# ---- block 1 ----
**Block 1: signal wires on met1**

Drawn at 2 px/um.
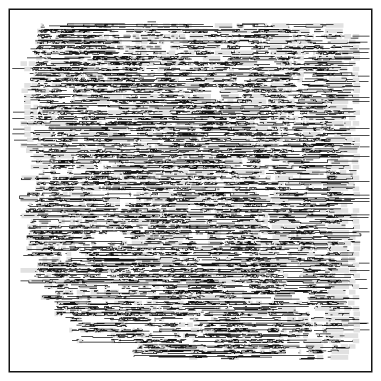

===== src/rtl/hilo_muldiv_unit_pkg.sv =====
// Shared definitions for the HI/LO multiply/divide unit.
//   - default operand width
//   - opcode encodings as presented on i_op
//   - FSM state encoding
package hilo_muldiv_unit_pkg;

    localparam int DEFAULT_MULDIV_DATA_SIZE = 32;

    localparam logic [1:0] MULDIV_OP_MULT  = 2'b00;
    localparam logic [1:0] MULDIV_OP_MULTU = 2'b01;
    localparam logic [1:0] MULDIV_OP_DIV   = 2'b10;
    localparam logic [1:0] MULDIV_OP_DIVU  = 2'b11;

    typedef enum logic [1:0] {
        ST_IDLE = 2'd0,
        ST_MUL  = 2'd1,
        ST_DIV  = 2'd2,
        ST_FIX  = 2'd3
    } muldiv_state_e;

endpackage


===== src/rtl/hilo_muldiv_unit_sign_adjust.sv =====
// Combinational sign handling around the unsigned multiply/divide core.
// Input side : operand_a/operand_b, is_signed -> abs_a/abs_b, sign_a/sign_b
// Output side: raw_result ({remainder,quotient} or 2W product), result_is_div,
//              res_sign_a/res_sign_b (captured at start) -> fixed_hi/fixed_lo
module hilo_muldiv_unit_sign_adjust #(
    parameter int DATA_SIZE = 32
) (
    input  logic [DATA_SIZE-1:0]   operand_a,
    input  logic [DATA_SIZE-1:0]   operand_b,
    input  logic                   is_signed,
    output logic [DATA_SIZE-1:0]   abs_a,
    output logic [DATA_SIZE-1:0]   abs_b,
    output logic                   sign_a,
    output logic                   sign_b,
    input  logic [2*DATA_SIZE-1:0] raw_result,
    input  logic                   result_is_div,
    input  logic                   res_sign_a,
    input  logic                   res_sign_b,
    output logic [DATA_SIZE-1:0]   fixed_hi,
    output logic [DATA_SIZE-1:0]   fixed_lo
);

    logic                   negate_result;
    logic [DATA_SIZE-1:0]   quotient;
    logic [DATA_SIZE-1:0]   remainder;
    logic [2*DATA_SIZE-1:0] product_fixed;

    // Unsigned ops never report a sign, so the fix stage leaves them alone.
    assign sign_a = is_signed & operand_a[DATA_SIZE-1];
    assign sign_b = is_signed & operand_b[DATA_SIZE-1];

    // The most negative value maps onto itself; read as unsigned it is the
    // correct magnitude, which is what makes 0x80000000 / -1 wrap naturally.
    assign abs_a = sign_a ? -operand_a : operand_a;
    assign abs_b = sign_b ? -operand_b : operand_b;

    assign negate_result = res_sign_a ^ res_sign_b;
    assign quotient      = raw_result[DATA_SIZE-1:0];
    assign remainder     = raw_result[2*DATA_SIZE-1:DATA_SIZE];
    assign product_fixed = negate_result ? -raw_result : raw_result;

    always_comb begin
        fixed_hi = product_fixed[2*DATA_SIZE-1:DATA_SIZE];
        fixed_lo = product_fixed[DATA_SIZE-1:0];
        if (result_is_div) begin
            // Remainder follows the dividend, quotient follows the sign product.
            fixed_hi = res_sign_a ? -remainder : remainder;
            fixed_lo = negate_result ? -quotient : quotient;
        end
    end

endmodule


===== src/rtl/hilo_muldiv_unit.sv =====
// Multi-cycle multiply/divide unit with the architectural HI/LO pair.
// One shift-add or restoring-divide step per clock, then a sign-fix edge.
//
// Ports:
//   i_clk, i_reset (async, active low), i_flush (sync abort)
//   i_start, i_op, i_operand_a, i_operand_b : operation request (IDLE only)
//   i_mthi, i_mtlo, i_bus_wr                : HI/LO writes (IDLE, no start)
//   o_hi, o_lo                              : HI/LO registers
//   o_busy, o_done, o_div_by_zero           : status
//
// state   | meaning
// IDLE    | waiting for i_start, accepts MTHI/MTLO
// MUL     | shift-add iterations, counter running
// DIV     | restoring-divide iterations, counter running
// FIX     | sign fix, write HI/LO, pulse o_done
module hilo_muldiv_unit
    import hilo_muldiv_unit_pkg::*;
#(
    parameter int DATA_SIZE  = DEFAULT_MULDIV_DATA_SIZE,
    parameter int ITERATIONS = DATA_SIZE
) (
    input  logic                 i_clk,
    input  logic                 i_reset,
    input  logic                 i_flush,
    input  logic                 i_start,
    input  logic [1:0]           i_op,
    input  logic [DATA_SIZE-1:0] i_operand_a,
    input  logic [DATA_SIZE-1:0] i_operand_b,
    input  logic                 i_mthi,
    input  logic                 i_mtlo,
    input  logic [DATA_SIZE-1:0] i_bus_wr,
    output logic [DATA_SIZE-1:0] o_hi,
    output logic [DATA_SIZE-1:0] o_lo,
    output logic                 o_busy,
    output logic                 o_done,
    output logic                 o_div_by_zero
);

    localparam int CW = $clog2(ITERATIONS + 1);
    localparam int W  = DATA_SIZE;

    muldiv_state_e state_q;
    muldiv_state_e state_d;

    logic [CW-1:0]  count_q;
    logic [2*W-1:0] acc_q;
    logic [W-1:0]   operand_q;
    logic           is_div_q;
    logic           sign_a_q;
    logic           sign_b_q;
    logic [W-1:0]   hi_q;
    logic [W-1:0]   lo_q;
    logic           busy_q;
    logic           done_q;
    logic           dz_q;

    logic           op_is_div;
    logic           op_is_signed;
    logic [W-1:0]   abs_a;
    logic [W-1:0]   abs_b;
    logic           sign_a;
    logic           sign_b;
    logic [W-1:0]   fixed_hi;
    logic [W-1:0]   fixed_lo;

    logic [W:0]     mul_sum;
    logic [2*W-1:0] mul_next;
    logic [W:0]     div_trial;
    logic [W:0]     div_diff;
    logic [2*W-1:0] div_next;
    logic           last_step;

    assign op_is_div    = (i_op == MULDIV_OP_DIV) || (i_op == MULDIV_OP_DIVU);
    assign op_is_signed = (i_op == MULDIV_OP_MULT) || (i_op == MULDIV_OP_DIV);

    hilo_muldiv_unit_sign_adjust #(
        .DATA_SIZE (W)
    ) u_sign_adjust (
        .operand_a     (i_operand_a),
        .operand_b     (i_operand_b),
        .is_signed     (op_is_signed),
        .abs_a         (abs_a),
        .abs_b         (abs_b),
        .sign_a        (sign_a),
        .sign_b        (sign_b),
        .raw_result    (acc_q),
        .result_is_div (is_div_q),
        .res_sign_a    (sign_a_q),
        .res_sign_b    (sign_b_q),
        .fixed_hi      (fixed_hi),
        .fixed_lo      (fixed_lo)
    );

    // Multiply: acc = {partial product, remaining multiplier bits}. The
    // carry out of the add is shifted back in as the new top bit.
    assign mul_sum  = {1'b0, acc_q[2*W-1:W]} + (acc_q[0] ? {1'b0, operand_q} : '0);
    assign mul_next = {mul_sum, acc_q[W-1:1]};

    // Divide: acc = {remainder, dividend/quotient}. The shifted remainder
    // needs one extra bit before the trial subtract.
    assign div_trial = {acc_q[2*W-1:W], acc_q[W-1]};
    assign div_diff  = div_trial - {1'b0, operand_q};
    assign div_next  = div_diff[W] ? {div_trial[W-1:0], acc_q[W-2:0], 1'b0}
                                   : {div_diff[W-1:0],  acc_q[W-2:0], 1'b1};

    assign last_step = (count_q == CW'(1));

    always_ff @(posedge i_clk or negedge i_reset) begin
        if (!i_reset) begin
            state_q <= ST_IDLE;
        end else begin
            state_q <= state_d;
        end
    end

    always_comb begin
        state_d = state_q;
        case (state_q)
            ST_IDLE: begin
                if (i_start) begin
                    state_d = op_is_div ? ST_DIV : ST_MUL;
                end
            end
            ST_MUL: begin
                if (last_step) begin
                    state_d = ST_FIX;
                end
            end
            ST_DIV: begin
                if (last_step) begin
                    state_d = ST_FIX;
                end
            end
            ST_FIX: begin
                state_d = ST_IDLE;
            end
            default: begin
                state_d = ST_IDLE;
            end
        endcase
        if (i_flush) begin
            state_d = ST_IDLE;
        end
    end

    always_ff @(posedge i_clk or negedge i_reset) begin
        if (!i_reset) begin
            count_q   <= '0;
            acc_q     <= '0;
            operand_q <= '0;
            is_div_q  <= 1'b0;
            sign_a_q  <= 1'b0;
            sign_b_q  <= 1'b0;
            hi_q      <= '0;
            lo_q      <= '0;
            busy_q    <= 1'b0;
            done_q    <= 1'b0;
            dz_q      <= 1'b0;
        end else begin
            done_q <= 1'b0;
            dz_q   <= 1'b0;
            // Busy covers the iteration edges and drops on the FIX edge,
            // together with the o_done rise.
            busy_q <= ((state_q == ST_MUL) || (state_q == ST_DIV)) && !i_flush;
            if (!i_flush) begin
                case (state_q)
                    ST_IDLE: begin
                        if (i_start) begin
                            count_q  <= CW'(ITERATIONS);
                            is_div_q <= op_is_div;
                            sign_a_q <= sign_a;
                            sign_b_q <= sign_b;
                            if (op_is_div) begin
                                acc_q     <= {{W{1'b0}}, abs_a};
                                operand_q <= abs_b;
                            end else begin
                                acc_q     <= {{W{1'b0}}, abs_b};
                                operand_q <= abs_a;
                            end
                        end else begin
                            if (i_mthi) begin
                                hi_q <= i_bus_wr;
                            end
                            if (i_mtlo) begin
                                lo_q <= i_bus_wr;
                            end
                        end
                    end
                    ST_MUL: begin
                        acc_q   <= mul_next;
                        count_q <= count_q - CW'(1);
                    end
                    ST_DIV: begin
                        acc_q   <= div_next;
                        count_q <= count_q - CW'(1);
                    end
                    ST_FIX: begin
                        done_q <= 1'b1;
                        // With a zero divisor the remainder is |a| and the
                        // dividend-sign fix restores the captured a exactly.
                        hi_q   <= fixed_hi;
                        if (is_div_q && (operand_q == '0)) begin
                            lo_q <= '1;
                            dz_q <= 1'b1;
                        end else begin
                            lo_q <= fixed_lo;
                        end
                    end
                    default: begin
                        count_q <= '0;
                    end
                endcase
            end
        end
    end

    assign o_hi          = hi_q;
    assign o_lo          = lo_q;
    assign o_busy        = busy_q;
    assign o_done        = done_q;
    assign o_div_by_zero = dz_q;

endmodule


===== config.mk =====
export PLATFORM = sky130hd
export DESIGN_NAME = hilo_muldiv_unit
export DESIGN_NICKNAME = d
export VERILOG_FILES = /design/src/rtl/hilo_muldiv_unit_pkg.sv /design/src/rtl/hilo_muldiv_unit_sign_adjust.sv /design/src/rtl/hilo_muldiv_unit.sv
export SDC_FILE = /design/constraint.sdc
export NUM_CORES = 1
export LEC_CHECK = 0
export CAP_MARGIN = 15
export CORE_MARGIN = 5
export CORE_UTILIZATION = 53
export CTS_CLUSTER_DIAMETER = 60
export DETAILED_ROUTE_END_ITERATION = 8
export PLACE_DENSITY = 0.79
export SYNTH_ARGS = -nofsm -noshare
export SYNTH_HDL_FRONTEND = slang
export SYNTH_SLANG_ARGS = --single-unit

===== constraint.sdc =====
create_clock -name i_clk -period 3.6 [get_ports i_clk]
set_input_delay 0.72 -clock i_clk [delete_from_list [all_inputs] [get_ports i_clk]]
set_output_delay 0.72 -clock i_clk [all_outputs]
set_load 0.05 [all_outputs]

# ---- block 2 ----
**src/rtl/mem_arb_pkg.sv**
```systemverilog
// Shared types and helpers for mem_access_arbiter: size codes, FSM states,
// trigger address, beat count and load extension.
package mem_arb_pkg;

  localparam int unsigned MODE_W = 3;
  localparam logic [31:0] TRIGGER_ADDR = 32'h0000_0100;

  typedef enum logic [MODE_W-1:0] {
    SZ_NONE   = 3'd0,
    SZ_WORD   = 3'd1,
    SZ_HALF_S = 3'd2,
    SZ_BYTE_S = 3'd3,
    SZ_HALF_U = 3'd4,
    SZ_BYTE_U = 3'd5
  } size_e;

  typedef enum logic [1:0] {
    ST_IDLE = 2'd0,
    ST_XFER = 2'd1,
    ST_LAST = 2'd2,
    ST_DONE = 2'd3
  } state_e;

  // Zero means the size code is not a legal access.
  function automatic logic [2:0] beat_count(input logic [MODE_W-1:0] mode);
    case (mode)
      SZ_WORD:              return 3'd4;
      SZ_HALF_S, SZ_HALF_U: return 3'd2;
      SZ_BYTE_S, SZ_BYTE_U: return 3'd1;
      default:              return 3'd0;
    endcase
  endfunction

  function automatic logic [31:0] load_extend(input logic [31:0] raw,
                                              input logic [MODE_W-1:0] mode);
    case (mode)
      SZ_HALF_S: return {{16{raw[15]}}, raw[15:0]};
      SZ_BYTE_S: return {{24{raw[7]}}, raw[7:0]};
      SZ_HALF_U: return {16'h0000, raw[15:0]};
      SZ_BYTE_U: return {24'h00_0000, raw[7:0]};
      default:   return raw;
    endcase
  endfunction

endpackage

```
**src/rtl/rr_arbiter2.sv**
```systemverilog
// Two-way round-robin pick; the pointer flips to the loser after every grant.
module rr_arbiter2 (
  input  logic clk,
  input  logic rst,
  input  logic req0_i,
  input  logic req1_i,
  input  logic adv_i,
  output logic sel1_c_o
);

  logic ptr_q, ptr_d;

  always_comb begin
    sel1_c_o = req1_i & (~req0_i | ptr_q);
    ptr_d    = ptr_q;
    if (adv_i && (req0_i || req1_i)) ptr_d = ~sel1_c_o;
  end

  always_ff @(posedge clk) begin
    if (rst) ptr_q <= 1'b0;
    else     ptr_q <= ptr_d;
  end

endmodule

```
**src/rtl/mem_access_arbiter.sv**
```systemverilog
// Two-port arbiter serialising word/half/byte accesses onto a byte-wide RAM.
// Define MISALIGN_CHECK_EN to reject misaligned word/half accesses.
module mem_access_arbiter
  import mem_arb_pkg::*;
#(
  parameter int unsigned WIDTH  = 32,
  parameter int unsigned ADDR_W = 17
) (
  input  logic              clk,
  input  logic              rst,
  input  logic              req0,
  input  logic              req1,
  input  logic              we0,
  input  logic              we1,
  input  logic [2:0]        mode0,
  input  logic [2:0]        mode1,
  input  logic [WIDTH-1:0]  addr0,
  input  logic [WIDTH-1:0]  addr1,
  input  logic [WIDTH-1:0]  wdata0,
  input  logic [WIDTH-1:0]  wdata1,
  output logic              ack0,
  output logic              ack1,
  output logic [WIDTH-1:0]  rdata0,
  output logic [WIDTH-1:0]  rdata1,
  output logic              err0,
  output logic              err1,
  input  logic              trigger,
  output logic              mem_en,
  output logic              mem_we,
  output logic [ADDR_W-1:0] mem_addr,
  output logic [7:0]        mem_wdata,
  input  logic [7:0]        mem_rdata,
  output logic              busy
);

  state_e st_q, st_d;
  logic [1:0] beat_q, beat_d;
  logic port_q, port_d, we_q, we_d;
  logic [2:0] mode_q, mode_d;
  logic [ADDR_W-1:0] addr_q, addr_d;
  logic [31:0] wdata_q, wdata_d, rbuf_q, rbuf_d, rfin_c;

  logic ack_d, err_d, ack_port_c;
  logic [WIDTH-1:0] rdata_d;
  logic mem_en_d, mem_we_d;
  logic [ADDR_W-1:0] mem_addr_d;
  logic [7:0] mem_wdata_d;

  logic grant_c, sel1_c, sel_we_c, misal_c, reject_c, trig_c, last_beat_c;
  logic [2:0] sel_mode_c, n_sel_c, n_cur_c;
  logic [WIDTH-1:0] sel_addr_c, sel_wdata_c;
  logic [1:0] beat_nxt_c, last_idx_c;

  assign grant_c = (st_q == ST_IDLE) && (req0 || req1);

  rr_arbiter2 u_rr (
    .clk     (clk),
    .rst     (rst),
    .req0_i  (req0),
    .req1_i  (req1),
    .adv_i   (st_q == ST_IDLE),
    .sel1_c_o(sel1_c)
  );

  assign sel_we_c    = sel1_c ? we1    : we0;
  assign sel_mode_c  = sel1_c ? mode1  : mode0;
  assign sel_addr_c  = sel1_c ? addr1  : addr0;
  assign sel_wdata_c = sel1_c ? wdata1 : wdata0;
  assign n_sel_c     = beat_count(sel_mode_c);
  assign n_cur_c     = beat_count(mode_q);
  assign beat_nxt_c  = beat_q + 2'd1;
  assign last_idx_c  = 2'(n_cur_c - 3'd1);
  assign last_beat_c = ({1'b0, beat_q} == (n_cur_c - 3'd1));

`ifdef MISALIGN_CHECK_EN
  assign misal_c = ((sel_mode_c == SZ_WORD) && (sel_addr_c[1:0] != 2'b00)) ||
                   (((sel_mode_c == SZ_HALF_S) || (sel_mode_c == SZ_HALF_U)) && sel_addr_c[0]);
`else
  assign misal_c = 1'b0;
`endif

  assign reject_c = (n_sel_c == 3'd0) || misal_c;
  assign trig_c   = !sel_we_c && (sel_addr_c == WIDTH'(TRIGGER_ADDR));

  always_ff @(posedge clk) begin
    if (rst) st_q <= ST_IDLE;
    else     st_q <= st_d;
  end

  always_comb begin
    st_d = st_q;
    unique case (st_q)
      ST_IDLE: if (grant_c) st_d = (reject_c || trig_c) ? ST_DONE : ST_XFER;
      ST_XFER: if (last_beat_c) st_d = ST_LAST;
      ST_LAST: st_d = ST_DONE;
      ST_DONE: st_d = ST_IDLE;
      default: st_d = ST_IDLE;
    endcase
  end

  // Datapath and next values of the registered outputs.
  always_comb begin
    beat_d      = beat_q;
    port_d      = port_q;
    we_d        = we_q;
    mode_d      = mode_q;
    addr_d      = addr_q;
    wdata_d     = wdata_q;
    rbuf_d      = rbuf_q;
    rfin_c      = rbuf_q;
    mem_en_d    = 1'b0;
    mem_we_d    = 1'b0;
    mem_addr_d  = '0;
    mem_wdata_d = '0;
    ack_d       = 1'b0;
    err_d       = 1'b0;
    rdata_d     = '0;
    ack_port_c  = port_q;
    case (st_q)
      ST_IDLE: if (grant_c) begin
        port_d     = sel1_c;
        we_d       = sel_we_c;
        mode_d     = sel_mode_c;
        addr_d     = sel_addr_c[ADDR_W-1:0];
        wdata_d    = 32'(sel_wdata_c);
        beat_d     = '0;
        rbuf_d     = '0;
        ack_port_c = sel1_c;
        if (reject_c) begin
          ack_d = 1'b1;
          err_d = 1'b1;
        end else if (trig_c) begin
          ack_d   = 1'b1;
          rdata_d = WIDTH'(trigger);
        end else begin
          mem_en_d    = 1'b1;
          mem_we_d    = sel_we_c;
          mem_addr_d  = sel_addr_c[ADDR_W-1:0];
          mem_wdata_d = sel_wdata_c[7:0];
        end
      end
      ST_XFER: begin
        // RAM answers one cycle late, so this cycle carries the previous beat.
        if (!we_q && (beat_q != 2'd0)) rbuf_d[{2'(beat_q - 2'd1), 3'b000} +: 8] = mem_rdata;
        if (!last_beat_c) begin
          beat_d      = beat_nxt_c;
          mem_en_d    = 1'b1;
          mem_we_d    = we_q;
          mem_addr_d  = addr_q + ADDR_W'(beat_nxt_c);
          mem_wdata_d = 8'(wdata_q >> {beat_nxt_c, 3'b000});
        end
      end
      ST_LAST: begin
        if (!we_q) begin
          rfin_c[{last_idx_c, 3'b000} +: 8] = mem_rdata;
          rdata_d = WIDTH'(load_extend(rfin_c, mode_q));
        end
        ack_d = 1'b1;
      end
      default: ;
    endcase
  end

  always_ff @(posedge clk) begin
    if (rst) begin
      beat_q    <= '0;
      port_q    <= 1'b0;
      we_q      <= 1'b0;
      mode_q    <= '0;
      addr_q    <= '0;
      wdata_q   <= '0;
      rbuf_q    <= '0;
      ack0      <= 1'b0;
      ack1      <= 1'b0;
      err0      <= 1'b0;
      err1      <= 1'b0;
      rdata0    <= '0;
      rdata1    <= '0;
      mem_en    <= 1'b0;
      mem_we    <= 1'b0;
      mem_addr  <= '0;
      mem_wdata <= '0;
      busy      <= 1'b0;
    end else begin
      beat_q    <= beat_d;
      port_q    <= port_d;
      we_q      <= we_d;
      mode_q    <= mode_d;
      addr_q    <= addr_d;
      wdata_q   <= wdata_d;
      rbuf_q    <= rbuf_d;
      ack0      <= ack_d & ~ack_port_c;
      ack1      <= ack_d & ack_port_c;
      err0      <= err_d & ~ack_port_c;
      err1      <= err_d & ack_port_c;
      rdata0    <= ack_port_c ? '0 : rdata_d;
      rdata1    <= ack_port_c ? rdata_d : '0;
      mem_en    <= mem_en_d;
      mem_we    <= mem_we_d;
      mem_addr  <= mem_addr_d;
      mem_wdata <= mem_wdata_d;
      busy      <= (st_d != ST_IDLE);
    end
  end

endmodule

```
**config.mk**
```make
export PLATFORM = sky130hd
export DESIGN_NAME = mem_access_arbiter
export DESIGN_NICKNAME = d
export VERILOG_FILES = /design/src/rtl/mem_arb_pkg.sv /design/src/rtl/rr_arbiter2.sv /design/src/rtl/mem_access_arbiter.sv
export SDC_FILE = /design/constraint.sdc
export NUM_CORES = 1
export LEC_CHECK = 0
export CAP_MARGIN = 20
export CORE_MARGIN = 4
export CORE_UTILIZATION = 30
export CTS_CLUSTER_DIAMETER = 80
export CTS_CLUSTER_SIZE = 25
export DETAILED_ROUTE_END_ITERATION = 12
export PLACE_DENSITY = 0.64
export SLEW_MARGIN = 0
export SYNTH_ARGS = -nofsm -noshare
export SYNTH_HDL_FRONTEND = slang
export SYNTH_SLANG_ARGS = --single-unit
```
**constraint.sdc**
```tcl
create_clock -name clk -period 4.2 [get_ports clk]
set_input_delay 0.84 -clock clk [delete_from_list [all_inputs] [get_ports clk]]
set_output_delay 0.84 -clock clk [all_outputs]
set_load 0.01 [all_outputs]
```
# ---- block 3 ----
===== config.mk =====
export PLATFORM = sky130hd
export DESIGN_NAME = mem_req_arbiter
export DESIGN_NICKNAME = d
export VERILOG_FILES = /design/src/rtl/mem_msg_pkg.sv /design/src/rtl/Mux2_RTL.sv /design/src/rtl/mem_req_arbiter.sv
export SDC_FILE = /design/constraint.sdc
export NUM_CORES = 1
export LEC_CHECK = 0
export ABC_CLOCK_PERIOD_IN_PS = 2500
export CORE_AREA = 2 2 125 127
export CTS_CLUSTER_SIZE = 20
export DETAILED_ROUTE_END_ITERATION = 6
export DIE_AREA = 0 0 127 129
export HOLD_SLACK_MARGIN = 0.06
export PLACE_DENSITY = 0.51
export SLEW_MARGIN = 20
export SYNTH_ARGS = -nofsm -noshare
export SYNTH_HDL_FRONTEND = slang
export SYNTH_SLANG_ARGS = --single-unit

===== constraint.sdc =====
create_clock -name clk -period 2.5 [get_ports clk]
set_clock_uncertainty 0.05 [all_clocks]
set_input_delay 0.5 -clock clk [delete_from_list [all_inputs] [get_ports clk]]
set_output_delay 0.5 -clock clk [all_outputs]
set_load 0.02 [all_outputs]

===== src/rtl/mem_msg_pkg.sv =====
`default_nettype none
// ============================================================================
// mem_msg_pkg
// Shared memory message widths, arbiter state encoding and round-robin pick.
// Revision: 1.0
// ============================================================================
package mem_msg_pkg;

  localparam int unsigned REQ_NBITS  = 78;
  localparam int unsigned RESP_NBITS = 35;

  typedef enum logic [1:0] {
    IDLE = 2'd0,
    SEND = 2'd1,
    WAIT = 2'd2
  } arb_state_t;

  // A lone requester always wins; contention is settled by the priority bit.
  function automatic logic arb_pick(input logic v0, input logic v1, input logic prio);
    return (v0 && v1) ? prio : v1;
  endfunction

endpackage
`default_nettype wire


===== src/rtl/Mux2_RTL.sv =====
`default_nettype none
// ============================================================================
// Mux2_RTL
// Generic two-input multiplexer, sel_i=1 selects in1_i.
// Revision: 1.0
// ============================================================================
module Mux2_RTL #(
  parameter int unsigned p_nbits = 1
) (
  input  logic [p_nbits-1:0] in0_i,
  input  logic [p_nbits-1:0] in1_i,
  input  logic               sel_i,
  output logic [p_nbits-1:0] out_o
);

  assign out_o = sel_i ? in1_i : in0_i;

endmodule
`default_nettype wire


===== src/rtl/mem_req_arbiter.sv =====
`default_nettype none
// ============================================================================
// mem_req_arbiter
// Round-robin arbiter sharing one memory port between two requesters,
// one outstanding transaction at a time.
// Revision: 1.0
// ============================================================================
module mem_req_arbiter
  import mem_msg_pkg::*;
#(
  parameter int unsigned p_req_nbits  = REQ_NBITS,
  parameter int unsigned p_resp_nbits = RESP_NBITS
) (
  input  logic                    clk,
  input  logic                    rst,
  input  logic                    req0_val,
  output logic                    req0_rdy,
  input  logic [p_req_nbits-1:0]  req0_msg,
  input  logic                    req1_val,
  output logic                    req1_rdy,
  input  logic [p_req_nbits-1:0]  req1_msg,
  output logic                    mem_req_val,
  input  logic                    mem_req_rdy,
  output logic [p_req_nbits-1:0]  mem_req_msg,
  input  logic                    mem_resp_val,
  output logic                    mem_resp_rdy,
  input  logic [p_resp_nbits-1:0] mem_resp_msg,
  output logic                    resp0_val,
  input  logic                    resp0_rdy,
  output logic                    resp1_val,
  input  logic                    resp1_rdy,
  output logic [p_resp_nbits-1:0] resp_msg,
  output logic                    grant
);

  arb_state_t state_q, state_d;
  logic       grant_q, grant_d;
  logic       prio_q,  prio_d;

  always_ff @(posedge clk or negedge rst) begin
    if (!rst) begin
      state_q <= IDLE;
      grant_q <= 1'b0;
      prio_q  <= 1'b0;
    end else begin
      state_q <= state_d;
      grant_q <= grant_d;
      prio_q  <= prio_d;
    end
  end

  // The grant decision is taken in IDLE and registered, so no ready is ever
  // a combinational function of the incoming valids.
  always_comb begin
    state_d      = state_q;
    grant_d      = grant_q;
    prio_d       = prio_q;
    req0_rdy     = 1'b0;
    req1_rdy     = 1'b0;
    mem_req_val  = 1'b0;
    mem_resp_rdy = 1'b0;
    resp0_val    = 1'b0;
    resp1_val    = 1'b0;
    case (state_q)
      IDLE: begin
        if (req0_val || req1_val) begin
          grant_d = arb_pick(req0_val, req1_val, prio_q);
          state_d = SEND;
        end
      end
      SEND: begin
        mem_req_val = 1'b1;
        req0_rdy    = mem_req_rdy & ~grant_q;
        req1_rdy    = mem_req_rdy &  grant_q;
        if (mem_req_rdy) begin
          state_d = WAIT;
        end
      end
      WAIT: begin
        mem_resp_rdy = grant_q ? resp1_rdy : resp0_rdy;
        resp0_val    = mem_resp_val & ~grant_q;
        resp1_val    = mem_resp_val &  grant_q;
        if (mem_resp_val && (grant_q ? resp1_rdy : resp0_rdy)) begin
          state_d = IDLE;
          prio_d  = ~grant_q;
        end
      end
      default: state_d = IDLE;
    endcase
  end

  Mux2_RTL #(
    .p_nbits (p_req_nbits)
  ) u_req_mux (
    .in0_i (req0_msg),
    .in1_i (req1_msg),
    .sel_i (grant_q),
    .out_o (mem_req_msg)
  );

  assign resp_msg = mem_resp_msg;
  assign grant    = grant_q;

endmodule
`default_nettype wire


# ---- block 4 ----
<file path="config.mk">
export PLATFORM = sky130hd
export DESIGN_NAME = wb_stage
export DESIGN_NICKNAME = d
export VERILOG_FILES = /design/src/rtl/wb_stage_pkg.sv /design/src/rtl/wb_stage_ld_align.sv /design/src/rtl/wb_stage.sv
export SDC_FILE = /design/constraint.sdc
export NUM_CORES = 1
export LEC_CHECK = 0
export ABC_CLOCK_PERIOD_IN_PS = 5400
export CAP_MARGIN = 20
export CORE_UTILIZATION = 45
export CTS_BUF_LIST = sky130_fd_sc_hd__clkbuf_4
export CTS_CLUSTER_SIZE = 12
export DETAILED_ROUTE_END_ITERATION = 12
export GPL_ROUTABILITY_DRIVEN = 0
export HOLD_SLACK_MARGIN = 0.03
export PLACE_DENSITY = 0.77
export SLEW_MARGIN = 15
export SYNTH_ARGS = -nofsm -noshare
export SYNTH_HDL_FRONTEND = slang
export SYNTH_SLANG_ARGS = --single-unit
</file>
<file path="constraint.sdc">
create_clock -name clk -period 5.4 [get_ports clk]
set_clock_uncertainty 0.2 [all_clocks]
set_input_delay 1.08 -clock clk [delete_from_list [all_inputs] [get_ports clk]]
set_output_delay 1.08 -clock clk [all_outputs]
set_load 0.02 [all_outputs]
</file>
<file path="src/rtl/wb_stage_pkg.sv">
// Shared definitions for the writeback stage.
//   WB_XLEN / WB_NREGS / WB_CNTW : default datapath width, register count,
//                                  scoreboard counter width
//   wb_sel_e  : result select encoding (reserved code behaves as ALU)
//   ld_size_e : load size encoding (both upper codes are full word)
package wb_stage_pkg;

   localparam int WB_XLEN  = 32;
   localparam int WB_NREGS = 16;
   localparam int WB_CNTW  = 2;

   typedef enum logic [1:0] {
      WB_SEL_ALU  = 2'b00,
      WB_SEL_LOAD = 2'b01,
      WB_SEL_PC4  = 2'b10,
      WB_SEL_RSVD = 2'b11
   } wb_sel_e;

   typedef enum logic [1:0] {
      LD_BYTE  = 2'b00,
      LD_HALF  = 2'b01,
      LD_WORD  = 2'b10,
      LD_WORD2 = 2'b11
   } ld_size_e;

endpackage

</file>
<file path="src/rtl/wb_stage_ld_align.sv">
// Load alignment for the writeback stage (purely combinational).
//   raw  : raw data-memory word
//   off  : byte offset within the word (off[0] is ignored for halfwords)
//   size : ld_size_e encoding
//   sext : sign-extend byte/half results, otherwise zero-extend
//   data : aligned, extended load value
module wb_stage_ld_align
   import wb_stage_pkg::*;
#(
   parameter int XLEN = WB_XLEN
) (
   input  logic [XLEN-1:0] raw,
   input  logic [1:0]      off,
   input  logic [1:0]      size,
   input  logic            sext,
   output logic [XLEN-1:0] data
);

   logic signed [7:0]  b;
   logic signed [15:0] h;

   always_comb begin
      b    = raw[{off, 3'b000} +: 8];
      h    = raw[{off[1], 4'b0000} +: 16];
      data = raw;
      case (ld_size_e'(size))
         LD_BYTE:  data = sext ? XLEN'(b) : XLEN'($unsigned(b));
         LD_HALF:  data = sext ? XLEN'(h) : XLEN'($unsigned(h));
         default:  data = raw;
      endcase
   end

endmodule

</file>
<file path="src/rtl/wb_stage.sv">
// Writeback stage: MEM/WB latch, result select/alignment, register-file
// write port and a per-register pending-write scoreboard for RAW stalls.
//   clk, rst        : clock, asynchronous active-high reset
//   mem_*           : instruction leaving MEM (valid, we, rd, sel, size,
//                     sext, alu result, raw load word, pc+4)
//   wb_stall, flush : hold the latch / kill the MEM instruction
//   id_*            : decode issue (we, rd) and source operands (rs, use)
//   EnRW, WN, WD    : register file write port (commits on negedge)
//   raw_stall       : decode must stall on an in-flight write
//   sb_overflow     : sticky, issue hit a saturated counter
module wb_stage
   import wb_stage_pkg::*;
#(
   parameter int XLEN  = WB_XLEN,
   parameter int NREGS = WB_NREGS,
   parameter int CNTW  = WB_CNTW
) (
   input  logic                     clk,
   input  logic                     rst,
   input  logic                     mem_valid,
   input  logic                     mem_we,
   input  logic [$clog2(NREGS)-1:0] mem_rd,
   input  logic [1:0]               mem_sel,
   input  logic [1:0]               mem_size,
   input  logic                     mem_sext,
   input  logic [XLEN-1:0]          mem_alu,
   input  logic [XLEN-1:0]          mem_ld,
   input  logic [XLEN-1:0]          mem_pc4,
   input  logic                     wb_stall,
   input  logic                     flush,
   input  logic                     id_issue,
   input  logic                     id_we,
   input  logic [$clog2(NREGS)-1:0] id_rd,
   input  logic [$clog2(NREGS)-1:0] id_rs1,
   input  logic [$clog2(NREGS)-1:0] id_rs2,
   input  logic                     id_use1,
   input  logic                     id_use2,
   output logic                     EnRW,
   output logic [$clog2(NREGS)-1:0] WN,
   output logic [XLEN-1:0]          WD,
   output logic                     raw_stall,
   output logic                     sb_overflow
);

   localparam int              RW      = $clog2(NREGS);
   localparam logic [CNTW-1:0] CNT_MAX = '1;

   // Saturating up/down step; simultaneous up and down cancel.
   function automatic logic [CNTW-1:0] sb_step(input logic [CNTW-1:0] c,
                                               input logic up, input logic dn);
      if (up && !dn) return (c == CNT_MAX) ? c : c + 1'b1;
      if (dn && !up) return (c == '0) ? c : c - 1'b1;
      return c;
   endfunction

   // A sole pending write that retires this cycle is seen by decode through
   // the negedge commit, so it does not count as busy.
   function automatic logic busy(input logic [RW-1:0] r, input logic [CNTW-1:0] c,
                                 input logic en, input logic [RW-1:0] wn);
      return (r != '0) && (c != '0) && !((c == CNTW'(1)) && en && (wn == r));
   endfunction

   logic            vld_p0, we_p0, sext_p0;
   logic [RW-1:0]   rd_p0;
   logic [1:0]      sel_p0, size_p0;
   logic [XLEN-1:0] alu_p0, ld_p0, pc4_p0, ld_data;
   logic [CNTW-1:0] cnt     [NREGS];
   logic [CNTW-1:0] cnt_nxt [NREGS];
   logic            inc, ovf_set;

   // ---- MEM -> WB latch (flush wins over stall) ----
   always_ff @(posedge clk or posedge rst) begin
      if (rst) begin
         vld_p0  <= 1'b0;
         we_p0   <= 1'b0;
         rd_p0   <= '0;
         sel_p0  <= '0;
         size_p0 <= '0;
         sext_p0 <= 1'b0;
         alu_p0  <= '0;
         ld_p0   <= '0;
         pc4_p0  <= '0;
      end else if (flush || !wb_stall) begin
         vld_p0  <= mem_valid && !flush;
         we_p0   <= mem_we;
         rd_p0   <= mem_rd;
         sel_p0  <= mem_sel;
         size_p0 <= mem_size;
         sext_p0 <= mem_sext;
         alu_p0  <= mem_alu;
         ld_p0   <= mem_ld;
         pc4_p0  <= mem_pc4;
      end
   end

   // ---- WB: result select and register file write port ----
   wb_stage_ld_align #(.XLEN(XLEN)) u_ld_align (
      .raw  (ld_p0),
      .off  (alu_p0[1:0]),
      .size (size_p0),
      .sext (sext_p0),
      .data (ld_data)
   );

   always_comb begin
      case (wb_sel_e'(sel_p0))
         WB_SEL_LOAD: WD = ld_data;
         WB_SEL_PC4:  WD = pc4_p0;
         default:     WD = alu_p0;
      endcase
   end

   assign EnRW = vld_p0 && we_p0 && (rd_p0 != '0) && !wb_stall;
   assign WN   = rd_p0;

   // ---- Scoreboard: pending-write counters ----
   assign inc = id_issue && id_we && (id_rd != '0) && !flush;

   always_comb begin
      ovf_set = 1'b0;
      for (int i = 0; i < NREGS; i++) cnt_nxt[i] = '0;
      if (flush) begin
         // Only a stalled, writing WB instruction survives as pending.
         if (vld_p0 && we_p0 && wb_stall && (rd_p0 != '0)) cnt_nxt[rd_p0] = CNTW'(1);
      end else begin
         for (int i = 1; i < NREGS; i++) begin
            cnt_nxt[i] = sb_step(cnt[i], inc && (id_rd == RW'(i)), EnRW && (WN == RW'(i)));
            if (inc && (id_rd == RW'(i)) && !(EnRW && (WN == RW'(i))) && (cnt[i] == CNT_MAX))
               ovf_set = 1'b1;
         end
      end
   end

   always_ff @(posedge clk or posedge rst) begin
      if (rst) begin
         for (int i = 0; i < NREGS; i++) cnt[i] <= '0;
         sb_overflow <= 1'b0;
      end else begin
         cnt         <= cnt_nxt;
         sb_overflow <= sb_overflow || ovf_set;
      end
   end

   assign raw_stall = (id_use1 && busy(id_rs1, cnt[id_rs1], EnRW, WN)) ||
                      (id_use2 && busy(id_rs2, cnt[id_rs2], EnRW, WN));

endmodule

</file>
**Block 3: routing congestion map**

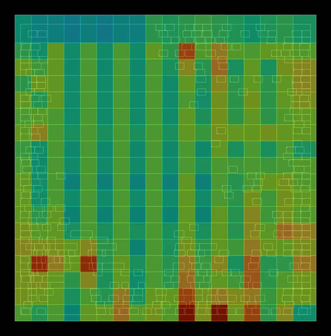
met1 Usage GRT: 0.0945
Overall Global Routing Usage: 0.0978

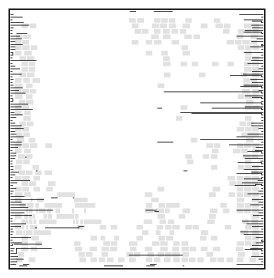
**Above:** block 3 (signal wires on met3).
Drawn at 2 px/um.
share of all routed wire	14%
main direction	horizontal
nets with wire on the layer	191
longest straight run	48.8 um
wire length on this layer	1,240 um
routed via count: 2,076
Detailed Route WL: 8.92 mm
met3 Use GR: 0.0482

==> run notes, block 3 <==
run metrics: Pre-Repair DR Iteration Count=3, # setup viols final=0, setup repair after global routing missed its margin=false, area share of xor/xnor cells in the synthesized design=0, total congestion overflow=0, Mux cell area share=0.612, initial antenna violation count=3, site row count=45, crit path time final=2440 ps, proportion of total power due to net switching=0.407, Final Instance Count excl. Fillers=554, Die X=127 um, number of enable-type register cells in the synthesized netlist=0, share of cells above drive strength 1=0.247, run status=completed, WHS=439 ps, type of the worst setup path=reg2out, register clock-pin slew on the reported worst setup and hold paths=30 ps, Post-Place Setup Slack=117 ps, portion of the post-synthesis area used by sequential elements=0.0689
-- block 3: state kept, by name, summed over array words and instances (netlist names) --
name / count
prio_q: 1
grant: 1
state_q: 2
-- block 3: area by class of cell --
type | instances | area, um^2
Fill cell | 1580 | 11000
Timing Repair Buffer | 256 | 2590
Multi-Input combinational cell | 101 | 1000
Tap cell | 188 | 235
Sequential cell | 4 | 104
Clock buffer | 4 | 78.8
Antenna cell | 1 | 2.50
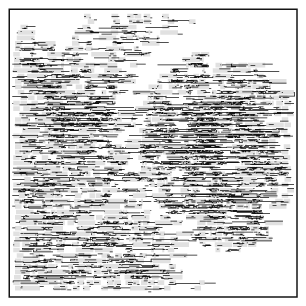
**Above:** block 4 (signal wires on met1).
Drawn at 2 px/um.
share of all routed wire	39%
main direction	horizontal
Detailed Route WL: 24.9 mm
met1 Usage GRT: 0.308
routed via count: 7,713

==> run notes, block 4 <==
run metrics: stage-log warning count=72, net switching power figure=0.977 mW, logic share of the area=0.449, number of enable-type register cells in the synthesized netlist=0, initial core utilization=0.459, tally of max-capacitance violations=0, clock tree from TritonCTS=done, run status=completed, type of origin of the critical path=input pin, portion of the post-synthesis area used by sequential elements=0.388, highest-power group=sequential cells, inverters=71, sequential cells=139, final worst-path cycle share=0.907, met3 Use GR=0.0895
==> block 4: sequential cells by signal (all words and copies together) (netlist names) <==
| signal | cells |
|---|---|
| sel_p0 | 2 |
| alu_p0 | 32 |
| sext_p0 | 1 |
| cnt | 31 |
| size_p0 | 2 |
| sb_overflow | 1 |
| pc4_p0 | 32 |
| vld_p0 | 1 |
| we_p0 | 1 |
| WN | 4 |
| ld_p0 | 32 |
==> block 4: routing by layer <==
metal	vias up	part of all wire
li1	3616	-
met1	3715	0.39
met2	322	0.49
met3	60	0.097
met4	0	0.028
met5	-	0
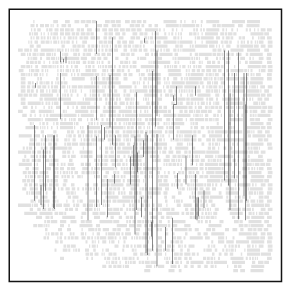
**Above:** block 1 (signal wires on met4).
Drawn at 1.5 px/um.
longest straight run	120 um
wire length on this layer	2,250 um
nets with wire on the layer	51
share of all routed wire	4.0%
routed via count: 16,400
Detailed Route WL: 56.2 mm

## Picture notes: 'signal wires on met1' of block 1
main direction	horizontal
longest straight run	76.4 um
wire length on this layer	24.4 mm
share of all routed wire	43%
nets with wire on the layer	2,199
met1 Usage GRT: 0.479

==> run notes, block 1 <==
run metrics: run status=completed, list of cells traversed by the critical path=clkdlybuf4s50_1 > or4_4 > or4b_2 > nor2_1 > buf_4 > nand3_2 > buf_4 > nor4_1 > o21ai_0 > mux2_2 > o221ai_1, tally of max-capacitance violations=0, required time at the endpoint of the critical path=3940 ps, Post-Synth Adder-Cell Area=0.0635, Pre-Repair DR Iteration Count=6, total congestion overflow=0, Post-Route M1 WL=24.4 mm, top cells by count, synth=235 x o21ai_0, 213 x nand2_1, 181 x nor2_1, Crit Path Max Fanout=4, detail-routed net length per standard cell=21.7 um, Crit path arrival time=3800 ps, count of instantiated cells in the yosys netlist=1,996, crit path time final=3450 ps, Num CTS Buffers=17, final worst-path cycle share=0.959, post-synth top area share=0.283, initial drt markers=1,799, Levels on crit path=11, sequential cell area=0.00435 mm^2, Mux cell area share=0.0271
==> block 1: metrics by stage <==
| step | util | worst slack (ps) | total power [mW] | cell area (um^2) |
|---|---|---|---|---|
| global route | 0.657 | -0.170 | 18.5 | 18900 |
| detailed placement | 0.633 | -278 | 15.1 | 18200 |
| finish | 0.657 | 148 | 17.4 | 18900 |
| global placement | 0.633 | -173 | 14.9 | 18200 |
| floorplan | - | 240 | 11.3 | 15400 |
| CTS | 0.655 | 149 | 17.2 | 18800 |
==> block 1: what timing repair did <==
action | in CTS | in global routing
gates resized | 0 | 12
setup endpoints to repair | 0 | 28
setup buffers | 0 | 0
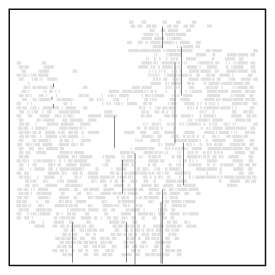
**Above:** block 2 (signal wires on met4).
Drawn at 1.5 px/um.
nets with wire on the layer	11
main direction	vertical
share of all routed wire	1.6%
Detailed Route WL: 25.3 mm
routed via count: 7,257

==> run notes, block 2 <==
run metrics: run status=completed, # setup viols final=0, CP bufs+invs=2, hold depth=2, vertical die dimension=170 um, setup repair after global routing missed its margin=false, flip-flop and latch count after synthesis=187, overall power=5.82 mW, final hold vios=0, cell internal pwr=3.71 mW, clock net sink count=187, clock tree from TritonCTS=done, Post-Synth Adder-Cell Area=0.0216, met2 Track Usage GR=0.281, crit path time final=3340 ps, Worst-Skew Late Latency=440 ps, Final Instance Count excl. Fillers=1,432, AND-OR/OR-AND share of the synthesized area=0.161, largest net degree at the start of global routing=89, Crit Path Max Fanout=18, number of buffers added to fix hold violations after cts=0, Mux cell area share=0.0587, total power density per cell area=519 mW/mm^2, highest layer used for signal routing=met5
block 2: how the worst max path moves through the flow:
stage / start / end / slack, ps
finish: mode_q[1] / rdata1[17] / 860
global route: mode_q[1] / rdata0[22] / 530
CTS: mode_q[1] / rdata0[27] / 880
detailed placement: mode_q[1] / rdata0[27] / 880
global placement: req0 / mem_wdata[0] / 980
floorplan: mode_q[2] / rdata0[24] / 1150
block 2: layout make-up:
class	count	area, um^2
multi-input cells	612	3820
clock inverters	15	193
fillers	2471	14300
clock buffers	17	425
flip-flops and latches	187	3740
inverters	16	60.1
well taps	330	413
repair buffers	255	2540

# ---- block 5 ----
**Block 5: met2 routing**

Drawn at 10 px/um.
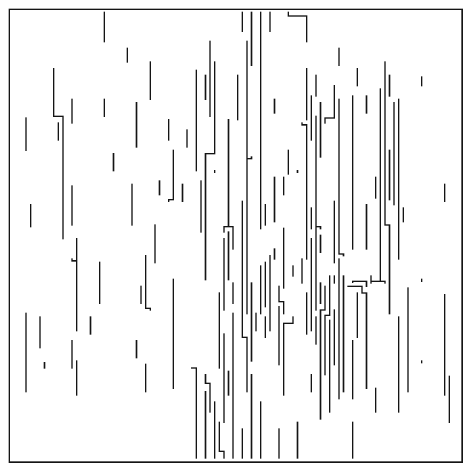

## src/rtl/ceespu_int_ctrl.sv

```systemverilog
// Interrupt request initiator for the ceespu decoder: synchronise, edge-detect, mask, prioritise, handshake.
// Define CEESPU_INT_LEVEL_EN to make the sources level-sensitive (edge detection bypassed).
module ceespu_int_ctrl #(
    parameter int         NUM_SRC     = 4,
    parameter int         SYNC_STAGES = 2,
    parameter logic [3:0] MASK_RESET  = 4'b1111
) (
    input  logic               I_clk,
    input  logic               I_rst_n,
    input  logic [NUM_SRC-1:0] I_irq,
    input  logic               I_mask_we,
    input  logic [NUM_SRC-1:0] I_mask_data,
    input  logic [NUM_SRC-1:0] I_clr_pending,
    input  logic               I_int_ack,
    output logic               O_int,
    output logic [1:0]         O_int_vector,
    output logic [NUM_SRC-1:0] O_pending,
    output logic [NUM_SRC-1:0] O_mask
);

    typedef enum logic [1:0] {IDLE, REQ, WAIT_LOW} state_t;

    state_t                               state_q, state_d;
    logic [SYNC_STAGES-1:0][NUM_SRC-1:0]  sync_q;
    logic [NUM_SRC-1:0]                   sync_out;
    logic [NUM_SRC-1:0]                   set;
    logic [NUM_SRC-1:0]                   pending_q, pending_d;
    logic [NUM_SRC-1:0]                   mask_q, mask_d;
    logic [NUM_SRC-1:0]                   cand;
    logic [NUM_SRC-1:0]                   ack_clr;
    logic [1:0]                           vec_q, vec_d;
    logic [1:0]                           winner;
    logic                                 int_q, int_d;
    logic                                 retire;

    assign sync_out = sync_q[SYNC_STAGES-1];

`ifdef CEESPU_INT_LEVEL_EN
    assign set = sync_out;
`else
    logic [NUM_SRC-1:0] prev_q;

    always_ff @(posedge I_clk or negedge I_rst_n) begin
        if (!I_rst_n) begin
            prev_q <= '0;
        end else begin
            prev_q <= sync_out;
        end
    end

    assign set = sync_out & ~prev_q;
`endif

    // Retire clears only the bit that was latched when the request was issued.
    assign retire = (state_q == REQ) && I_int_ack;

    generate
        for (genvar gi = 0; gi < NUM_SRC; gi++) begin : g_ack_clr
            assign ack_clr[gi] = retire && (vec_q == 2'(gi));
        end
    endgenerate

    // Clear first, then OR in new sets so a coinciding edge is never lost.
    assign pending_d = (pending_q & ~(I_clr_pending | ack_clr)) | set;
    assign mask_d    = I_mask_we ? I_mask_data : mask_q;
    assign cand      = pending_q & mask_q;

    always_comb begin
        winner = 2'd0;
        for (int i = NUM_SRC - 1; i >= 0; i--) begin
            if (cand[i]) begin
                winner = 2'(i);
            end
        end
    end

    always_comb begin
        state_d = state_q;
        vec_d   = vec_q;
        case (state_q)
            IDLE: begin
                if (cand != '0) begin
                    state_d = REQ;
                    vec_d   = winner;
                end
            end
            REQ: begin
                if (I_int_ack) begin
                    state_d = WAIT_LOW;
                end
            end
            WAIT_LOW: begin
                if (!I_int_ack) begin
                    state_d = IDLE;
                end
            end
            default: state_d = IDLE;
        endcase
        int_d = (state_d == REQ);
    end

    always_ff @(posedge I_clk or negedge I_rst_n) begin
        if (!I_rst_n) begin
            sync_q    <= '0;
            pending_q <= '0;
            mask_q    <= MASK_RESET[NUM_SRC-1:0];
            vec_q     <= 2'd0;
            int_q     <= 1'b0;
            state_q   <= IDLE;
        end else begin
            sync_q    <= {sync_q[SYNC_STAGES-2:0], I_irq};
            pending_q <= pending_d;
            mask_q    <= mask_d;
            vec_q     <= vec_d;
            int_q     <= int_d;
            state_q   <= state_d;
        end
    end

    assign O_int        = int_q;
    assign O_int_vector = vec_q;
    assign O_pending    = pending_q;
    assign O_mask       = mask_q;

endmodule

```

## config.mk

```make
export PLATFORM = sky130hd
export DESIGN_NAME = ceespu_int_ctrl
export DESIGN_NICKNAME = d
export VERILOG_FILES = /design/src/rtl/ceespu_int_ctrl.sv
export SDC_FILE = /design/constraint.sdc
export NUM_CORES = 1
export LEC_CHECK = 0
export CAP_MARGIN = 20
export CORE_UTILIZATION = 48
export DETAILED_ROUTE_END_ITERATION = 16
export GPL_TIMING_DRIVEN = 0
export PLACE_DENSITY_LB_ADDON = 0.12
export SLEW_MARGIN = 20
export SYNTH_ARGS = -nofsm -noshare
export SYNTH_HDL_FRONTEND = slang
export SYNTH_SLANG_ARGS = --single-unit
```

## constraint.sdc

```tcl
create_clock -name I_clk -period 2.3 [get_ports I_clk]
set_clock_uncertainty 0.05 [all_clocks]
set_input_delay 0.46 -clock I_clk [delete_from_list [all_inputs] [get_ports I_clk]]
set_output_delay 0.46 -clock I_clk [all_outputs]
set_load 0.01 [all_outputs]
```

# ---- block 6 ----
==> config.mk <==
export PLATFORM = sky130hd
export DESIGN_NAME = stl_skid_buf
export DESIGN_NICKNAME = d
export VERILOG_FILES = /design/src/rtl/stl_pkg.sv /design/src/rtl/stl_reg.sv /design/src/rtl/stl_skid_buf.sv
export SDC_FILE = /design/constraint.sdc
export NUM_CORES = 1
export LEC_CHECK = 0
export ABC_AREA = 1
export CAP_MARGIN = 15
export CORE_MARGIN = 1
export CORE_UTILIZATION = 40
export CTS_CLUSTER_DIAMETER = 100
export DETAILED_ROUTE_END_ITERATION = 6
export PLACE_DENSITY = 0.71
export SYNTH_ARGS = -nofsm -noshare
export SYNTH_HDL_FRONTEND = slang
export SYNTH_HIERARCHICAL = 1
export SYNTH_SLANG_ARGS = --single-unit
==> constraint.sdc <==
create_clock -name i_clk -period 2.5 [get_ports i_clk]
set_input_delay 0.5 -clock i_clk [delete_from_list [all_inputs] [get_ports i_clk]]
set_output_delay 0.5 -clock i_clk [all_outputs]
set_load 0.1 [all_outputs]
==> src/rtl/stl_pkg.sv <==
// Shared types and constants for the stl pipeline-register family.
// Latency: n/a (declarations only).
// Backpressure: n/a.
package stl_pkg;

    // Skid buffer has a main slot and a single overflow slot.
    localparam int SKID_DEPTH = 2;

    // Encoding is chosen so the state value is directly the occupancy count.
    typedef enum logic [1:0] {
        SKID_EMPTY = 2'd0,
        SKID_ONE   = 2'd1,
        SKID_FULL  = 2'd2
    } stl_skid_state_e;

endpackage

==> src/rtl/stl_reg.sv <==
// Enable register with asynchronous active-low reset to a parameterised value.
// Latency: 1 cycle from i_d/i_wen to o_q.
// Backpressure: none; holds its value whenever i_wen is low.
// Ports: i_clk clock, i_rst_n async reset, i_wen write enable, i_d next value, o_q stored value.
module stl_reg #(
    parameter int               WIDTH     = 32,
    parameter logic [WIDTH-1:0] RESET_VAL = '0
) (
    input  logic             i_clk,
    input  logic             i_rst_n,
    input  logic             i_wen,
    input  logic [WIDTH-1:0] i_d,
    output logic [WIDTH-1:0] o_q
);

    logic [WIDTH-1:0] data_q;

    always_ff @(posedge i_clk or negedge i_rst_n) begin
        if (!i_rst_n) begin
            data_q <= RESET_VAL;
        end else if (i_wen) begin
            data_q <= i_d;
        end
    end

    assign o_q = data_q;

endmodule

==> src/rtl/stl_skid_buf.sv <==
// Two-entry valid/ready skid buffer decoupling a producer stage from a consumer stage.
// Latency: 1 cycle (beat accepted at edge N is visible on o_data/o_valid after edge N).
// Backpressure: o_ready is decoded from registered occupancy only; one extra beat is absorbed in SKID.
// Ports: i_clk/i_rst_n clock and async reset, i_flush sync discard,
//        i_valid/o_ready/i_data upstream handshake, o_valid/i_ready/o_data downstream handshake,
//        o_count current occupancy (0..2).
module stl_skid_buf
    import stl_pkg::*;
#(
    parameter int               WIDTH     = 32,
    parameter logic [WIDTH-1:0] RESET_VAL = '0
) (
    input  logic             i_clk,
    input  logic             i_rst_n,
    input  logic             i_flush,
    input  logic             i_valid,
    output logic             o_ready,
    input  logic [WIDTH-1:0] i_data,
    output logic             o_valid,
    input  logic             i_ready,
    output logic [WIDTH-1:0] o_data,
    output logic [$clog2(SKID_DEPTH+1)-1:0] o_count
);

    logic [1:0]       state_raw_q;
    stl_skid_state_e  state_q;
    stl_skid_state_e  state_d;
    logic             state_wen;

    logic [WIDTH-1:0] main_q;
    logic [WIDTH-1:0] main_d;
    logic             main_wen;
    logic [WIDTH-1:0] skid_q;
    logic             skid_wen;

    logic             in_fire;
    logic             out_fire;

    assign state_q = stl_skid_state_e'(state_raw_q);

    // Handshake outputs come only from registered state, which keeps
    // i_valid/i_ready off any combinational path to the opposite side.
    assign o_valid = (state_q != SKID_EMPTY);
    assign o_ready = (state_q != SKID_FULL);
    assign o_count = state_raw_q;
    assign o_data  = main_q;

    assign in_fire  = i_valid & o_ready;
    assign out_fire = o_valid & i_ready;

    always_comb begin
        state_d  = state_q;
        main_d   = i_data;
        main_wen = 1'b0;
        skid_wen = 1'b0;

        if (i_flush) begin
            // Slots are left untouched so o_data keeps its last value.
            state_d = SKID_EMPTY;
        end else begin
            case (state_q)
                SKID_EMPTY: begin
                    if (in_fire) begin
                        state_d  = SKID_ONE;
                        main_wen = 1'b1;
                    end
                end
                SKID_ONE: begin
                    if (in_fire && !out_fire) begin
                        // Consumer stalled while a new beat arrived: park it.
                        state_d  = SKID_FULL;
                        skid_wen = 1'b1;
                    end else if (!in_fire && out_fire) begin
                        state_d = SKID_EMPTY;
                    end else if (in_fire && out_fire) begin
                        main_wen = 1'b1;
                    end
                end
                SKID_FULL: begin
                    // o_ready is low here, so only the drain path exists.
                    if (out_fire) begin
                        state_d  = SKID_ONE;
                        main_d   = skid_q;
                        main_wen = 1'b1;
                    end
                end
                default: begin
                    state_d = SKID_EMPTY;
                end
            endcase
        end

        state_wen = (state_d != state_q);
    end

    stl_reg #(
        .WIDTH     (WIDTH),
        .RESET_VAL (RESET_VAL)
    ) u_main_reg (
        .i_clk   (i_clk),
        .i_rst_n (i_rst_n),
        .i_wen   (main_wen),
        .i_d     (main_d),
        .o_q     (main_q)
    );

    stl_reg #(
        .WIDTH     (WIDTH),
        .RESET_VAL (RESET_VAL)
    ) u_skid_reg (
        .i_clk   (i_clk),
        .i_rst_n (i_rst_n),
        .i_wen   (skid_wen),
        .i_d     (i_data),
        .o_q     (skid_q)
    );

    stl_reg #(
        .WIDTH     (2),
        .RESET_VAL (2'(SKID_EMPTY))
    ) u_state_reg (
        .i_clk   (i_clk),
        .i_rst_n (i_rst_n),
        .i_wen   (state_wen),
        .i_d     (2'(state_d)),
        .o_q     (state_raw_q)
    );

endmodule

# ---- block 7 ----
$ cat src/rtl/operand_serializer_pkg.sv
// Shared types and constants for the bit-serial operand transmitter.
// Build option: SERTX_PARITY_EN adds a trailing even-parity bit per lane.
package operand_serializer_pkg;

  localparam int DEF_WIDTH = 32;
  localparam int DEF_LANES = 3;

  typedef enum logic [1:0] {
    IDLE   = 2'd0,
    SHIFT  = 2'd1,
    PARITY = 2'd2
  } state_t;

  function automatic int lane_lo(
    input int width,
    input int lane
  );
    return width * lane;
  endfunction

endpackage

$ cat src/rtl/serializer_lane.sv
// One serial lane: parallel-load shift register with MSB tap.
// Build option: SERTX_PARITY_EN latches the word's even parity at load.
module serializer_lane
  import operand_serializer_pkg::*;
#(
  parameter int WIDTH = DEF_WIDTH
) (
  input  logic             clk,
  input  logic             reset,
  input  logic             load,
  input  logic             shift,
  input  state_t           state,
  input  logic [WIDTH-1:0] din,
  output logic             tap
);

  logic [WIDTH-1:0] sr_q;

  always_ff @(posedge clk or posedge reset) begin
    if (reset) begin
      sr_q <= '0;
    end else if (load) begin
      sr_q <= din;
    end else if (shift) begin
      sr_q <= {sr_q[WIDTH-2:0], 1'b0};
    end
  end

`ifdef SERTX_PARITY_EN
  logic par_q;

  always_ff @(posedge clk or posedge reset) begin
    if (reset) begin
      par_q <= 1'b0;
    end else if (load) begin
      par_q <= ^din;
    end
  end
`endif

  // Line is quiet in IDLE so the consumer shifts in zeros
  always_comb begin
    tap = 1'b0;
    unique case (state)
      SHIFT:   tap = sr_q[WIDTH-1];
`ifdef SERTX_PARITY_EN
      PARITY:  tap = par_q;
`endif
      default: tap = 1'b0;
    endcase
  end

endmodule

$ cat src/rtl/operand_serializer.sv
// Multi-lane MSB-first serializer with valid/ready word intake.
// Build option: SERTX_PARITY_EN appends one even-parity bit per word.
module operand_serializer
  import operand_serializer_pkg::*;
#(
  parameter int WIDTH = DEF_WIDTH,
  parameter int LANES = DEF_LANES
) (
  input  logic                   clk,
  input  logic                   reset,
  input  logic [LANES*WIDTH-1:0] in_data,
  input  logic                   in_valid,
  output logic                   in_ready,
  input  logic                   ser_en,
  output logic [LANES-1:0]       ser_out,
  output logic                   busy,
  output logic                   done
);

  localparam int CW = (WIDTH > 1) ? $clog2(WIDTH) : 1;
  localparam logic [CW-1:0] LAST = CW'(WIDTH - 1);

  if (WIDTH < 2) begin : g_bad_width
    $error("operand_serializer: WIDTH must be >= 2");
  end

  state_t        state_q;
  state_t        state_d;
  logic [CW-1:0] cnt_q;
  logic [CW-1:0] cnt_d;
  logic          done_q;
  logic          done_d;
  logic          load;
  logic          shift;

  always_ff @(posedge clk or posedge reset) begin
    if (reset) begin
      state_q <= IDLE;
      cnt_q   <= '0;
      done_q  <= 1'b0;
    end else begin
      state_q <= state_d;
      cnt_q   <= cnt_d;
      done_q  <= done_d;
    end
  end

  always_comb begin
    state_d = state_q;
    cnt_d   = cnt_q;
    done_d  = 1'b0;
    load    = 1'b0;
    shift   = 1'b0;
    unique case (state_q)
      IDLE: begin
        if (in_valid) begin
          load    = 1'b1;
          cnt_d   = '0;
          state_d = SHIFT;
        end
      end
      SHIFT: begin
        if (ser_en) begin
          shift = 1'b1;
          if (cnt_q == LAST) begin
            cnt_d = '0;
`ifdef SERTX_PARITY_EN
            state_d = PARITY;
`else
            state_d = IDLE;
            done_d  = 1'b1;
`endif
          end else begin
            cnt_d = cnt_q + CW'(1);
          end
        end
      end
`ifdef SERTX_PARITY_EN
      PARITY: begin
        if (ser_en) begin
          state_d = IDLE;
          done_d  = 1'b1;
        end
      end
`endif
      default: begin
        state_d = IDLE;
        cnt_d   = '0;
      end
    endcase
  end

  for (genvar i = 0; i < LANES; i++) begin : g_lane
    serializer_lane #(
      .WIDTH(WIDTH)
    ) u_lane (
      .clk  (clk),
      .reset(reset),
      .load (load),
      .shift(shift),
      .state(state_q),
      .din  (in_data[lane_lo(WIDTH, i) +: WIDTH]),
      .tap  (ser_out[i])
    );
  end

  assign in_ready = (state_q == IDLE);
  assign busy     = (state_q != IDLE);
  assign done     = done_q;

endmodule

$ cat config.mk
export PLATFORM = sky130hd
export DESIGN_NAME = operand_serializer
export DESIGN_NICKNAME = d
export VERILOG_FILES = /design/src/rtl/operand_serializer_pkg.sv /design/src/rtl/serializer_lane.sv /design/src/rtl/operand_serializer.sv
export SDC_FILE = /design/constraint.sdc
export NUM_CORES = 1
export LEC_CHECK = 0
export CORE_MARGIN = 2
export CORE_UTILIZATION = 34
export DETAILED_ROUTE_END_ITERATION = 8
export PLACE_DENSITY = 0.66
export SLEW_MARGIN = 25
export SYNTH_ARGS = -nofsm -noshare
export SYNTH_HDL_FRONTEND = slang
export SYNTH_HIERARCHICAL = 1
export SYNTH_SLANG_ARGS = --single-unit
$ cat constraint.sdc
create_clock -name clk -period 4.3 [get_ports clk]
set_input_delay 0.43 -clock clk [delete_from_list [all_inputs] [get_ports clk]]
set_output_delay 0.43 -clock clk [all_outputs]
set_load 0.02 [all_outputs]
**Block 6: signal wires on met3**

Drawn at 3 px/um.
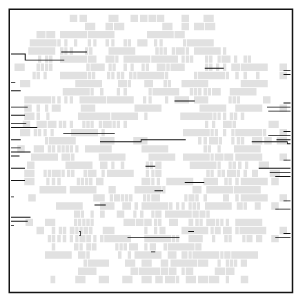
nets with wire on the layer	40
wire length on this layer	272 um
main direction	horizontal
share of all routed wire	4.0%
Detailed Route WL: 6.80 mm
routed via count: 2,657
met3 Use GR: 0.0340

==> run notes, block 6 <==
run metrics: Final Instance Count excl. Fillers=591, length of routed met2 wiring=3.31 mm, crit path time final=1760 ps, post-cts repair resize count=0, largest cells by area after synthesis=dfrtp_1 49%, nand2_1 24%, o21ai_2 8.3%, inv_1 4.2%, buf_6 4.0%, launching instance or port of the critical path=u_state_reg/o_q[1], final worst-path cycle share=0.705, Die X=93.9 um, final hold vios=0, Crit. End Element=primary output, run status=completed, Detail Route met3 WL=271 um, post-CTS setup repair buffer count=0, leading area contributor after synthesis=dfrtp_1, area after detailed placement=0.00397 mm^2, vertical die dimension=93.9 um, clk buf depth=2
-- block 6: state kept, by name, indices dropped and copies added (netlist names) --
| name | cells |
|---|---|
| u_main_reg/o_q | 32 |
| u_skid_reg/o_q | 32 |
| u_state_reg/o_q | 2 |
-- block 6: layout make-up --
class / count / area [um^2]
repair buffers: 79 / 703
well taps: 105 / 131
clock inverters: 5 / 77.6
clock buffers: 11 / 141
flip-flops and latches: 66 / 1650
multi-input cells: 283 / 1310
inverters: 42 / 173
fillers: 801 / 3990
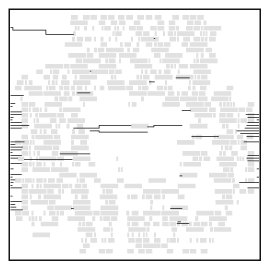
**Above:** block 7 (signal wires on met3).
Drawn at 2 px/um.
longest straight run	24.2 um
nets with wire on the layer	54
main direction	horizontal
share of all routed wire	4.1%
met3 Use GR: 0.0284
Detailed Route WL: 9.81 mm
routed via count: 3,468

==> run notes, block 7 <==
run metrics: beginning of the worst register-to-register path=state_q[0], share of total power in sequential cells=0.508, number of port buffers=105, library cell contributing the largest single delay on the critical path=clkdlybuf4s50_1, Leakage=2.83 nW, Worst Skew=4.24 ps, busiest layer in global routing=met2, number of buffers added to fix hold violations after cts=0, Setup WS post-layout=2030 ps, # setup viols final=0, total half-perimeter wirelength after legalization and detailed placement=6.82 mm, Crit path arrival time=2480 ps, count of instantiated cells in the yosys netlist=462, run status=completed, post-cts repair resize count=0, number of levels the H-tree was split into=3, Die Footprint=0.0156 mm^2, cell count after placement=725
[block 7: final cells by class]
type	count	area [um^2]	share of cell area
clock inverter	1	5.00	0.000801
inverter	5	18.8	0.00300
sequential	103	2580	0.412
clock buffer	13	260	0.0416
timing repair buffer	111	1120	0.179
tap	184	230	0.0368
multi-input combinational	322	2040	0.326
[block 7: cell families after synthesis]
kind of cell               after synthesis  share of synthesized area
and+or+nand+nor                        120                     0.0978
other                                    1                   0.000757
adders and majority gates                2                    0.00505
DFF                                    103                      0.520
buffers and inverters                   39                     0.0705
AOI/OAI and AO/OA                      103                      0.116
muxes                                   94                      0.190
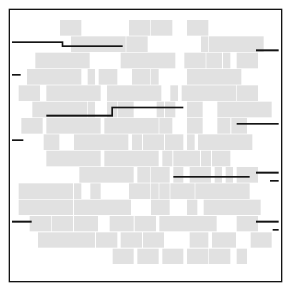
**Above:** block 5 (signal wires on met3).
Drawn at 6 px/um.
main direction	horizontal
share of all routed wire	5.5%
wire length on this layer	79.8 um
Detailed Route WL: 1.47 mm
met3 Use GR: 0.0720
routed via count: 601

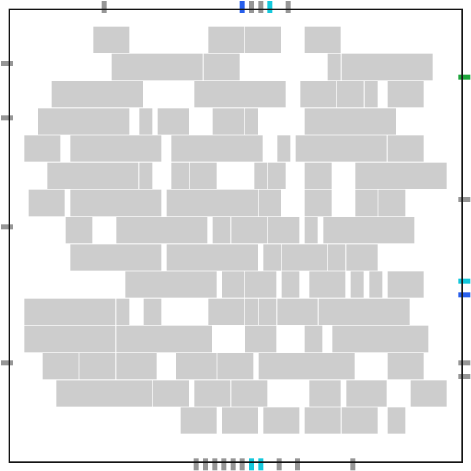
**Above:** block 5 (ports around the boundary).
Drawn at 10 px/um. Pins as bars across the die edge, other pins in gray.
color	port	pins	direction	edge
blue	O_int_vector	2	output	1 north, 1 east
cyan	O_pending	4	output	2 south, 1 east, 1 north
green	O_int	1	output	east
number of port buffers: 26
Die X: 45.1 um
vertical die dimension: 45.1 um

About 'met2 routing' of block 5:
share of all routed wire	53%
nets with wire on the layer	99
longest straight run	27.2 um
main direction	vertical
met2 Track Usage GR: 0.293

==> run notes, block 5 <==
run metrics: Data buffer area share=0.211, Crit path arrival time=1440 ps, Final Instance Count excl. Fillers=120, tally of max-capacitance violations=0, fraction of registers with async set or reset after synthesis=1.00, clock root buffer=clkbuf_4, flop2flop setup slack=1050 ps, Diodes inserted=0, number of levels the H-tree was split into=1, synth warn=0, Crit Path Max Fanout=5, run status=completed, synthesis area per yosys=893 um^2, type of the worst setup path=reg2out, CP bufs+invs=1, required time at the endpoint of the critical path=1790 ps, cell count after placement=116, area after detailed placement=0.00118 mm^2
==> block 5: logic make-up (layout without fill, tap and decap cells) <==
kind of cell / Yosys count / after routing / share of synthesized area
AND/OR/NAND/NOR: 11 / 11 / 0.0714
flip-flops: 25 / 25 / 0.706
AND-OR/OR-AND: 17 / 17 / 0.133
XOR/XNOR: 1 / 1 / 0.00981
multiplexers: 4 / 4 / 0.0504
buffers and inverters: 7 / 37 / 0.0294
==> block 5: sequential cells by signal (all words and copies together), names as in the netlist <==
name,flops
sync_out,4
O_pending,4
O_int_vector,2
O_int,1
O_mask,4
prev_q,4
sync_q,4
state_q,2

# ---- block 8 ----
**Block 8: routing congestion map**

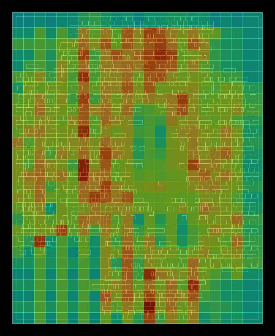

[src/rtl/gnn_frame_loader.sv]
// Loads one 40-word frame from a valid/ready stream into the parallel feature/weight buses of the
// 4-node GNN core, strikes in_ready once, then holds the buses until the core reports completion.
module gnn_frame_loader #(
  parameter int DW    = 5,
  parameter int NFEAT = 16,
  parameter int NWGT  = 24
) (
  input  logic                  clk,
  input  logic                  rst_n,
  input  logic                  s_valid,
  input  logic [DW-1:0]         s_data,
  input  logic                  s_last,
  output logic                  s_ready,
  output logic [NFEAT*DW-1:0]   feat_o,
  output logic [NWGT*DW-1:0]    wgt_o,
  output logic                  in_ready,
  input  logic                  res_done,
  output logic                  busy,
  output logic                  frame_err,
  output logic [7:0]            frame_cnt,
  output logic [1:0]            dbg_state_o
);

  localparam int NW = NFEAT + NWGT;
  localparam logic [5:0] CNT_LAST = 6'(NW - 1);

  typedef enum logic [1:0] {
    S_LOAD  = 2'd0,
    S_DRAIN = 2'd1,
    S_FIRE  = 2'd2,
    S_WAIT  = 2'd3
  } state_t;

  // Stream handshake: a word moves on a cycle where s_valid and s_ready are both high at the
  // rising edge; s_ready is a registered copy of "next state accepts words".
  state_t             state_q, state_d;
  logic [5:0]         cnt_q, cnt_d;
  logic [NW*DW-1:0]   words_q, words_d;
  logic               s_ready_q, s_ready_d;
  logic               in_ready_q, in_ready_d;
  logic               busy_q, busy_d;
  logic               frame_err_q, frame_err_d;
  logic [7:0]         frame_cnt_q, frame_cnt_d;
  logic               beat;

  always_comb begin
    state_d     = state_q;
    cnt_d       = cnt_q;
    words_d     = words_q;
    frame_err_d = 1'b0;
    frame_cnt_d = frame_cnt_q;
    beat        = s_valid & s_ready_q;
    case (state_q)
      S_LOAD: begin
        if (beat) begin
          words_d[DW*int'(cnt_q) +: DW] = s_data;
          if (cnt_q == CNT_LAST) begin
            cnt_d = 6'd0;
            if (s_last) begin
              state_d = S_FIRE;
            end else begin
              frame_err_d = 1'b1;
              state_d     = S_DRAIN;
            end
          end else if (s_last) begin
            // Short frame: partial words stay on the buses until overwritten.
            frame_err_d = 1'b1;
            cnt_d       = 6'd0;
          end else begin
            cnt_d = cnt_q + 6'd1;
          end
        end
      end
      S_DRAIN: begin
        if (beat && s_last) begin
          state_d = S_LOAD;
          cnt_d   = 6'd0;
        end
      end
      S_FIRE: begin
        state_d = S_WAIT;
      end
      S_WAIT: begin
        if (res_done) begin
          frame_cnt_d = frame_cnt_q + 8'd1;
          cnt_d       = 6'd0;
          state_d     = S_LOAD;
        end
      end
      default: state_d = S_LOAD;
    endcase
    // Outputs are registered from the next state so they line up with it.
    s_ready_d  = (state_d == S_LOAD) || (state_d == S_DRAIN);
    in_ready_d = (state_d == S_FIRE);
    busy_d     = (state_d == S_FIRE) || (state_d == S_WAIT);
  end

  always_ff @(posedge clk) begin
    if (!rst_n) begin
      state_q     <= S_LOAD;
      cnt_q       <= 6'd0;
      words_q     <= '0;
      s_ready_q   <= 1'b0;
      in_ready_q  <= 1'b0;
      busy_q      <= 1'b0;
      frame_err_q <= 1'b0;
      frame_cnt_q <= 8'd0;
    end else begin
      state_q     <= state_d;
      cnt_q       <= cnt_d;
      words_q     <= words_d;
      s_ready_q   <= s_ready_d;
      in_ready_q  <= in_ready_d;
      busy_q      <= busy_d;
      frame_err_q <= frame_err_d;
      frame_cnt_q <= frame_cnt_d;
    end
  end

  assign s_ready     = s_ready_q;
  assign feat_o      = words_q[NFEAT*DW-1:0];
  assign wgt_o       = words_q[NW*DW-1:NFEAT*DW];
  assign in_ready    = in_ready_q;
  assign busy        = busy_q;
  assign frame_err   = frame_err_q;
  assign frame_cnt   = frame_cnt_q;
  assign dbg_state_o = state_q;

endmodule
[config.mk]
export PLATFORM = sky130hd
export DESIGN_NAME = gnn_frame_loader
export DESIGN_NICKNAME = d
export VERILOG_FILES = /design/src/rtl/gnn_frame_loader.sv
export SDC_FILE = /design/constraint.sdc
export NUM_CORES = 1
export LEC_CHECK = 0
export CAP_MARGIN = 20
export CORE_ASPECT_RATIO = 1.25
export CORE_MARGIN = 2
export CORE_UTILIZATION = 30
export DETAILED_ROUTE_END_ITERATION = 10
export SYNTH_ARGS = -nofsm -noshare
export SYNTH_HDL_FRONTEND = slang
export SYNTH_SLANG_ARGS = --single-unit
[constraint.sdc]
create_clock -name clk -period 2.9 [get_ports clk]
set_clock_uncertainty 0.2 [all_clocks]
set_input_delay 0.87 -clock clk [delete_from_list [all_inputs] [get_ports clk]]
set_output_delay 0.87 -clock clk [all_outputs]
set_load 0.02 [all_outputs]
# ---- block 9 ----
===== src/rtl/bit_serial_adder_ctrl.sv =====
// Bit-serial add/sub engine: one full-adder slice iterated LSB first over WIDTH cycles.
// Latency WIDTH+1 cycles start->done; start is ignored unless ready (no queueing).
module bit_serial_adder_ctrl #(
   parameter int WIDTH = 8
) (
   input  logic             clk,
   input  logic             reset,
   input  logic             start,
   input  logic             sub,
   input  logic [WIDTH-1:0] a,
   input  logic [WIDTH-1:0] b,
   output logic             ready,
   output logic             busy,
   output logic             done,
   output logic [WIDTH-1:0] result,
   output logic             carryOut,
   output logic             overflow
);

   localparam int CW = (WIDTH > 2) ? $clog2(WIDTH) : 1;
   localparam logic [CW-1:0] LAST_BIT = CW'(WIDTH - 1);

   localparam logic [1:0] S_IDLE = 2'd0;
   localparam logic [1:0] S_RUN  = 2'd1;
   localparam logic [1:0] S_DONE = 2'd2;

   logic [1:0]       state_q,  state_d;
   logic [CW-1:0]    cnt_q,    cnt_d;
   logic             carry_q,  carry_d;
   logic [WIDTH-1:0] opa_q,    opa_d;
   logic [WIDTH-1:0] opb_q,    opb_d;
   logic [WIDTH-2:0] sum_q,    sum_d;
   logic [WIDTH-1:0] result_q, result_d;
   logic             cout_q,   cout_d;
   logic             ovf_q,    ovf_d;

   logic             sum_bit;
   logic             cout_bit;
   logic [WIDTH-1:0] sum_full;

   assign sum_bit  = opa_q[0] ^ opb_q[0] ^ carry_q;
   assign cout_bit = (opa_q[0] & opb_q[0]) | (opa_q[0] & carry_q) | (opb_q[0] & carry_q);
   // Low WIDTH-1 sum bits are already aligned in sum_q by the final RUN edge.
   assign sum_full = {sum_bit, sum_q};

   always_comb begin
      state_d  = state_q;
      cnt_d    = cnt_q;
      carry_d  = carry_q;
      opa_d    = opa_q;
      opb_d    = opb_q;
      sum_d    = sum_q;
      result_d = result_q;
      cout_d   = cout_q;
      ovf_d    = ovf_q;
      case (state_q)
         S_IDLE: begin
            if (start) begin
               opa_d   = a;
               opb_d   = b ^ {WIDTH{sub}};
               carry_d = sub;
               cnt_d   = '0;
               state_d = S_RUN;
            end
         end
         S_RUN: begin
            sum_d   = sum_full[WIDTH-1:1];
            opa_d   = {1'b0, opa_q[WIDTH-1:1]};
            opb_d   = {1'b0, opb_q[WIDTH-1:1]};
            carry_d = cout_bit;
            cnt_d   = cnt_q + CW'(1);
            if (cnt_q == LAST_BIT) begin
               // carry_q here is the carry into the MSB, captured on the previous edge.
               result_d = sum_full;
               cout_d   = cout_bit;
               ovf_d    = carry_q ^ cout_bit;
               state_d  = S_DONE;
            end
         end
         S_DONE: state_d = S_IDLE;
         default: state_d = S_IDLE;
      endcase
   end

   always_ff @(posedge clk or posedge reset) begin
      if (reset) begin
         state_q  <= S_IDLE;
         cnt_q    <= '0;
         carry_q  <= 1'b0;
         opa_q    <= '0;
         opb_q    <= '0;
         sum_q    <= '0;
         result_q <= '0;
         cout_q   <= 1'b0;
         ovf_q    <= 1'b0;
      end else begin
         state_q  <= state_d;
         cnt_q    <= cnt_d;
         carry_q  <= carry_d;
         opa_q    <= opa_d;
         opb_q    <= opb_d;
         sum_q    <= sum_d;
         result_q <= result_d;
         cout_q   <= cout_d;
         ovf_q    <= ovf_d;
      end
   end

   assign ready    = (state_q == S_IDLE);
   assign busy     = (state_q == S_RUN) || (state_q == S_DONE);
   assign done     = (state_q == S_DONE);
   assign result   = result_q;
   assign carryOut = cout_q;
   assign overflow = ovf_q;

endmodule


===== config.mk =====
export PLATFORM = sky130hd
export DESIGN_NAME = bit_serial_adder_ctrl
export DESIGN_NICKNAME = d
export VERILOG_FILES = /design/src/rtl/bit_serial_adder_ctrl.sv
export SDC_FILE = /design/constraint.sdc
export NUM_CORES = 1
export LEC_CHECK = 0
export CORE_UTILIZATION = 52
export DETAILED_ROUTE_END_ITERATION = 16
export GPL_ROUTABILITY_DRIVEN = 0
export PLACE_DENSITY = 0.86
export SYNTH_ARGS = -nofsm -noshare
export SYNTH_HDL_FRONTEND = slang
export SYNTH_SLANG_ARGS = --single-unit
export TNS_END_PERCENT = 50

===== constraint.sdc =====
create_clock -name clk -period 2.2 [get_ports clk]
set_input_delay 0.22 -clock clk [delete_from_list [all_inputs] [get_ports clk]]
set_output_delay 0.22 -clock clk [all_outputs]
set_load 0.02 [all_outputs]


## Gallery

Met2 routing.
panel A
Drawn at 2 px/um.
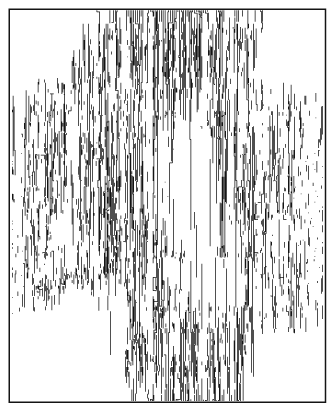
panel B
Drawn at 8 px/um.
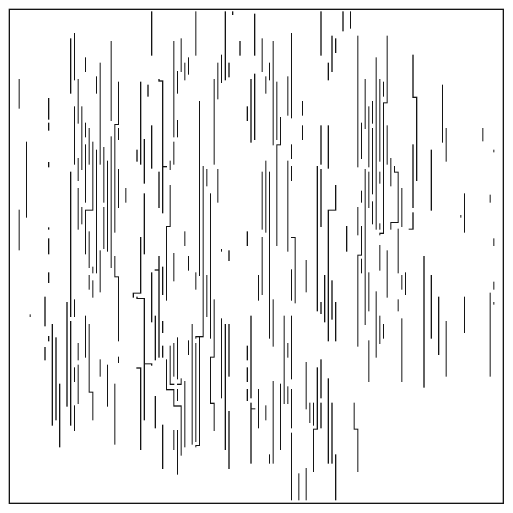
Panel A is block 8.
Panel B is block 9.

Key to panel A:
main direction	vertical
wire length on this layer	13,500 um
longest straight run	73.1 um
nets with wire on the layer	1,030

**Block 8: signal wires on met3**

Drawn at 1.5 px/um.
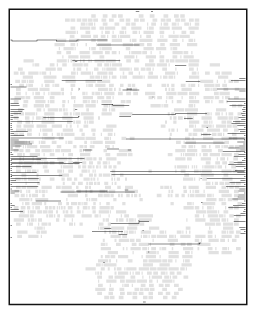
wire length on this layer	1,690 um
longest straight run	89.2 um
main direction	horizontal
nets with wire on the layer	135
met3 Use GR: 0.0391
routed via count: 7,350
Detailed Route WL: 27.5 mm

Notes on 'routing congestion map' of block 8 above:
met2 Track Usage GR: 0.310
busiest layer in global routing: met2

==> run notes, block 8 <==
run metrics: clock net sink count=220, tally of max-capacitance violations=0, type of the worst setup path=in2reg, crit path time final=2710 ps, Leakage=5.48 nW, WHS=257 ps, Die X=157 um, growth of design area from synthesis to finish=43.1%, power share of the clock group=0.404, Max transition margin=0.347, met1 Usage GRT=0.218, site row count=70, count of instantiated cells in the yosys netlist=920, type of the worst min-delay path=reg2reg, run status=completed, total congestion overflow=0, number of unique standard cell types used by synthesis=42, vertical die dimension=196 um, Slew @ Worst Pin=980 ps, Pre-Repair DR Iteration Count=4, detail-routed net length per standard cell=17.3 um, Setup WS post-layout=191 ps
block 8: registers in the layout (all words and copies together) (netlist names):
register,flops
busy,1
cnt_q,6
in_ready,1
frame_err,1
frame_cnt,8
s_ready,1
dbg_state_o,2
words_q,200
block 8: area by class of cell:
class,count,area (um^2),area share
Sequential cell,220,4400,0.349
Multi-Input combinational cell,636,4190,0.332
Timing Repair Buffer,287,2740,0.217
Inverter,11,41.3,0.00327
Clock inverter,10,101,0.00803
Tap cell,396,495,0.0392
Clock buffer,33,654,0.0518
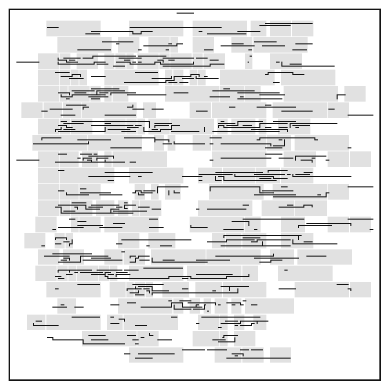
**Above:** block 9 (signal wires on met1).
Drawn at 6 px/um.
share of all routed wire	43%
wire length on this layer	1,290 um
main direction	horizontal
longest straight run	15.2 um
met1 Usage GRT: 0.227
routed via count: 1,171
Detailed Route WL: 3.01 mm

==> run notes, block 9 <==
run metrics: run status=completed, sequential cell area=976 um^2, met2 Track Usage GR=0.307, clock root buffer=clkbuf_4, busiest layer in global routing=met2, fraction of registers with async set or reset after synthesis=1.00, detail-routed net length per standard cell=13.1 um, # setup viols final=0, number of filler cells placed in the layout=281, overall power=2.93 mW, post-layout instance area=0.00225 mm^2, number of enable-type register cells in the synthesized netlist=0, most frequent logic cell in the layout=dfrtp_1, register clock-pin slew on the reported worst setup and hold paths=120 ps, type of the worst setup path=reg2out, inverters=5, number of unique standard cell types used by synthesis=22
## block 9: worst reg2reg max path, delay by kind of cell, from the launching register on
| kind | cells | cell delay, ps |
|---|---|---|
| adders and majority gates | 1 | 520 |
| DFF | 1 | 410 |
| muxes | 1 | 390 |
| and+or+nand+nor | 1 | 360 |
| buffers and inverters | 1 | 90 |
## block 9: kinds of logic (layout without fill, tap and decap cells)
family	Yosys count	in the layout	synth area share
flops	39	39	0.529
mux	32	32	0.207
compound gates	25	25	0.0746
simple gates	24	24	0.0529
buf+inv	12	48	0.0488
xor+xnor	9	9	0.0427
fa+ha+maj	6	6	0.0447

# ---- block 10 ----
**Block 10: signal wires on met3**

Drawn at 4 px/um.
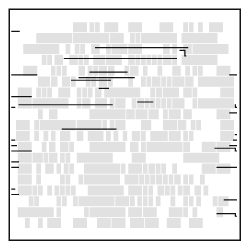

File: src/rtl/hazard_pkg.sv
// hazard_pkg: shared constants and sizing helper for the hazard scoreboard
package hazard_pkg;

    localparam int DEF_REG_ADDR_W = 3;
    localparam int ZERO_REG       = 0;

    // Countdown width large enough to hold the longer of the two latencies (at least 1 bit)
    function automatic int cnt_width(input int load_lat, input int alu_lat);
        int m;
        m = (load_lat > alu_lat) ? load_lat : alu_lat;
        return (m < 1) ? 1 : $clog2(m + 1);
    endfunction

endpackage

File: src/rtl/hazard_scoreboard_if.sv
// hazard_scoreboard_if: decode-stage request and stall/status bundle of the hazard scoreboard
interface hazard_scoreboard_if
    import hazard_pkg::*;
#(
    parameter int REG_ADDR_W = DEF_REG_ADDR_W,
    parameter int CNT_W      = 16
);

    logic                       dec_valid;
    logic [REG_ADDR_W-1:0]      dec_src_a;
    logic                       dec_src_a_en;
    logic [REG_ADDR_W-1:0]      dec_src_b;
    logic                       dec_src_b_en;
    logic [REG_ADDR_W-1:0]      dec_dst;
    logic                       dec_reg_write;
    logic                       dec_mem_read;
    logic                       flush;
    logic                       stall;
    logic [2**REG_ADDR_W-1:0]   busy;
    logic [CNT_W-1:0]           stall_cnt;

    modport master (
        output dec_valid, dec_src_a, dec_src_a_en, dec_src_b, dec_src_b_en,
               dec_dst, dec_reg_write, dec_mem_read, flush,
        input  stall, busy, stall_cnt
    );

    modport slave (
        input  dec_valid, dec_src_a, dec_src_a_en, dec_src_b, dec_src_b_en,
               dec_dst, dec_reg_write, dec_mem_read, flush,
        output stall, busy, stall_cnt
    );

endinterface

File: src/rtl/hazard_reg_timer.sv
// hazard_reg_timer: loadable down-counter tracking how long one register's result stays unforwardable
module hazard_reg_timer #(
    parameter int W = 1
) (
    input  logic         clk_i,
    input  logic         rst_n_i,
    input  logic         load_i,
    input  logic [W-1:0] val_i,
    output logic         busy_o
);

    logic [W-1:0] cnt_q;
    logic [W-1:0] cnt_d;

    // A fresh load wins over the decrement and is taken unreduced
    always_comb cnt_d = load_i ? val_i : ((cnt_q != '0) ? cnt_q - W'(1) : cnt_q);

    // Countdown register
    always_ff @(posedge clk_i or negedge rst_n_i)
        if (!rst_n_i) cnt_q <= '0;
        else          cnt_q <= cnt_d;

    assign busy_o = |cnt_q;

endmodule

File: src/rtl/hazard_scoreboard.sv
// hazard_scoreboard: per-register countdown scoreboard that stalls decode on unforwardable sources
module hazard_scoreboard
    import hazard_pkg::*;
#(
    parameter int REG_ADDR_W = DEF_REG_ADDR_W,
    parameter int LOAD_LAT   = 1,
    parameter int ALU_LAT    = 0,
    parameter int CNT_W      = 16
) (
    input  logic                clk_i,
    input  logic                rst_n_i,
    hazard_scoreboard_if.slave  hz
);

    localparam int            NUM_REGS  = 2**REG_ADDR_W;
    localparam int            TW        = cnt_width(LOAD_LAT, ALU_LAT);
    localparam logic [TW-1:0] LOAD_V    = TW'(LOAD_LAT);
    localparam logic [TW-1:0] ALU_V     = TW'(ALU_LAT);
    localparam logic          TRACK_ALU = (ALU_LAT > 0);

    logic [NUM_REGS-1:0] busy;
    logic                stall;
    logic                issue;
    logic                track;
    logic [TW-1:0]       set_val;
    logic [CNT_W-1:0]    stall_cnt_q;
    logic [CNT_W-1:0]    stall_cnt_d;

    // Hazard detection and scoreboard update request, all from registered state plus decode inputs
    always_comb begin
        stall   = hz.dec_valid & ~hz.flush &
                  ((hz.dec_src_a_en & busy[hz.dec_src_a]) | (hz.dec_src_b_en & busy[hz.dec_src_b]));
        issue   = hz.dec_valid & ~stall & ~hz.flush;
        track   = issue & hz.dec_reg_write & (hz.dec_dst != REG_ADDR_W'(ZERO_REG)) &
                  (hz.dec_mem_read | TRACK_ALU);
        set_val = hz.dec_mem_read ? LOAD_V : ALU_V;
    end

    // Register 0 is hardwired and therefore never in flight
    assign busy[0] = 1'b0;

    for (genvar r = 1; r < NUM_REGS; r++) begin : g_timer
        hazard_reg_timer #(.W(TW)) u_timer (
            .clk_i   (clk_i),
            .rst_n_i (rst_n_i),
            .load_i  (track && (hz.dec_dst == REG_ADDR_W'(r))),
            .val_i   (set_val),
            .busy_o  (busy[r])
        );
    end

    // Saturating count of stalled cycles
    always_comb stall_cnt_d = (stall && !(&stall_cnt_q)) ? stall_cnt_q + CNT_W'(1) : stall_cnt_q;

    // Stall statistics register
    always_ff @(posedge clk_i or negedge rst_n_i)
        if (!rst_n_i) stall_cnt_q <= '0;
        else          stall_cnt_q <= stall_cnt_d;

    assign hz.stall     = stall;
    assign hz.busy      = busy;
    assign hz.stall_cnt = stall_cnt_q;

endmodule

File: src/flat_wrapper.sv
// flat-port wrapper written by rule: the top's interface ports become plain ports
module hazard_scoreboard_flat import hazard_pkg::*;
#(
    parameter int REG_ADDR_W = DEF_REG_ADDR_W,
    parameter int LOAD_LAT   = 1,
    parameter int ALU_LAT    = 0,
    parameter int CNT_W      = 16
)
  (clk_i, rst_n_i, hz_dec_valid, hz_dec_src_a, hz_dec_src_a_en, hz_dec_src_b, hz_dec_src_b_en, hz_dec_dst, hz_dec_reg_write, hz_dec_mem_read, hz_flush, hz_stall, hz_busy, hz_stall_cnt);
  hazard_scoreboard_if #(.REG_ADDR_W(REG_ADDR_W), .CNT_W(CNT_W)) hz_i ();
  input  logic clk_i;
  input  logic rst_n_i;
  input wire logic [$bits(hz_i.dec_valid)-1:0] hz_dec_valid;
  input wire logic [$bits(hz_i.dec_src_a)-1:0] hz_dec_src_a;
  input wire logic [$bits(hz_i.dec_src_a_en)-1:0] hz_dec_src_a_en;
  input wire logic [$bits(hz_i.dec_src_b)-1:0] hz_dec_src_b;
  input wire logic [$bits(hz_i.dec_src_b_en)-1:0] hz_dec_src_b_en;
  input wire logic [$bits(hz_i.dec_dst)-1:0] hz_dec_dst;
  input wire logic [$bits(hz_i.dec_reg_write)-1:0] hz_dec_reg_write;
  input wire logic [$bits(hz_i.dec_mem_read)-1:0] hz_dec_mem_read;
  input wire logic [$bits(hz_i.flush)-1:0] hz_flush;
  output wire logic [$bits(hz_i.stall)-1:0] hz_stall;
  output wire logic [$bits(hz_i.busy)-1:0] hz_busy;
  output wire logic [$bits(hz_i.stall_cnt)-1:0] hz_stall_cnt;
  assign hz_i.dec_valid = hz_dec_valid;
  assign hz_i.dec_src_a = hz_dec_src_a;
  assign hz_i.dec_src_a_en = hz_dec_src_a_en;
  assign hz_i.dec_src_b = hz_dec_src_b;
  assign hz_i.dec_src_b_en = hz_dec_src_b_en;
  assign hz_i.dec_dst = hz_dec_dst;
  assign hz_i.dec_reg_write = hz_dec_reg_write;
  assign hz_i.dec_mem_read = hz_dec_mem_read;
  assign hz_i.flush = hz_flush;
  assign hz_stall = hz_i.stall;
  assign hz_busy = hz_i.busy;
  assign hz_stall_cnt = hz_i.stall_cnt;
  hazard_scoreboard #(.REG_ADDR_W(REG_ADDR_W), .LOAD_LAT(LOAD_LAT), .ALU_LAT(ALU_LAT), .CNT_W(CNT_W)) u_core (.clk_i(clk_i), .rst_n_i(rst_n_i), .hz(hz_i));
endmodule
File: config.mk
export PLATFORM = sky130hd
export DESIGN_NAME = hazard_scoreboard_flat
export DESIGN_NICKNAME = d
export VERILOG_FILES = /design/src/rtl/hazard_pkg.sv /design/src/rtl/hazard_scoreboard_if.sv /design/src/rtl/hazard_reg_timer.sv /design/src/rtl/hazard_scoreboard.sv /design/src/flat_wrapper.sv
export SDC_FILE = /design/constraint.sdc
export NUM_CORES = 1
export LEC_CHECK = 0
export ABC_AREA = 1
export CORE_UTILIZATION = 50
export DETAILED_ROUTE_END_ITERATION = 7
export GPL_ROUTABILITY_DRIVEN = 0
export GPL_TIMING_DRIVEN = 0
export PLACE_DENSITY = 0.83
export SLEW_MARGIN = 20
export SYNTH_ARGS = -nofsm -noshare
export SYNTH_HDL_FRONTEND = slang
export SYNTH_HIERARCHICAL = 1
export SYNTH_SLANG_ARGS = --single-unit
File: constraint.sdc
create_clock -name clk_i -period 4.7 [get_ports clk_i]
set_input_delay 0.47 -clock clk_i [delete_from_list [all_inputs] [get_ports clk_i]]
set_output_delay 0.47 -clock clk_i [all_outputs]
set_load 0.01 [all_outputs]
# ---- block 11 ----
File: config.mk
export PLATFORM = sky130hd
export DESIGN_NAME = uart_rx_engine_p
export DESIGN_NICKNAME = d
export VERILOG_FILES = /design/src/rtl/uart_rx_engine_p.sv
export SDC_FILE = /design/constraint.sdc
export NUM_CORES = 1
export LEC_CHECK = 0
export CORE_MARGIN = 2
export CORE_UTILIZATION = 45
export CTS_CLUSTER_SIZE = 28
export DETAILED_ROUTE_END_ITERATION = 7
export HOLD_SLACK_MARGIN = 0.12
export PLACE_DENSITY = 0.67
export SETUP_SLACK_MARGIN = 0.15
export SYNTH_ARGS = -nofsm -noshare
export SYNTH_HDL_FRONTEND = slang
export SYNTH_SLANG_ARGS = --single-unit
File: constraint.sdc
create_clock -name clk -period 5.1 [get_ports clk]
set_input_delay 1.275 -clock clk [delete_from_list [all_inputs] [get_ports clk]]
set_output_delay 1.275 -clock clk [all_outputs]
set_load 0.005 [all_outputs]
File: src/rtl/uart_rx_engine_p.sv
// UART receive engine: synchronises rx, qualifies the start bit at mid-bit, samples data at bit centres.
// Latency: frame completes on the bit-time tick of the last checked stop bit (+2 clk synchroniser delay from pad).
// Backpressure: none on the line; an unread frame is overwritten by the next one and flagged with oe.
//
// Ports:
//   clk, rst          system clock, asynchronous active-high reset
//   rx                raw serial line (idle high)
//   k                 bit period minus one in clocks (>= 3)
//   nbits             data bits per frame, clamped to 5..DW
//   pen, odd, stop2   parity enable, odd/even select, two-stop-bit check
//   rd_ack            host consumed the frame; clears rx_rdy and error flags
//   data              right-justified received word (LSB = first bit)
//   rx_rdy            frame available
//   pe, fe, oe        parity / framing / overrun error of the frame in data
//   busy              receiver not idle
module uart_rx_engine_p #(
    parameter int DW = 8,
    parameter int KW = 19
) (
    input  logic          clk,
    input  logic          rst,
    input  logic          rx,
    input  logic [KW-1:0] k,
    input  logic [3:0]    nbits,
    input  logic          pen,
    input  logic          odd,
    input  logic          stop2,
    input  logic          rd_ack,
    output logic [DW-1:0] data,
    output logic          rx_rdy,
    output logic          pe,
    output logic          fe,
    output logic          oe,
    output logic          busy
);

    typedef enum logic [2:0] {
        IDLE,
        START,
        DATA,
        PAR,
        STOP1,
        STOP2,
        WAITHI
    } state_t;

    state_t        state, state_nxt;
    logic          rx_m, rx_s;
    logic [KW-1:0] kc, tgt;
    logic          btu;
    logic [3:0]    n_cl, n_l, bcnt;
    logic          pen_l, odd_l, stop2_l;
    logic [DW-1:0] sr;
    logic          par_acc, par_err;
    logic          done, fe_nxt;

    // Two-flop synchroniser; resets to the idle line level so reset never fakes a start bit.
    always_ff @(posedge clk or posedge rst) begin
        if (rst) begin
            rx_m <= 1'b1;
            rx_s <= 1'b1;
        end else begin
            rx_m <= rx;
            rx_s <= rx_m;
        end
    end

    always_comb begin
        if (nbits < 4'd5)
            n_cl = 4'd5;
        else if (nbits > 4'(DW))
            n_cl = 4'(DW);
        else
            n_cl = nbits;
    end

    // The start bit is timed to its half-way point, every later bit a full period on from there,
    // so all data/parity/stop samples land at bit centres.
    assign tgt = (state == START) ? (k >> 1) : k;
    assign btu = (kc == tgt);

    always_ff @(posedge clk or posedge rst) begin
        if (rst)
            state <= IDLE;
        else
            state <= state_nxt;
    end

    always_comb begin
        state_nxt = state;
        done      = 1'b0;
        fe_nxt    = 1'b0;
        case (state)
            IDLE: begin
                if (!rx_s)
                    state_nxt = START;
            end
            START: begin
                if (btu)
                    state_nxt = rx_s ? IDLE : DATA;
            end
            DATA: begin
                if (btu && (bcnt == n_l - 4'd1))
                    state_nxt = pen_l ? PAR : STOP1;
            end
            PAR: begin
                if (btu)
                    state_nxt = STOP1;
            end
            STOP1: begin
                if (btu) begin
                    if (!rx_s) begin
                        fe_nxt    = 1'b1;
                        done      = 1'b1;
                        state_nxt = WAITHI;
                    end else if (stop2_l) begin
                        state_nxt = STOP2;
                    end else begin
                        done      = 1'b1;
                        state_nxt = IDLE;
                    end
                end
            end
            STOP2: begin
                if (btu) begin
                    done = 1'b1;
                    if (!rx_s) begin
                        fe_nxt    = 1'b1;
                        state_nxt = WAITHI;
                    end else begin
                        state_nxt = IDLE;
                    end
                end
            end
            WAITHI: begin
                // A break / stuck-low line yields one errored frame; wait for idle before re-arming.
                if (rx_s)
                    state_nxt = IDLE;
            end
            default: state_nxt = IDLE;
        endcase
    end

    // Bit-time counter restarts on every state entry and after every tick.
    always_ff @(posedge clk or posedge rst) begin
        if (rst)
            kc <= '0;
        else if (btu || (state_nxt != state) || (state == IDLE) || (state == WAITHI))
            kc <= '0;
        else
            kc <= kc + 1'b1;
    end

    // Frame format is captured once the start bit is confirmed; later input changes do not
    // affect the frame in flight.
    always_ff @(posedge clk or posedge rst) begin
        if (rst) begin
            n_l     <= 4'd5;
            pen_l   <= 1'b0;
            odd_l   <= 1'b0;
            stop2_l <= 1'b0;
            bcnt    <= '0;
            sr      <= '0;
            par_acc <= 1'b0;
            par_err <= 1'b0;
        end else if ((state == START) && (state_nxt == DATA)) begin
            n_l     <= n_cl;
            pen_l   <= pen;
            odd_l   <= odd;
            stop2_l <= stop2;
            bcnt    <= '0;
            sr      <= '0;
            par_acc <= 1'b0;
            par_err <= 1'b0;
        end else if ((state == DATA) && btu) begin
            // Write each bit straight into its final position so the word is right-justified
            // for any frame length.
            for (int i = 0; i < DW; i++) begin
                if (bcnt == 4'(i))
                    sr[i] <= rx_s;
            end
            par_acc <= par_acc ^ rx_s;
            bcnt    <= bcnt + 4'd1;
        end else if ((state == PAR) && btu) begin
            par_err <= odd_l ? ~(par_acc ^ rx_s) : (par_acc ^ rx_s);
        end
    end

    // Host-side registers: a completing frame takes priority over a same-cycle acknowledge.
    always_ff @(posedge clk or posedge rst) begin
        if (rst) begin
            data   <= '0;
            rx_rdy <= 1'b0;
            pe     <= 1'b0;
            fe     <= 1'b0;
            oe     <= 1'b0;
        end else if (done) begin
            data   <= sr;
            pe     <= par_err & pen_l;
            fe     <= fe_nxt;
            oe     <= rx_rdy & ~rd_ack;
            rx_rdy <= 1'b1;
        end else if (rd_ack) begin
            rx_rdy <= 1'b0;
            pe     <= 1'b0;
            fe     <= 1'b0;
            oe     <= 1'b0;
        end
    end

    assign busy = (state != IDLE);

endmodule

# ---- block 12 ----
`src/rtl/agu_pkg.sv`:
```
// Shared encodings, exception codes and the queued-op payload for the load/store AGU.
package agu_pkg;

  localparam int OP_STORE_BIT = 3;

  typedef enum logic [1:0] {
    SZ_BYTE = 2'b00,
    SZ_HALF = 2'b01,
    SZ_WORD = 2'b10,
    SZ_ILL  = 2'b11
  } size_e;

  localparam logic [3:0] EXC_LD_MISALIGN = 4'd4;
  localparam logic [3:0] EXC_LD_FAULT    = 4'd5;
  localparam logic [3:0] EXC_ST_MISALIGN = 4'd6;
  localparam logic [3:0] EXC_ST_FAULT    = 4'd7;

  // Fixed-width part of a queued op; tag and destination widths come from the top.
  typedef struct packed {
    logic [3:0]  op;
    logic [31:0] base;
    logic [11:0] imm;
    logic [31:0] data;
  } agu_req_t;

  function automatic logic [3:0] size_mask(input logic [1:0] sz);
    case (sz)
      SZ_BYTE: return 4'b0001;
      SZ_HALF: return 4'b0011;
      default: return 4'b1111;
    endcase
  endfunction

endpackage

```
`src/rtl/agu_fifo.sv`:
```
// DEPTH-entry synchronous FIFO with flush; full/empty derive from a registered count.
module agu_fifo #(
  parameter int  DEPTH = 2,
  parameter type T     = logic
) (
  input  logic clk_i,
  input  logic rst_i,
  input  logic flush_i,
  input  logic push_i,
  input  T     wr_data_i,
  input  logic pop_i,
  output T     rd_data_o,
  output logic empty_o,
  output logic full_o
);
  localparam int AW = $clog2(DEPTH);
  localparam logic [AW:0] FULL_CNT = DEPTH[AW:0];

  T              mem_q [DEPTH];
  logic [AW-1:0] wr_ptr_q, wr_ptr_d, rd_ptr_q, rd_ptr_d;
  logic [AW:0]   count_q, count_d;
  logic          do_push, do_pop;

  assign full_o    = (count_q == FULL_CNT);
  assign empty_o   = (count_q == '0);
  assign do_push   = push_i && !full_o;
  assign do_pop    = pop_i && !empty_o;
  assign rd_data_o = mem_q[rd_ptr_q];

  always_comb begin
    wr_ptr_d = wr_ptr_q;
    rd_ptr_d = rd_ptr_q;
    count_d  = count_q;
    if (flush_i) begin
      wr_ptr_d = '0;
      rd_ptr_d = '0;
      count_d  = '0;
    end else begin
      // DEPTH is a power of two, so pointer overflow is the wrap.
      if (do_push) wr_ptr_d = wr_ptr_q + 1'b1;
      if (do_pop)  rd_ptr_d = rd_ptr_q + 1'b1;
      case ({do_push, do_pop})
        2'b10:   count_d = count_q + 1'b1;
        2'b01:   count_d = count_q - 1'b1;
        default: count_d = count_q;
      endcase
    end
  end

  always_ff @(posedge clk_i) begin
    if (rst_i) begin
      wr_ptr_q <= '0;
      rd_ptr_q <= '0;
      count_q  <= '0;
    end else begin
      wr_ptr_q <= wr_ptr_d;
      rd_ptr_q <= rd_ptr_d;
      count_q  <= count_d;
    end
  end

  always_ff @(posedge clk_i) begin
    if (do_push && !flush_i) mem_q[wr_ptr_q] <= wr_data_i;
  end

endmodule

```
`src/rtl/agu_param.sv`:
```
// Load/store AGU: queues issued ops, decodes the head and issues one registered
// load, store or exception pulse per popped op.
module agu_param
  import agu_pkg::*;
#(
  parameter int ROB_W     = 6,
  parameter int DEST_W    = 6,
  parameter int DEPTH     = 2,
  parameter int PHYS_BITS = 32,
  parameter int IO_BIT    = 31
) (
  input  logic              cpu_clock_i,
  input  logic              cpu_reset_i,
  input  logic              flush_i,
  input  logic              lsu_vld_i,
  output logic              lsu_busy_o,
  input  logic [ROB_W-1:0]  lsu_rob_i,
  input  logic [3:0]        lsu_op_i,
  input  logic [31:0]       lsu_base_i,
  input  logic [11:0]       lsu_imm_i,
  input  logic [31:0]       lsu_data_i,
  input  logic [DEST_W-1:0] lsu_dest_i,
  input  logic              lq_full_i,
  output logic              lq_valid_o,
  output logic [31:0]       lq_addr_o,
  output logic [2:0]        lq_ld_type_o,
  output logic [DEST_W-1:0] lq_dest_o,
  output logic [ROB_W-1:0]  lq_rob_o,
  output logic              conflict_vld_o,
  output logic [29:0]       conflict_address_o,
  output logic [3:0]        conflict_bm_o,
  input  logic              enqueue_full_i,
  output logic              enqueue_en_o,
  output logic [29:0]       enqueue_address_o,
  output logic [31:0]       enqueue_data_o,
  output logic [3:0]        enqueue_bm_o,
  output logic              enqueue_io_o,
  output logic [ROB_W-1:0]  enqueue_rob_o,
  output logic              excp_valid_o,
  output logic [31:0]       excp_pc_o,
  output logic [3:0]        excp_code_o,
  output logic [ROB_W-1:0]  excp_rob_o
);

  typedef struct packed {
    logic [ROB_W-1:0]  rob;
    agu_req_t          req;
    logic [DEST_W-1:0] dest;
  } entry_t;

  typedef struct packed {
    logic              lq_valid;
    logic [31:0]       lq_addr;
    logic [2:0]        lq_ld_type;
    logic [DEST_W-1:0] lq_dest;
    logic [ROB_W-1:0]  lq_rob;
    logic              cf_vld;
    logic [29:0]       cf_addr;
    logic [3:0]        cf_bm;
    logic              enq_en;
    logic [29:0]       enq_addr;
    logic [31:0]       enq_data;
    logic [3:0]        enq_bm;
    logic              enq_io;
    logic [ROB_W-1:0]  enq_rob;
    logic              ex_valid;
    logic [31:0]       ex_pc;
    logic [3:0]        ex_code;
    logic [ROB_W-1:0]  ex_rob;
  } out_t;

  entry_t      wr_ent, hd;
  logic        empty, full, pop;
  logic [31:0] ea, st_data;
  logic [3:0]  bm;
  logic        is_st, mis, fault, excp, can_go;
  out_t        out_q, out_d;

  always_comb begin
    wr_ent          = '0;
    wr_ent.rob      = lsu_rob_i;
    wr_ent.req.op   = lsu_op_i;
    wr_ent.req.base = lsu_base_i;
    wr_ent.req.imm  = lsu_imm_i;
    wr_ent.req.data = lsu_data_i;
    wr_ent.dest     = lsu_dest_i;
  end

  agu_fifo #(.DEPTH(DEPTH), .T(entry_t)) u_fifo (
    .clk_i     (cpu_clock_i),
    .rst_i     (cpu_reset_i),
    .flush_i   (flush_i),
    .push_i    (lsu_vld_i),
    .wr_data_i (wr_ent),
    .pop_i     (pop),
    .rd_data_o (hd),
    .empty_o   (empty),
    .full_o    (full)
  );

  assign lsu_busy_o = full;

  always_comb begin
    ea      = hd.req.base + {{20{hd.req.imm[11]}}, hd.req.imm};
    is_st   = hd.req.op[OP_STORE_BIT];
    case (size_e'(hd.req.op[1:0]))
      SZ_BYTE: mis = 1'b0;
      SZ_HALF: mis = ea[0];
      SZ_WORD: mis = |ea[1:0];
      default: mis = 1'b1;
    endcase
    fault   = |(ea >> PHYS_BITS);
    excp    = mis | fault;
    bm      = size_mask(hd.req.op[1:0]) << ea[1:0];
    st_data = hd.req.data << {ea[1:0], 3'b000};
    // Exceptions never wait on downstream space; good ops wait on their own queue only.
    can_go  = excp | (is_st ? !enqueue_full_i : !lq_full_i);
    pop     = !empty && !flush_i && !cpu_reset_i && can_go;
  end

  always_comb begin
    out_d          = out_q;
    out_d.lq_valid = 1'b0;
    out_d.cf_vld   = 1'b0;
    out_d.enq_en   = 1'b0;
    out_d.ex_valid = 1'b0;
    if (pop) begin
      if (excp) begin
        out_d.ex_valid = 1'b1;
        out_d.ex_pc    = ea;
        out_d.ex_rob   = hd.rob;
        out_d.ex_code  = is_st ? (mis ? EXC_ST_MISALIGN : EXC_ST_FAULT)
                               : (mis ? EXC_LD_MISALIGN : EXC_LD_FAULT);
      end else if (is_st) begin
        out_d.enq_en   = 1'b1;
        out_d.enq_addr = ea[31:2];
        out_d.enq_data = st_data;
        out_d.enq_bm   = bm;
        out_d.enq_io   = ea[IO_BIT];
        out_d.enq_rob  = hd.rob;
      end else begin
        out_d.lq_valid   = 1'b1;
        out_d.lq_addr    = ea;
        out_d.lq_ld_type = hd.req.op[2:0];
        out_d.lq_dest    = hd.dest;
        out_d.lq_rob     = hd.rob;
        out_d.cf_vld     = 1'b1;
        out_d.cf_addr    = ea[31:2];
        out_d.cf_bm      = bm;
      end
    end
  end

  always_ff @(posedge cpu_clock_i) begin
    if (cpu_reset_i) out_q <= '0;
    else             out_q <= out_d;
  end

  assign lq_valid_o         = out_q.lq_valid;
  assign lq_addr_o          = out_q.lq_addr;
  assign lq_ld_type_o       = out_q.lq_ld_type;
  assign lq_dest_o          = out_q.lq_dest;
  assign lq_rob_o           = out_q.lq_rob;
  assign conflict_vld_o     = out_q.cf_vld;
  assign conflict_address_o = out_q.cf_addr;
  assign conflict_bm_o      = out_q.cf_bm;
  assign enqueue_en_o       = out_q.enq_en;
  assign enqueue_address_o  = out_q.enq_addr;
  assign enqueue_data_o     = out_q.enq_data;
  assign enqueue_bm_o       = out_q.enq_bm;
  assign enqueue_io_o       = out_q.enq_io;
  assign enqueue_rob_o      = out_q.enq_rob;
  assign excp_valid_o       = out_q.ex_valid;
  assign excp_pc_o          = out_q.ex_pc;
  assign excp_code_o        = out_q.ex_code;
  assign excp_rob_o         = out_q.ex_rob;

endmodule
```
`config.mk`:
```
export PLATFORM = sky130hd
export DESIGN_NAME = agu_param
export DESIGN_NICKNAME = d
export VERILOG_FILES = /design/src/rtl/agu_pkg.sv /design/src/rtl/agu_fifo.sv /design/src/rtl/agu_param.sv
export SDC_FILE = /design/constraint.sdc
export NUM_CORES = 1
export LEC_CHECK = 0
export CORE_UTILIZATION = 32
export CTS_CLUSTER_DIAMETER = 30
export DETAILED_ROUTE_END_ITERATION = 6
export PLACE_DENSITY = 0.6
export SLEW_MARGIN = 20
export SYNTH_ARGS = -nofsm -noshare
export SYNTH_HDL_FRONTEND = slang
export SYNTH_SLANG_ARGS = --single-unit
```
`constraint.sdc`:
```
create_clock -name cpu_clock_i -period 10.8 [get_ports cpu_clock_i]
set_input_delay 1.08 -clock cpu_clock_i [delete_from_list [all_inputs] [get_ports cpu_clock_i]]
set_output_delay 1.08 -clock cpu_clock_i [all_outputs]
set_load 0.005 [all_outputs]
```
**Block 12: routing congestion map**

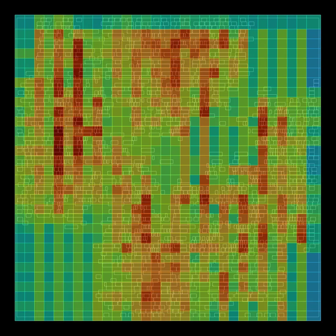
final core utilization: 0.455
met1 Usage GRT: 0.206
met2 Track Usage GR: 0.310
met3 Use GR: 0.0425
Overall Global Routing Usage: 0.177

==> run notes, block 12 <==
run metrics: main flop type after synthesis=edfxtp_1, worst r2r path cells=14, Crit Path Max Fanout=81, CP bufs+invs=4, Setup WS post-layout=5790 ps, total power density per cell area=199 mW/mm^2, post-cts repair resize count=0, run status=completed, number of levels the H-tree was split into=3, overall power=4.13 mW, final-layout clock buffer total=104, site row count=78, clock root buffer=clkbuf_16, final worst-path cycle share=0.464, highest-power group=clock
==> block 12: through the flow <==
stage	area, um^2	util
final	20700	0.455
after global routing	20700	0.455
after CTS	20700	0.455
after detailed placement	18000	0.396
after global placement	18000	0.396
after floorplan	14800	-
==> block 12: flip-flops by register name, indices dropped and copies added (netlist names), 30 cells and up, named ones only <==
signal	flops
enqueue_address_o	30
enqueue_data_o	32
excp_pc_o	32
lq_addr_o	32
u_fifo.mem_q	184
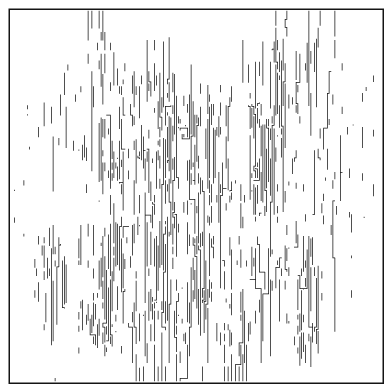
**Above:** block 11 (met2 routing).
Drawn at 4 px/um.
wire length on this layer	3,490 um
nets with wire on the layer	352
routed via count: 2,780
met2 Track Usage GR: 0.295
Detailed Route WL: 7.77 mm

==> run notes, block 11 <==
run metrics: run status=completed, register clock-pin slew on the reported worst setup and hold paths=70 ps, post-cts repair resize count=0, Num CTS Buffers=9, sequential cell area=0.00143 mm^2, antenna violation net count after detailed routing=0, Die Footprint=0.00867 mm^2, Syn Std Cell Area=0.00357 mm^2, initial antenna violation count=0, power in sequential cells=0.552 mW, number of filler cells placed in the layout=705, site row count=32, type of the worst min-delay path=reg2reg, Die X=93.1 um, total congestion overflow=0, synthesis area per yosys=0.00357 mm^2, clock net sink count=57, synth warn=0, type of origin of the critical path=input pin, Crit path arrival time=4060 ps, highest-power group=sequential cells, flip-flop and latch count after synthesis=57, share of total power in sequential cells=0.435, post-synth top area share=0.371
## block 11: per-layer routing
metal  GRT usage  up-vias
met2       0.295       63
met1       0.284     1317
met3      0.0363       11
met5           0        -
li1            -     1389
met4      0.0858        0
## block 11: metrics by stage
step	worst slack (ps)	total power, mW	cell area (um^2)	util	hold WS [ps]
final	1240	1.27	4190	0.542	357
after global routing	962	1.35	4190	0.542	364
after CTS	1280	1.28	4190	0.542	359
after detailed placement	893	0.909	4020	0.520	349
after global placement	942	0.905	4020	0.520	346
after floorplan	1700	0.827	3570	-	345
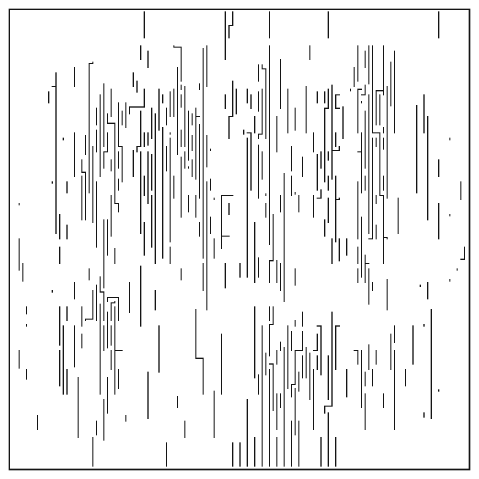
**Above:** block 10 (met2 routing).
Drawn at 8 px/um.
share of all routed wire	43%
wire length on this layer	1,430 um
main direction	vertical
longest straight run	26.2 um
nets with wire on the layer	215
met2 Track Usage GR: 0.327
Detailed Route WL: 3.33 mm
routed via count: 1,516

Notes on 'signal wires on met3' of block 10 above:
nets with wire on the layer	30
wire length on this layer	181 um
main direction	horizontal
met3 Use GR: 0.0522

==> run notes, block 10 <==
run metrics: Detail Route met3 WL=180 um, inverters=26, number of levels the H-tree was split into=1, busiest layer in global routing=met2, WHS=106 ps, clock tree from TritonCTS=done, Num CTS Buffers=3, count of unresolved DRC violations after routing=3, total half-perimeter wirelength after legalization and detailed placement=2.54 mm, run status=finished, violations left, Post-Synth Adder-Cell Area=0.00817, launching instance or port of the critical path=hz_dec_src_b[0], failing checks=DRC, clock net sink count=23, Non-CTS buffers=45, highest-count cells in the layout ignoring fill and taps=86 x nand2_1, 39 x clkdlybuf4s50_1, 24 x inv_1, 23 x dfrtp_1, 22 x nor2_1, most frequent logic cell in the layout=nand2_1
## block 10: metrics by stage
stage / instances / setup slack [ps] / instance area (um^2) / power, mW
floorplan: 221 / 3090 / 1530 / 0.286
global placement: 292 / 2080 / 1970 / 0.342
detailed placement: 292 / 2090 / 1970 / 0.345
CTS: 296 / 2070 / 2000 / 0.439
global route: 296 / 1960 / 2000 / 0.462
finish: 296 / 2100 / 2000 / 0.434
## block 10: state kept, by name, indices dropped and copies added, names as in the netlist
signal                         count
u_core/g_timer.u_timer/busy_o      7
u_core/hz.stall_cnt               16

## Gallery

Signal wires on met1.
(a)
Drawn at 6 px/um.
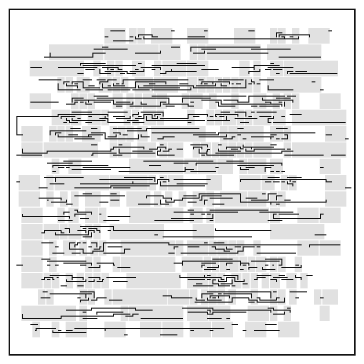
(b)
Drawn at 4 px/um.
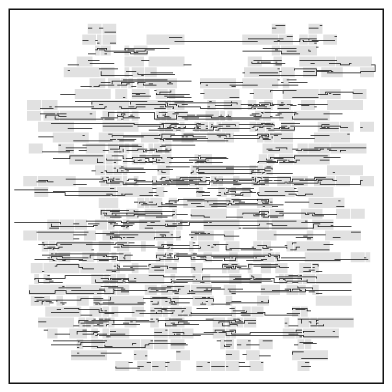
(c)
Drawn at 1.5 px/um.
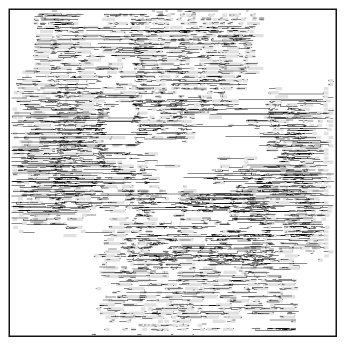
| picture | from |
|---|---|
| (a) | block 10 |
| (b) | block 11 |
| (c) | block 12 |
- largest die: (c)
- smallest die: (a)



==> screenshots <==
Met2 routing.
picture 1
Drawn at 3 px/um.
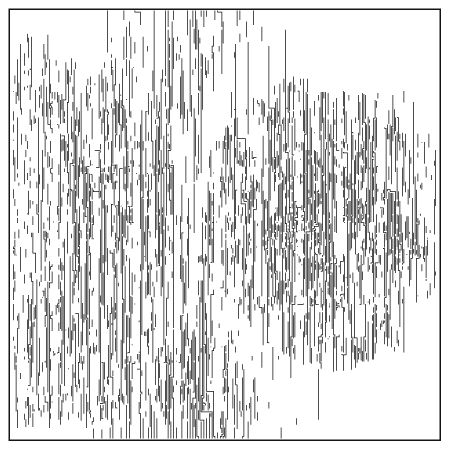
picture 2
Drawn at 3 px/um.
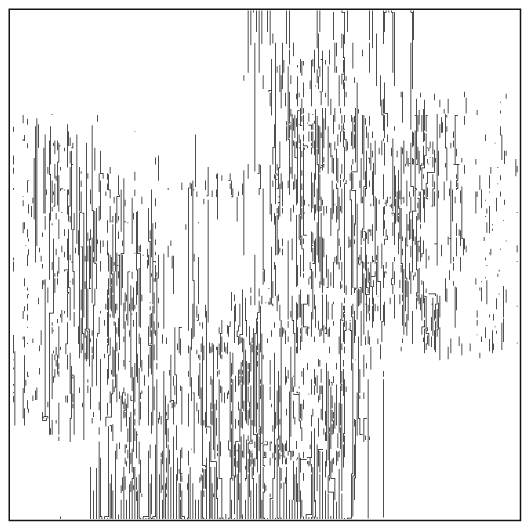
picture 3
Drawn at 2 px/um.
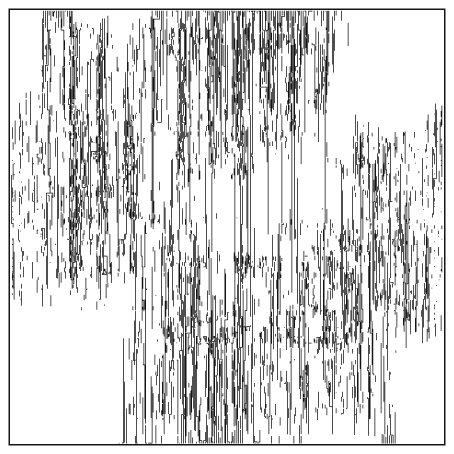
picture 4
Drawn at 4 px/um.
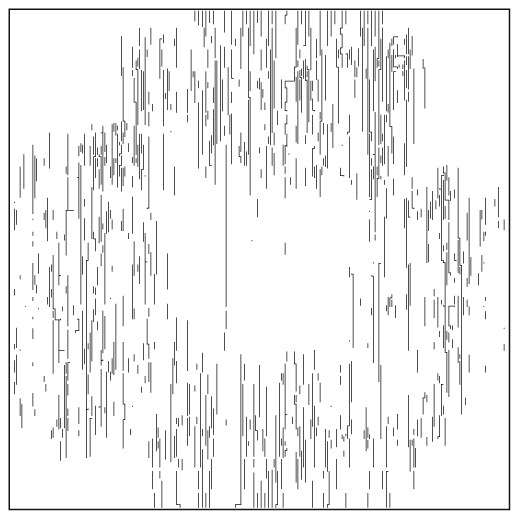
picture 5
Drawn at 4 px/um.
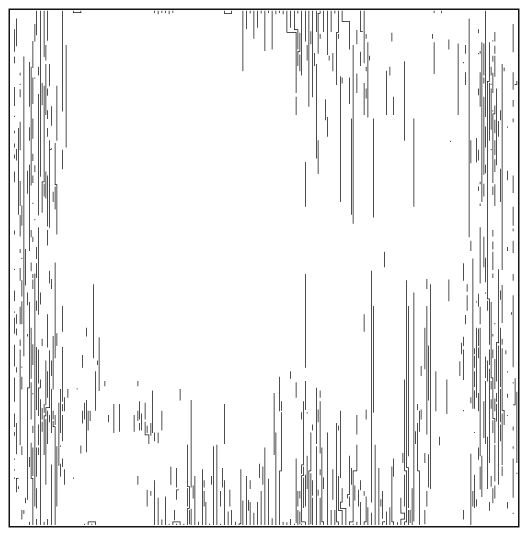
picture 6
Drawn at 4 px/um.
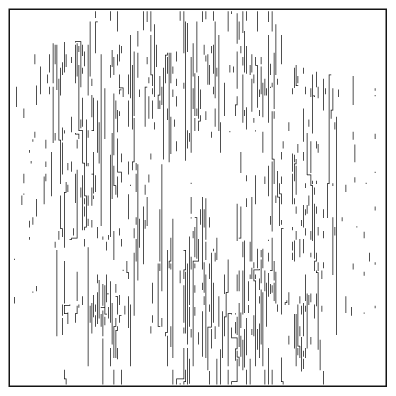
| picture | from |
|---|---|
| picture 5 | block 3 |
| picture 3 | block 12 |
| picture 2 | block 2 |
| picture 4 | block 7 |
| picture 1 | block 4 |
| picture 6 | block 6 |
- largest die: picture 3
- smallest die: picture 6


## Gallery

Routing congestion map.
image #1
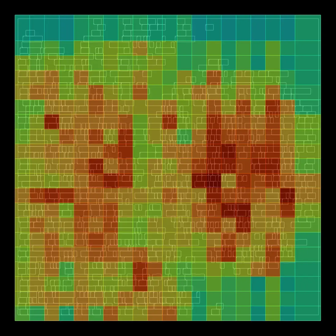
image #2
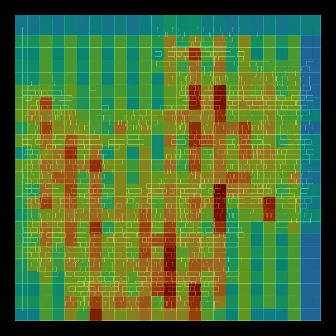
image #3
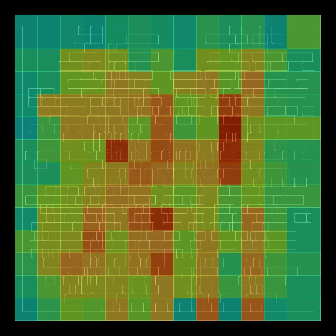
image #4
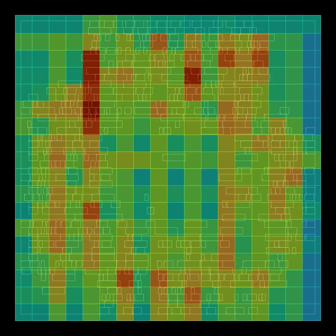
image #5
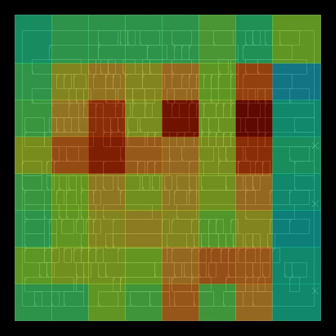
image #6
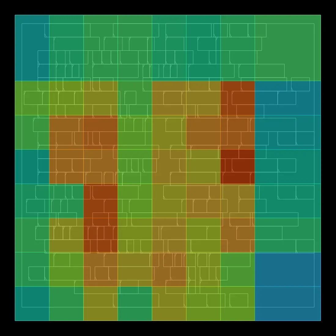
Image #6 comes from block 9.
Image #4 comes from block 7.
Image #5 comes from block 10.
Image #1 comes from block 4.
Image #2 comes from block 2.
Image #3 comes from block 11.
The one with the lowest track usage is image #4.
The one with the least wire per cell is image #5.

Power is estimated from default activity; no workload was simulated.
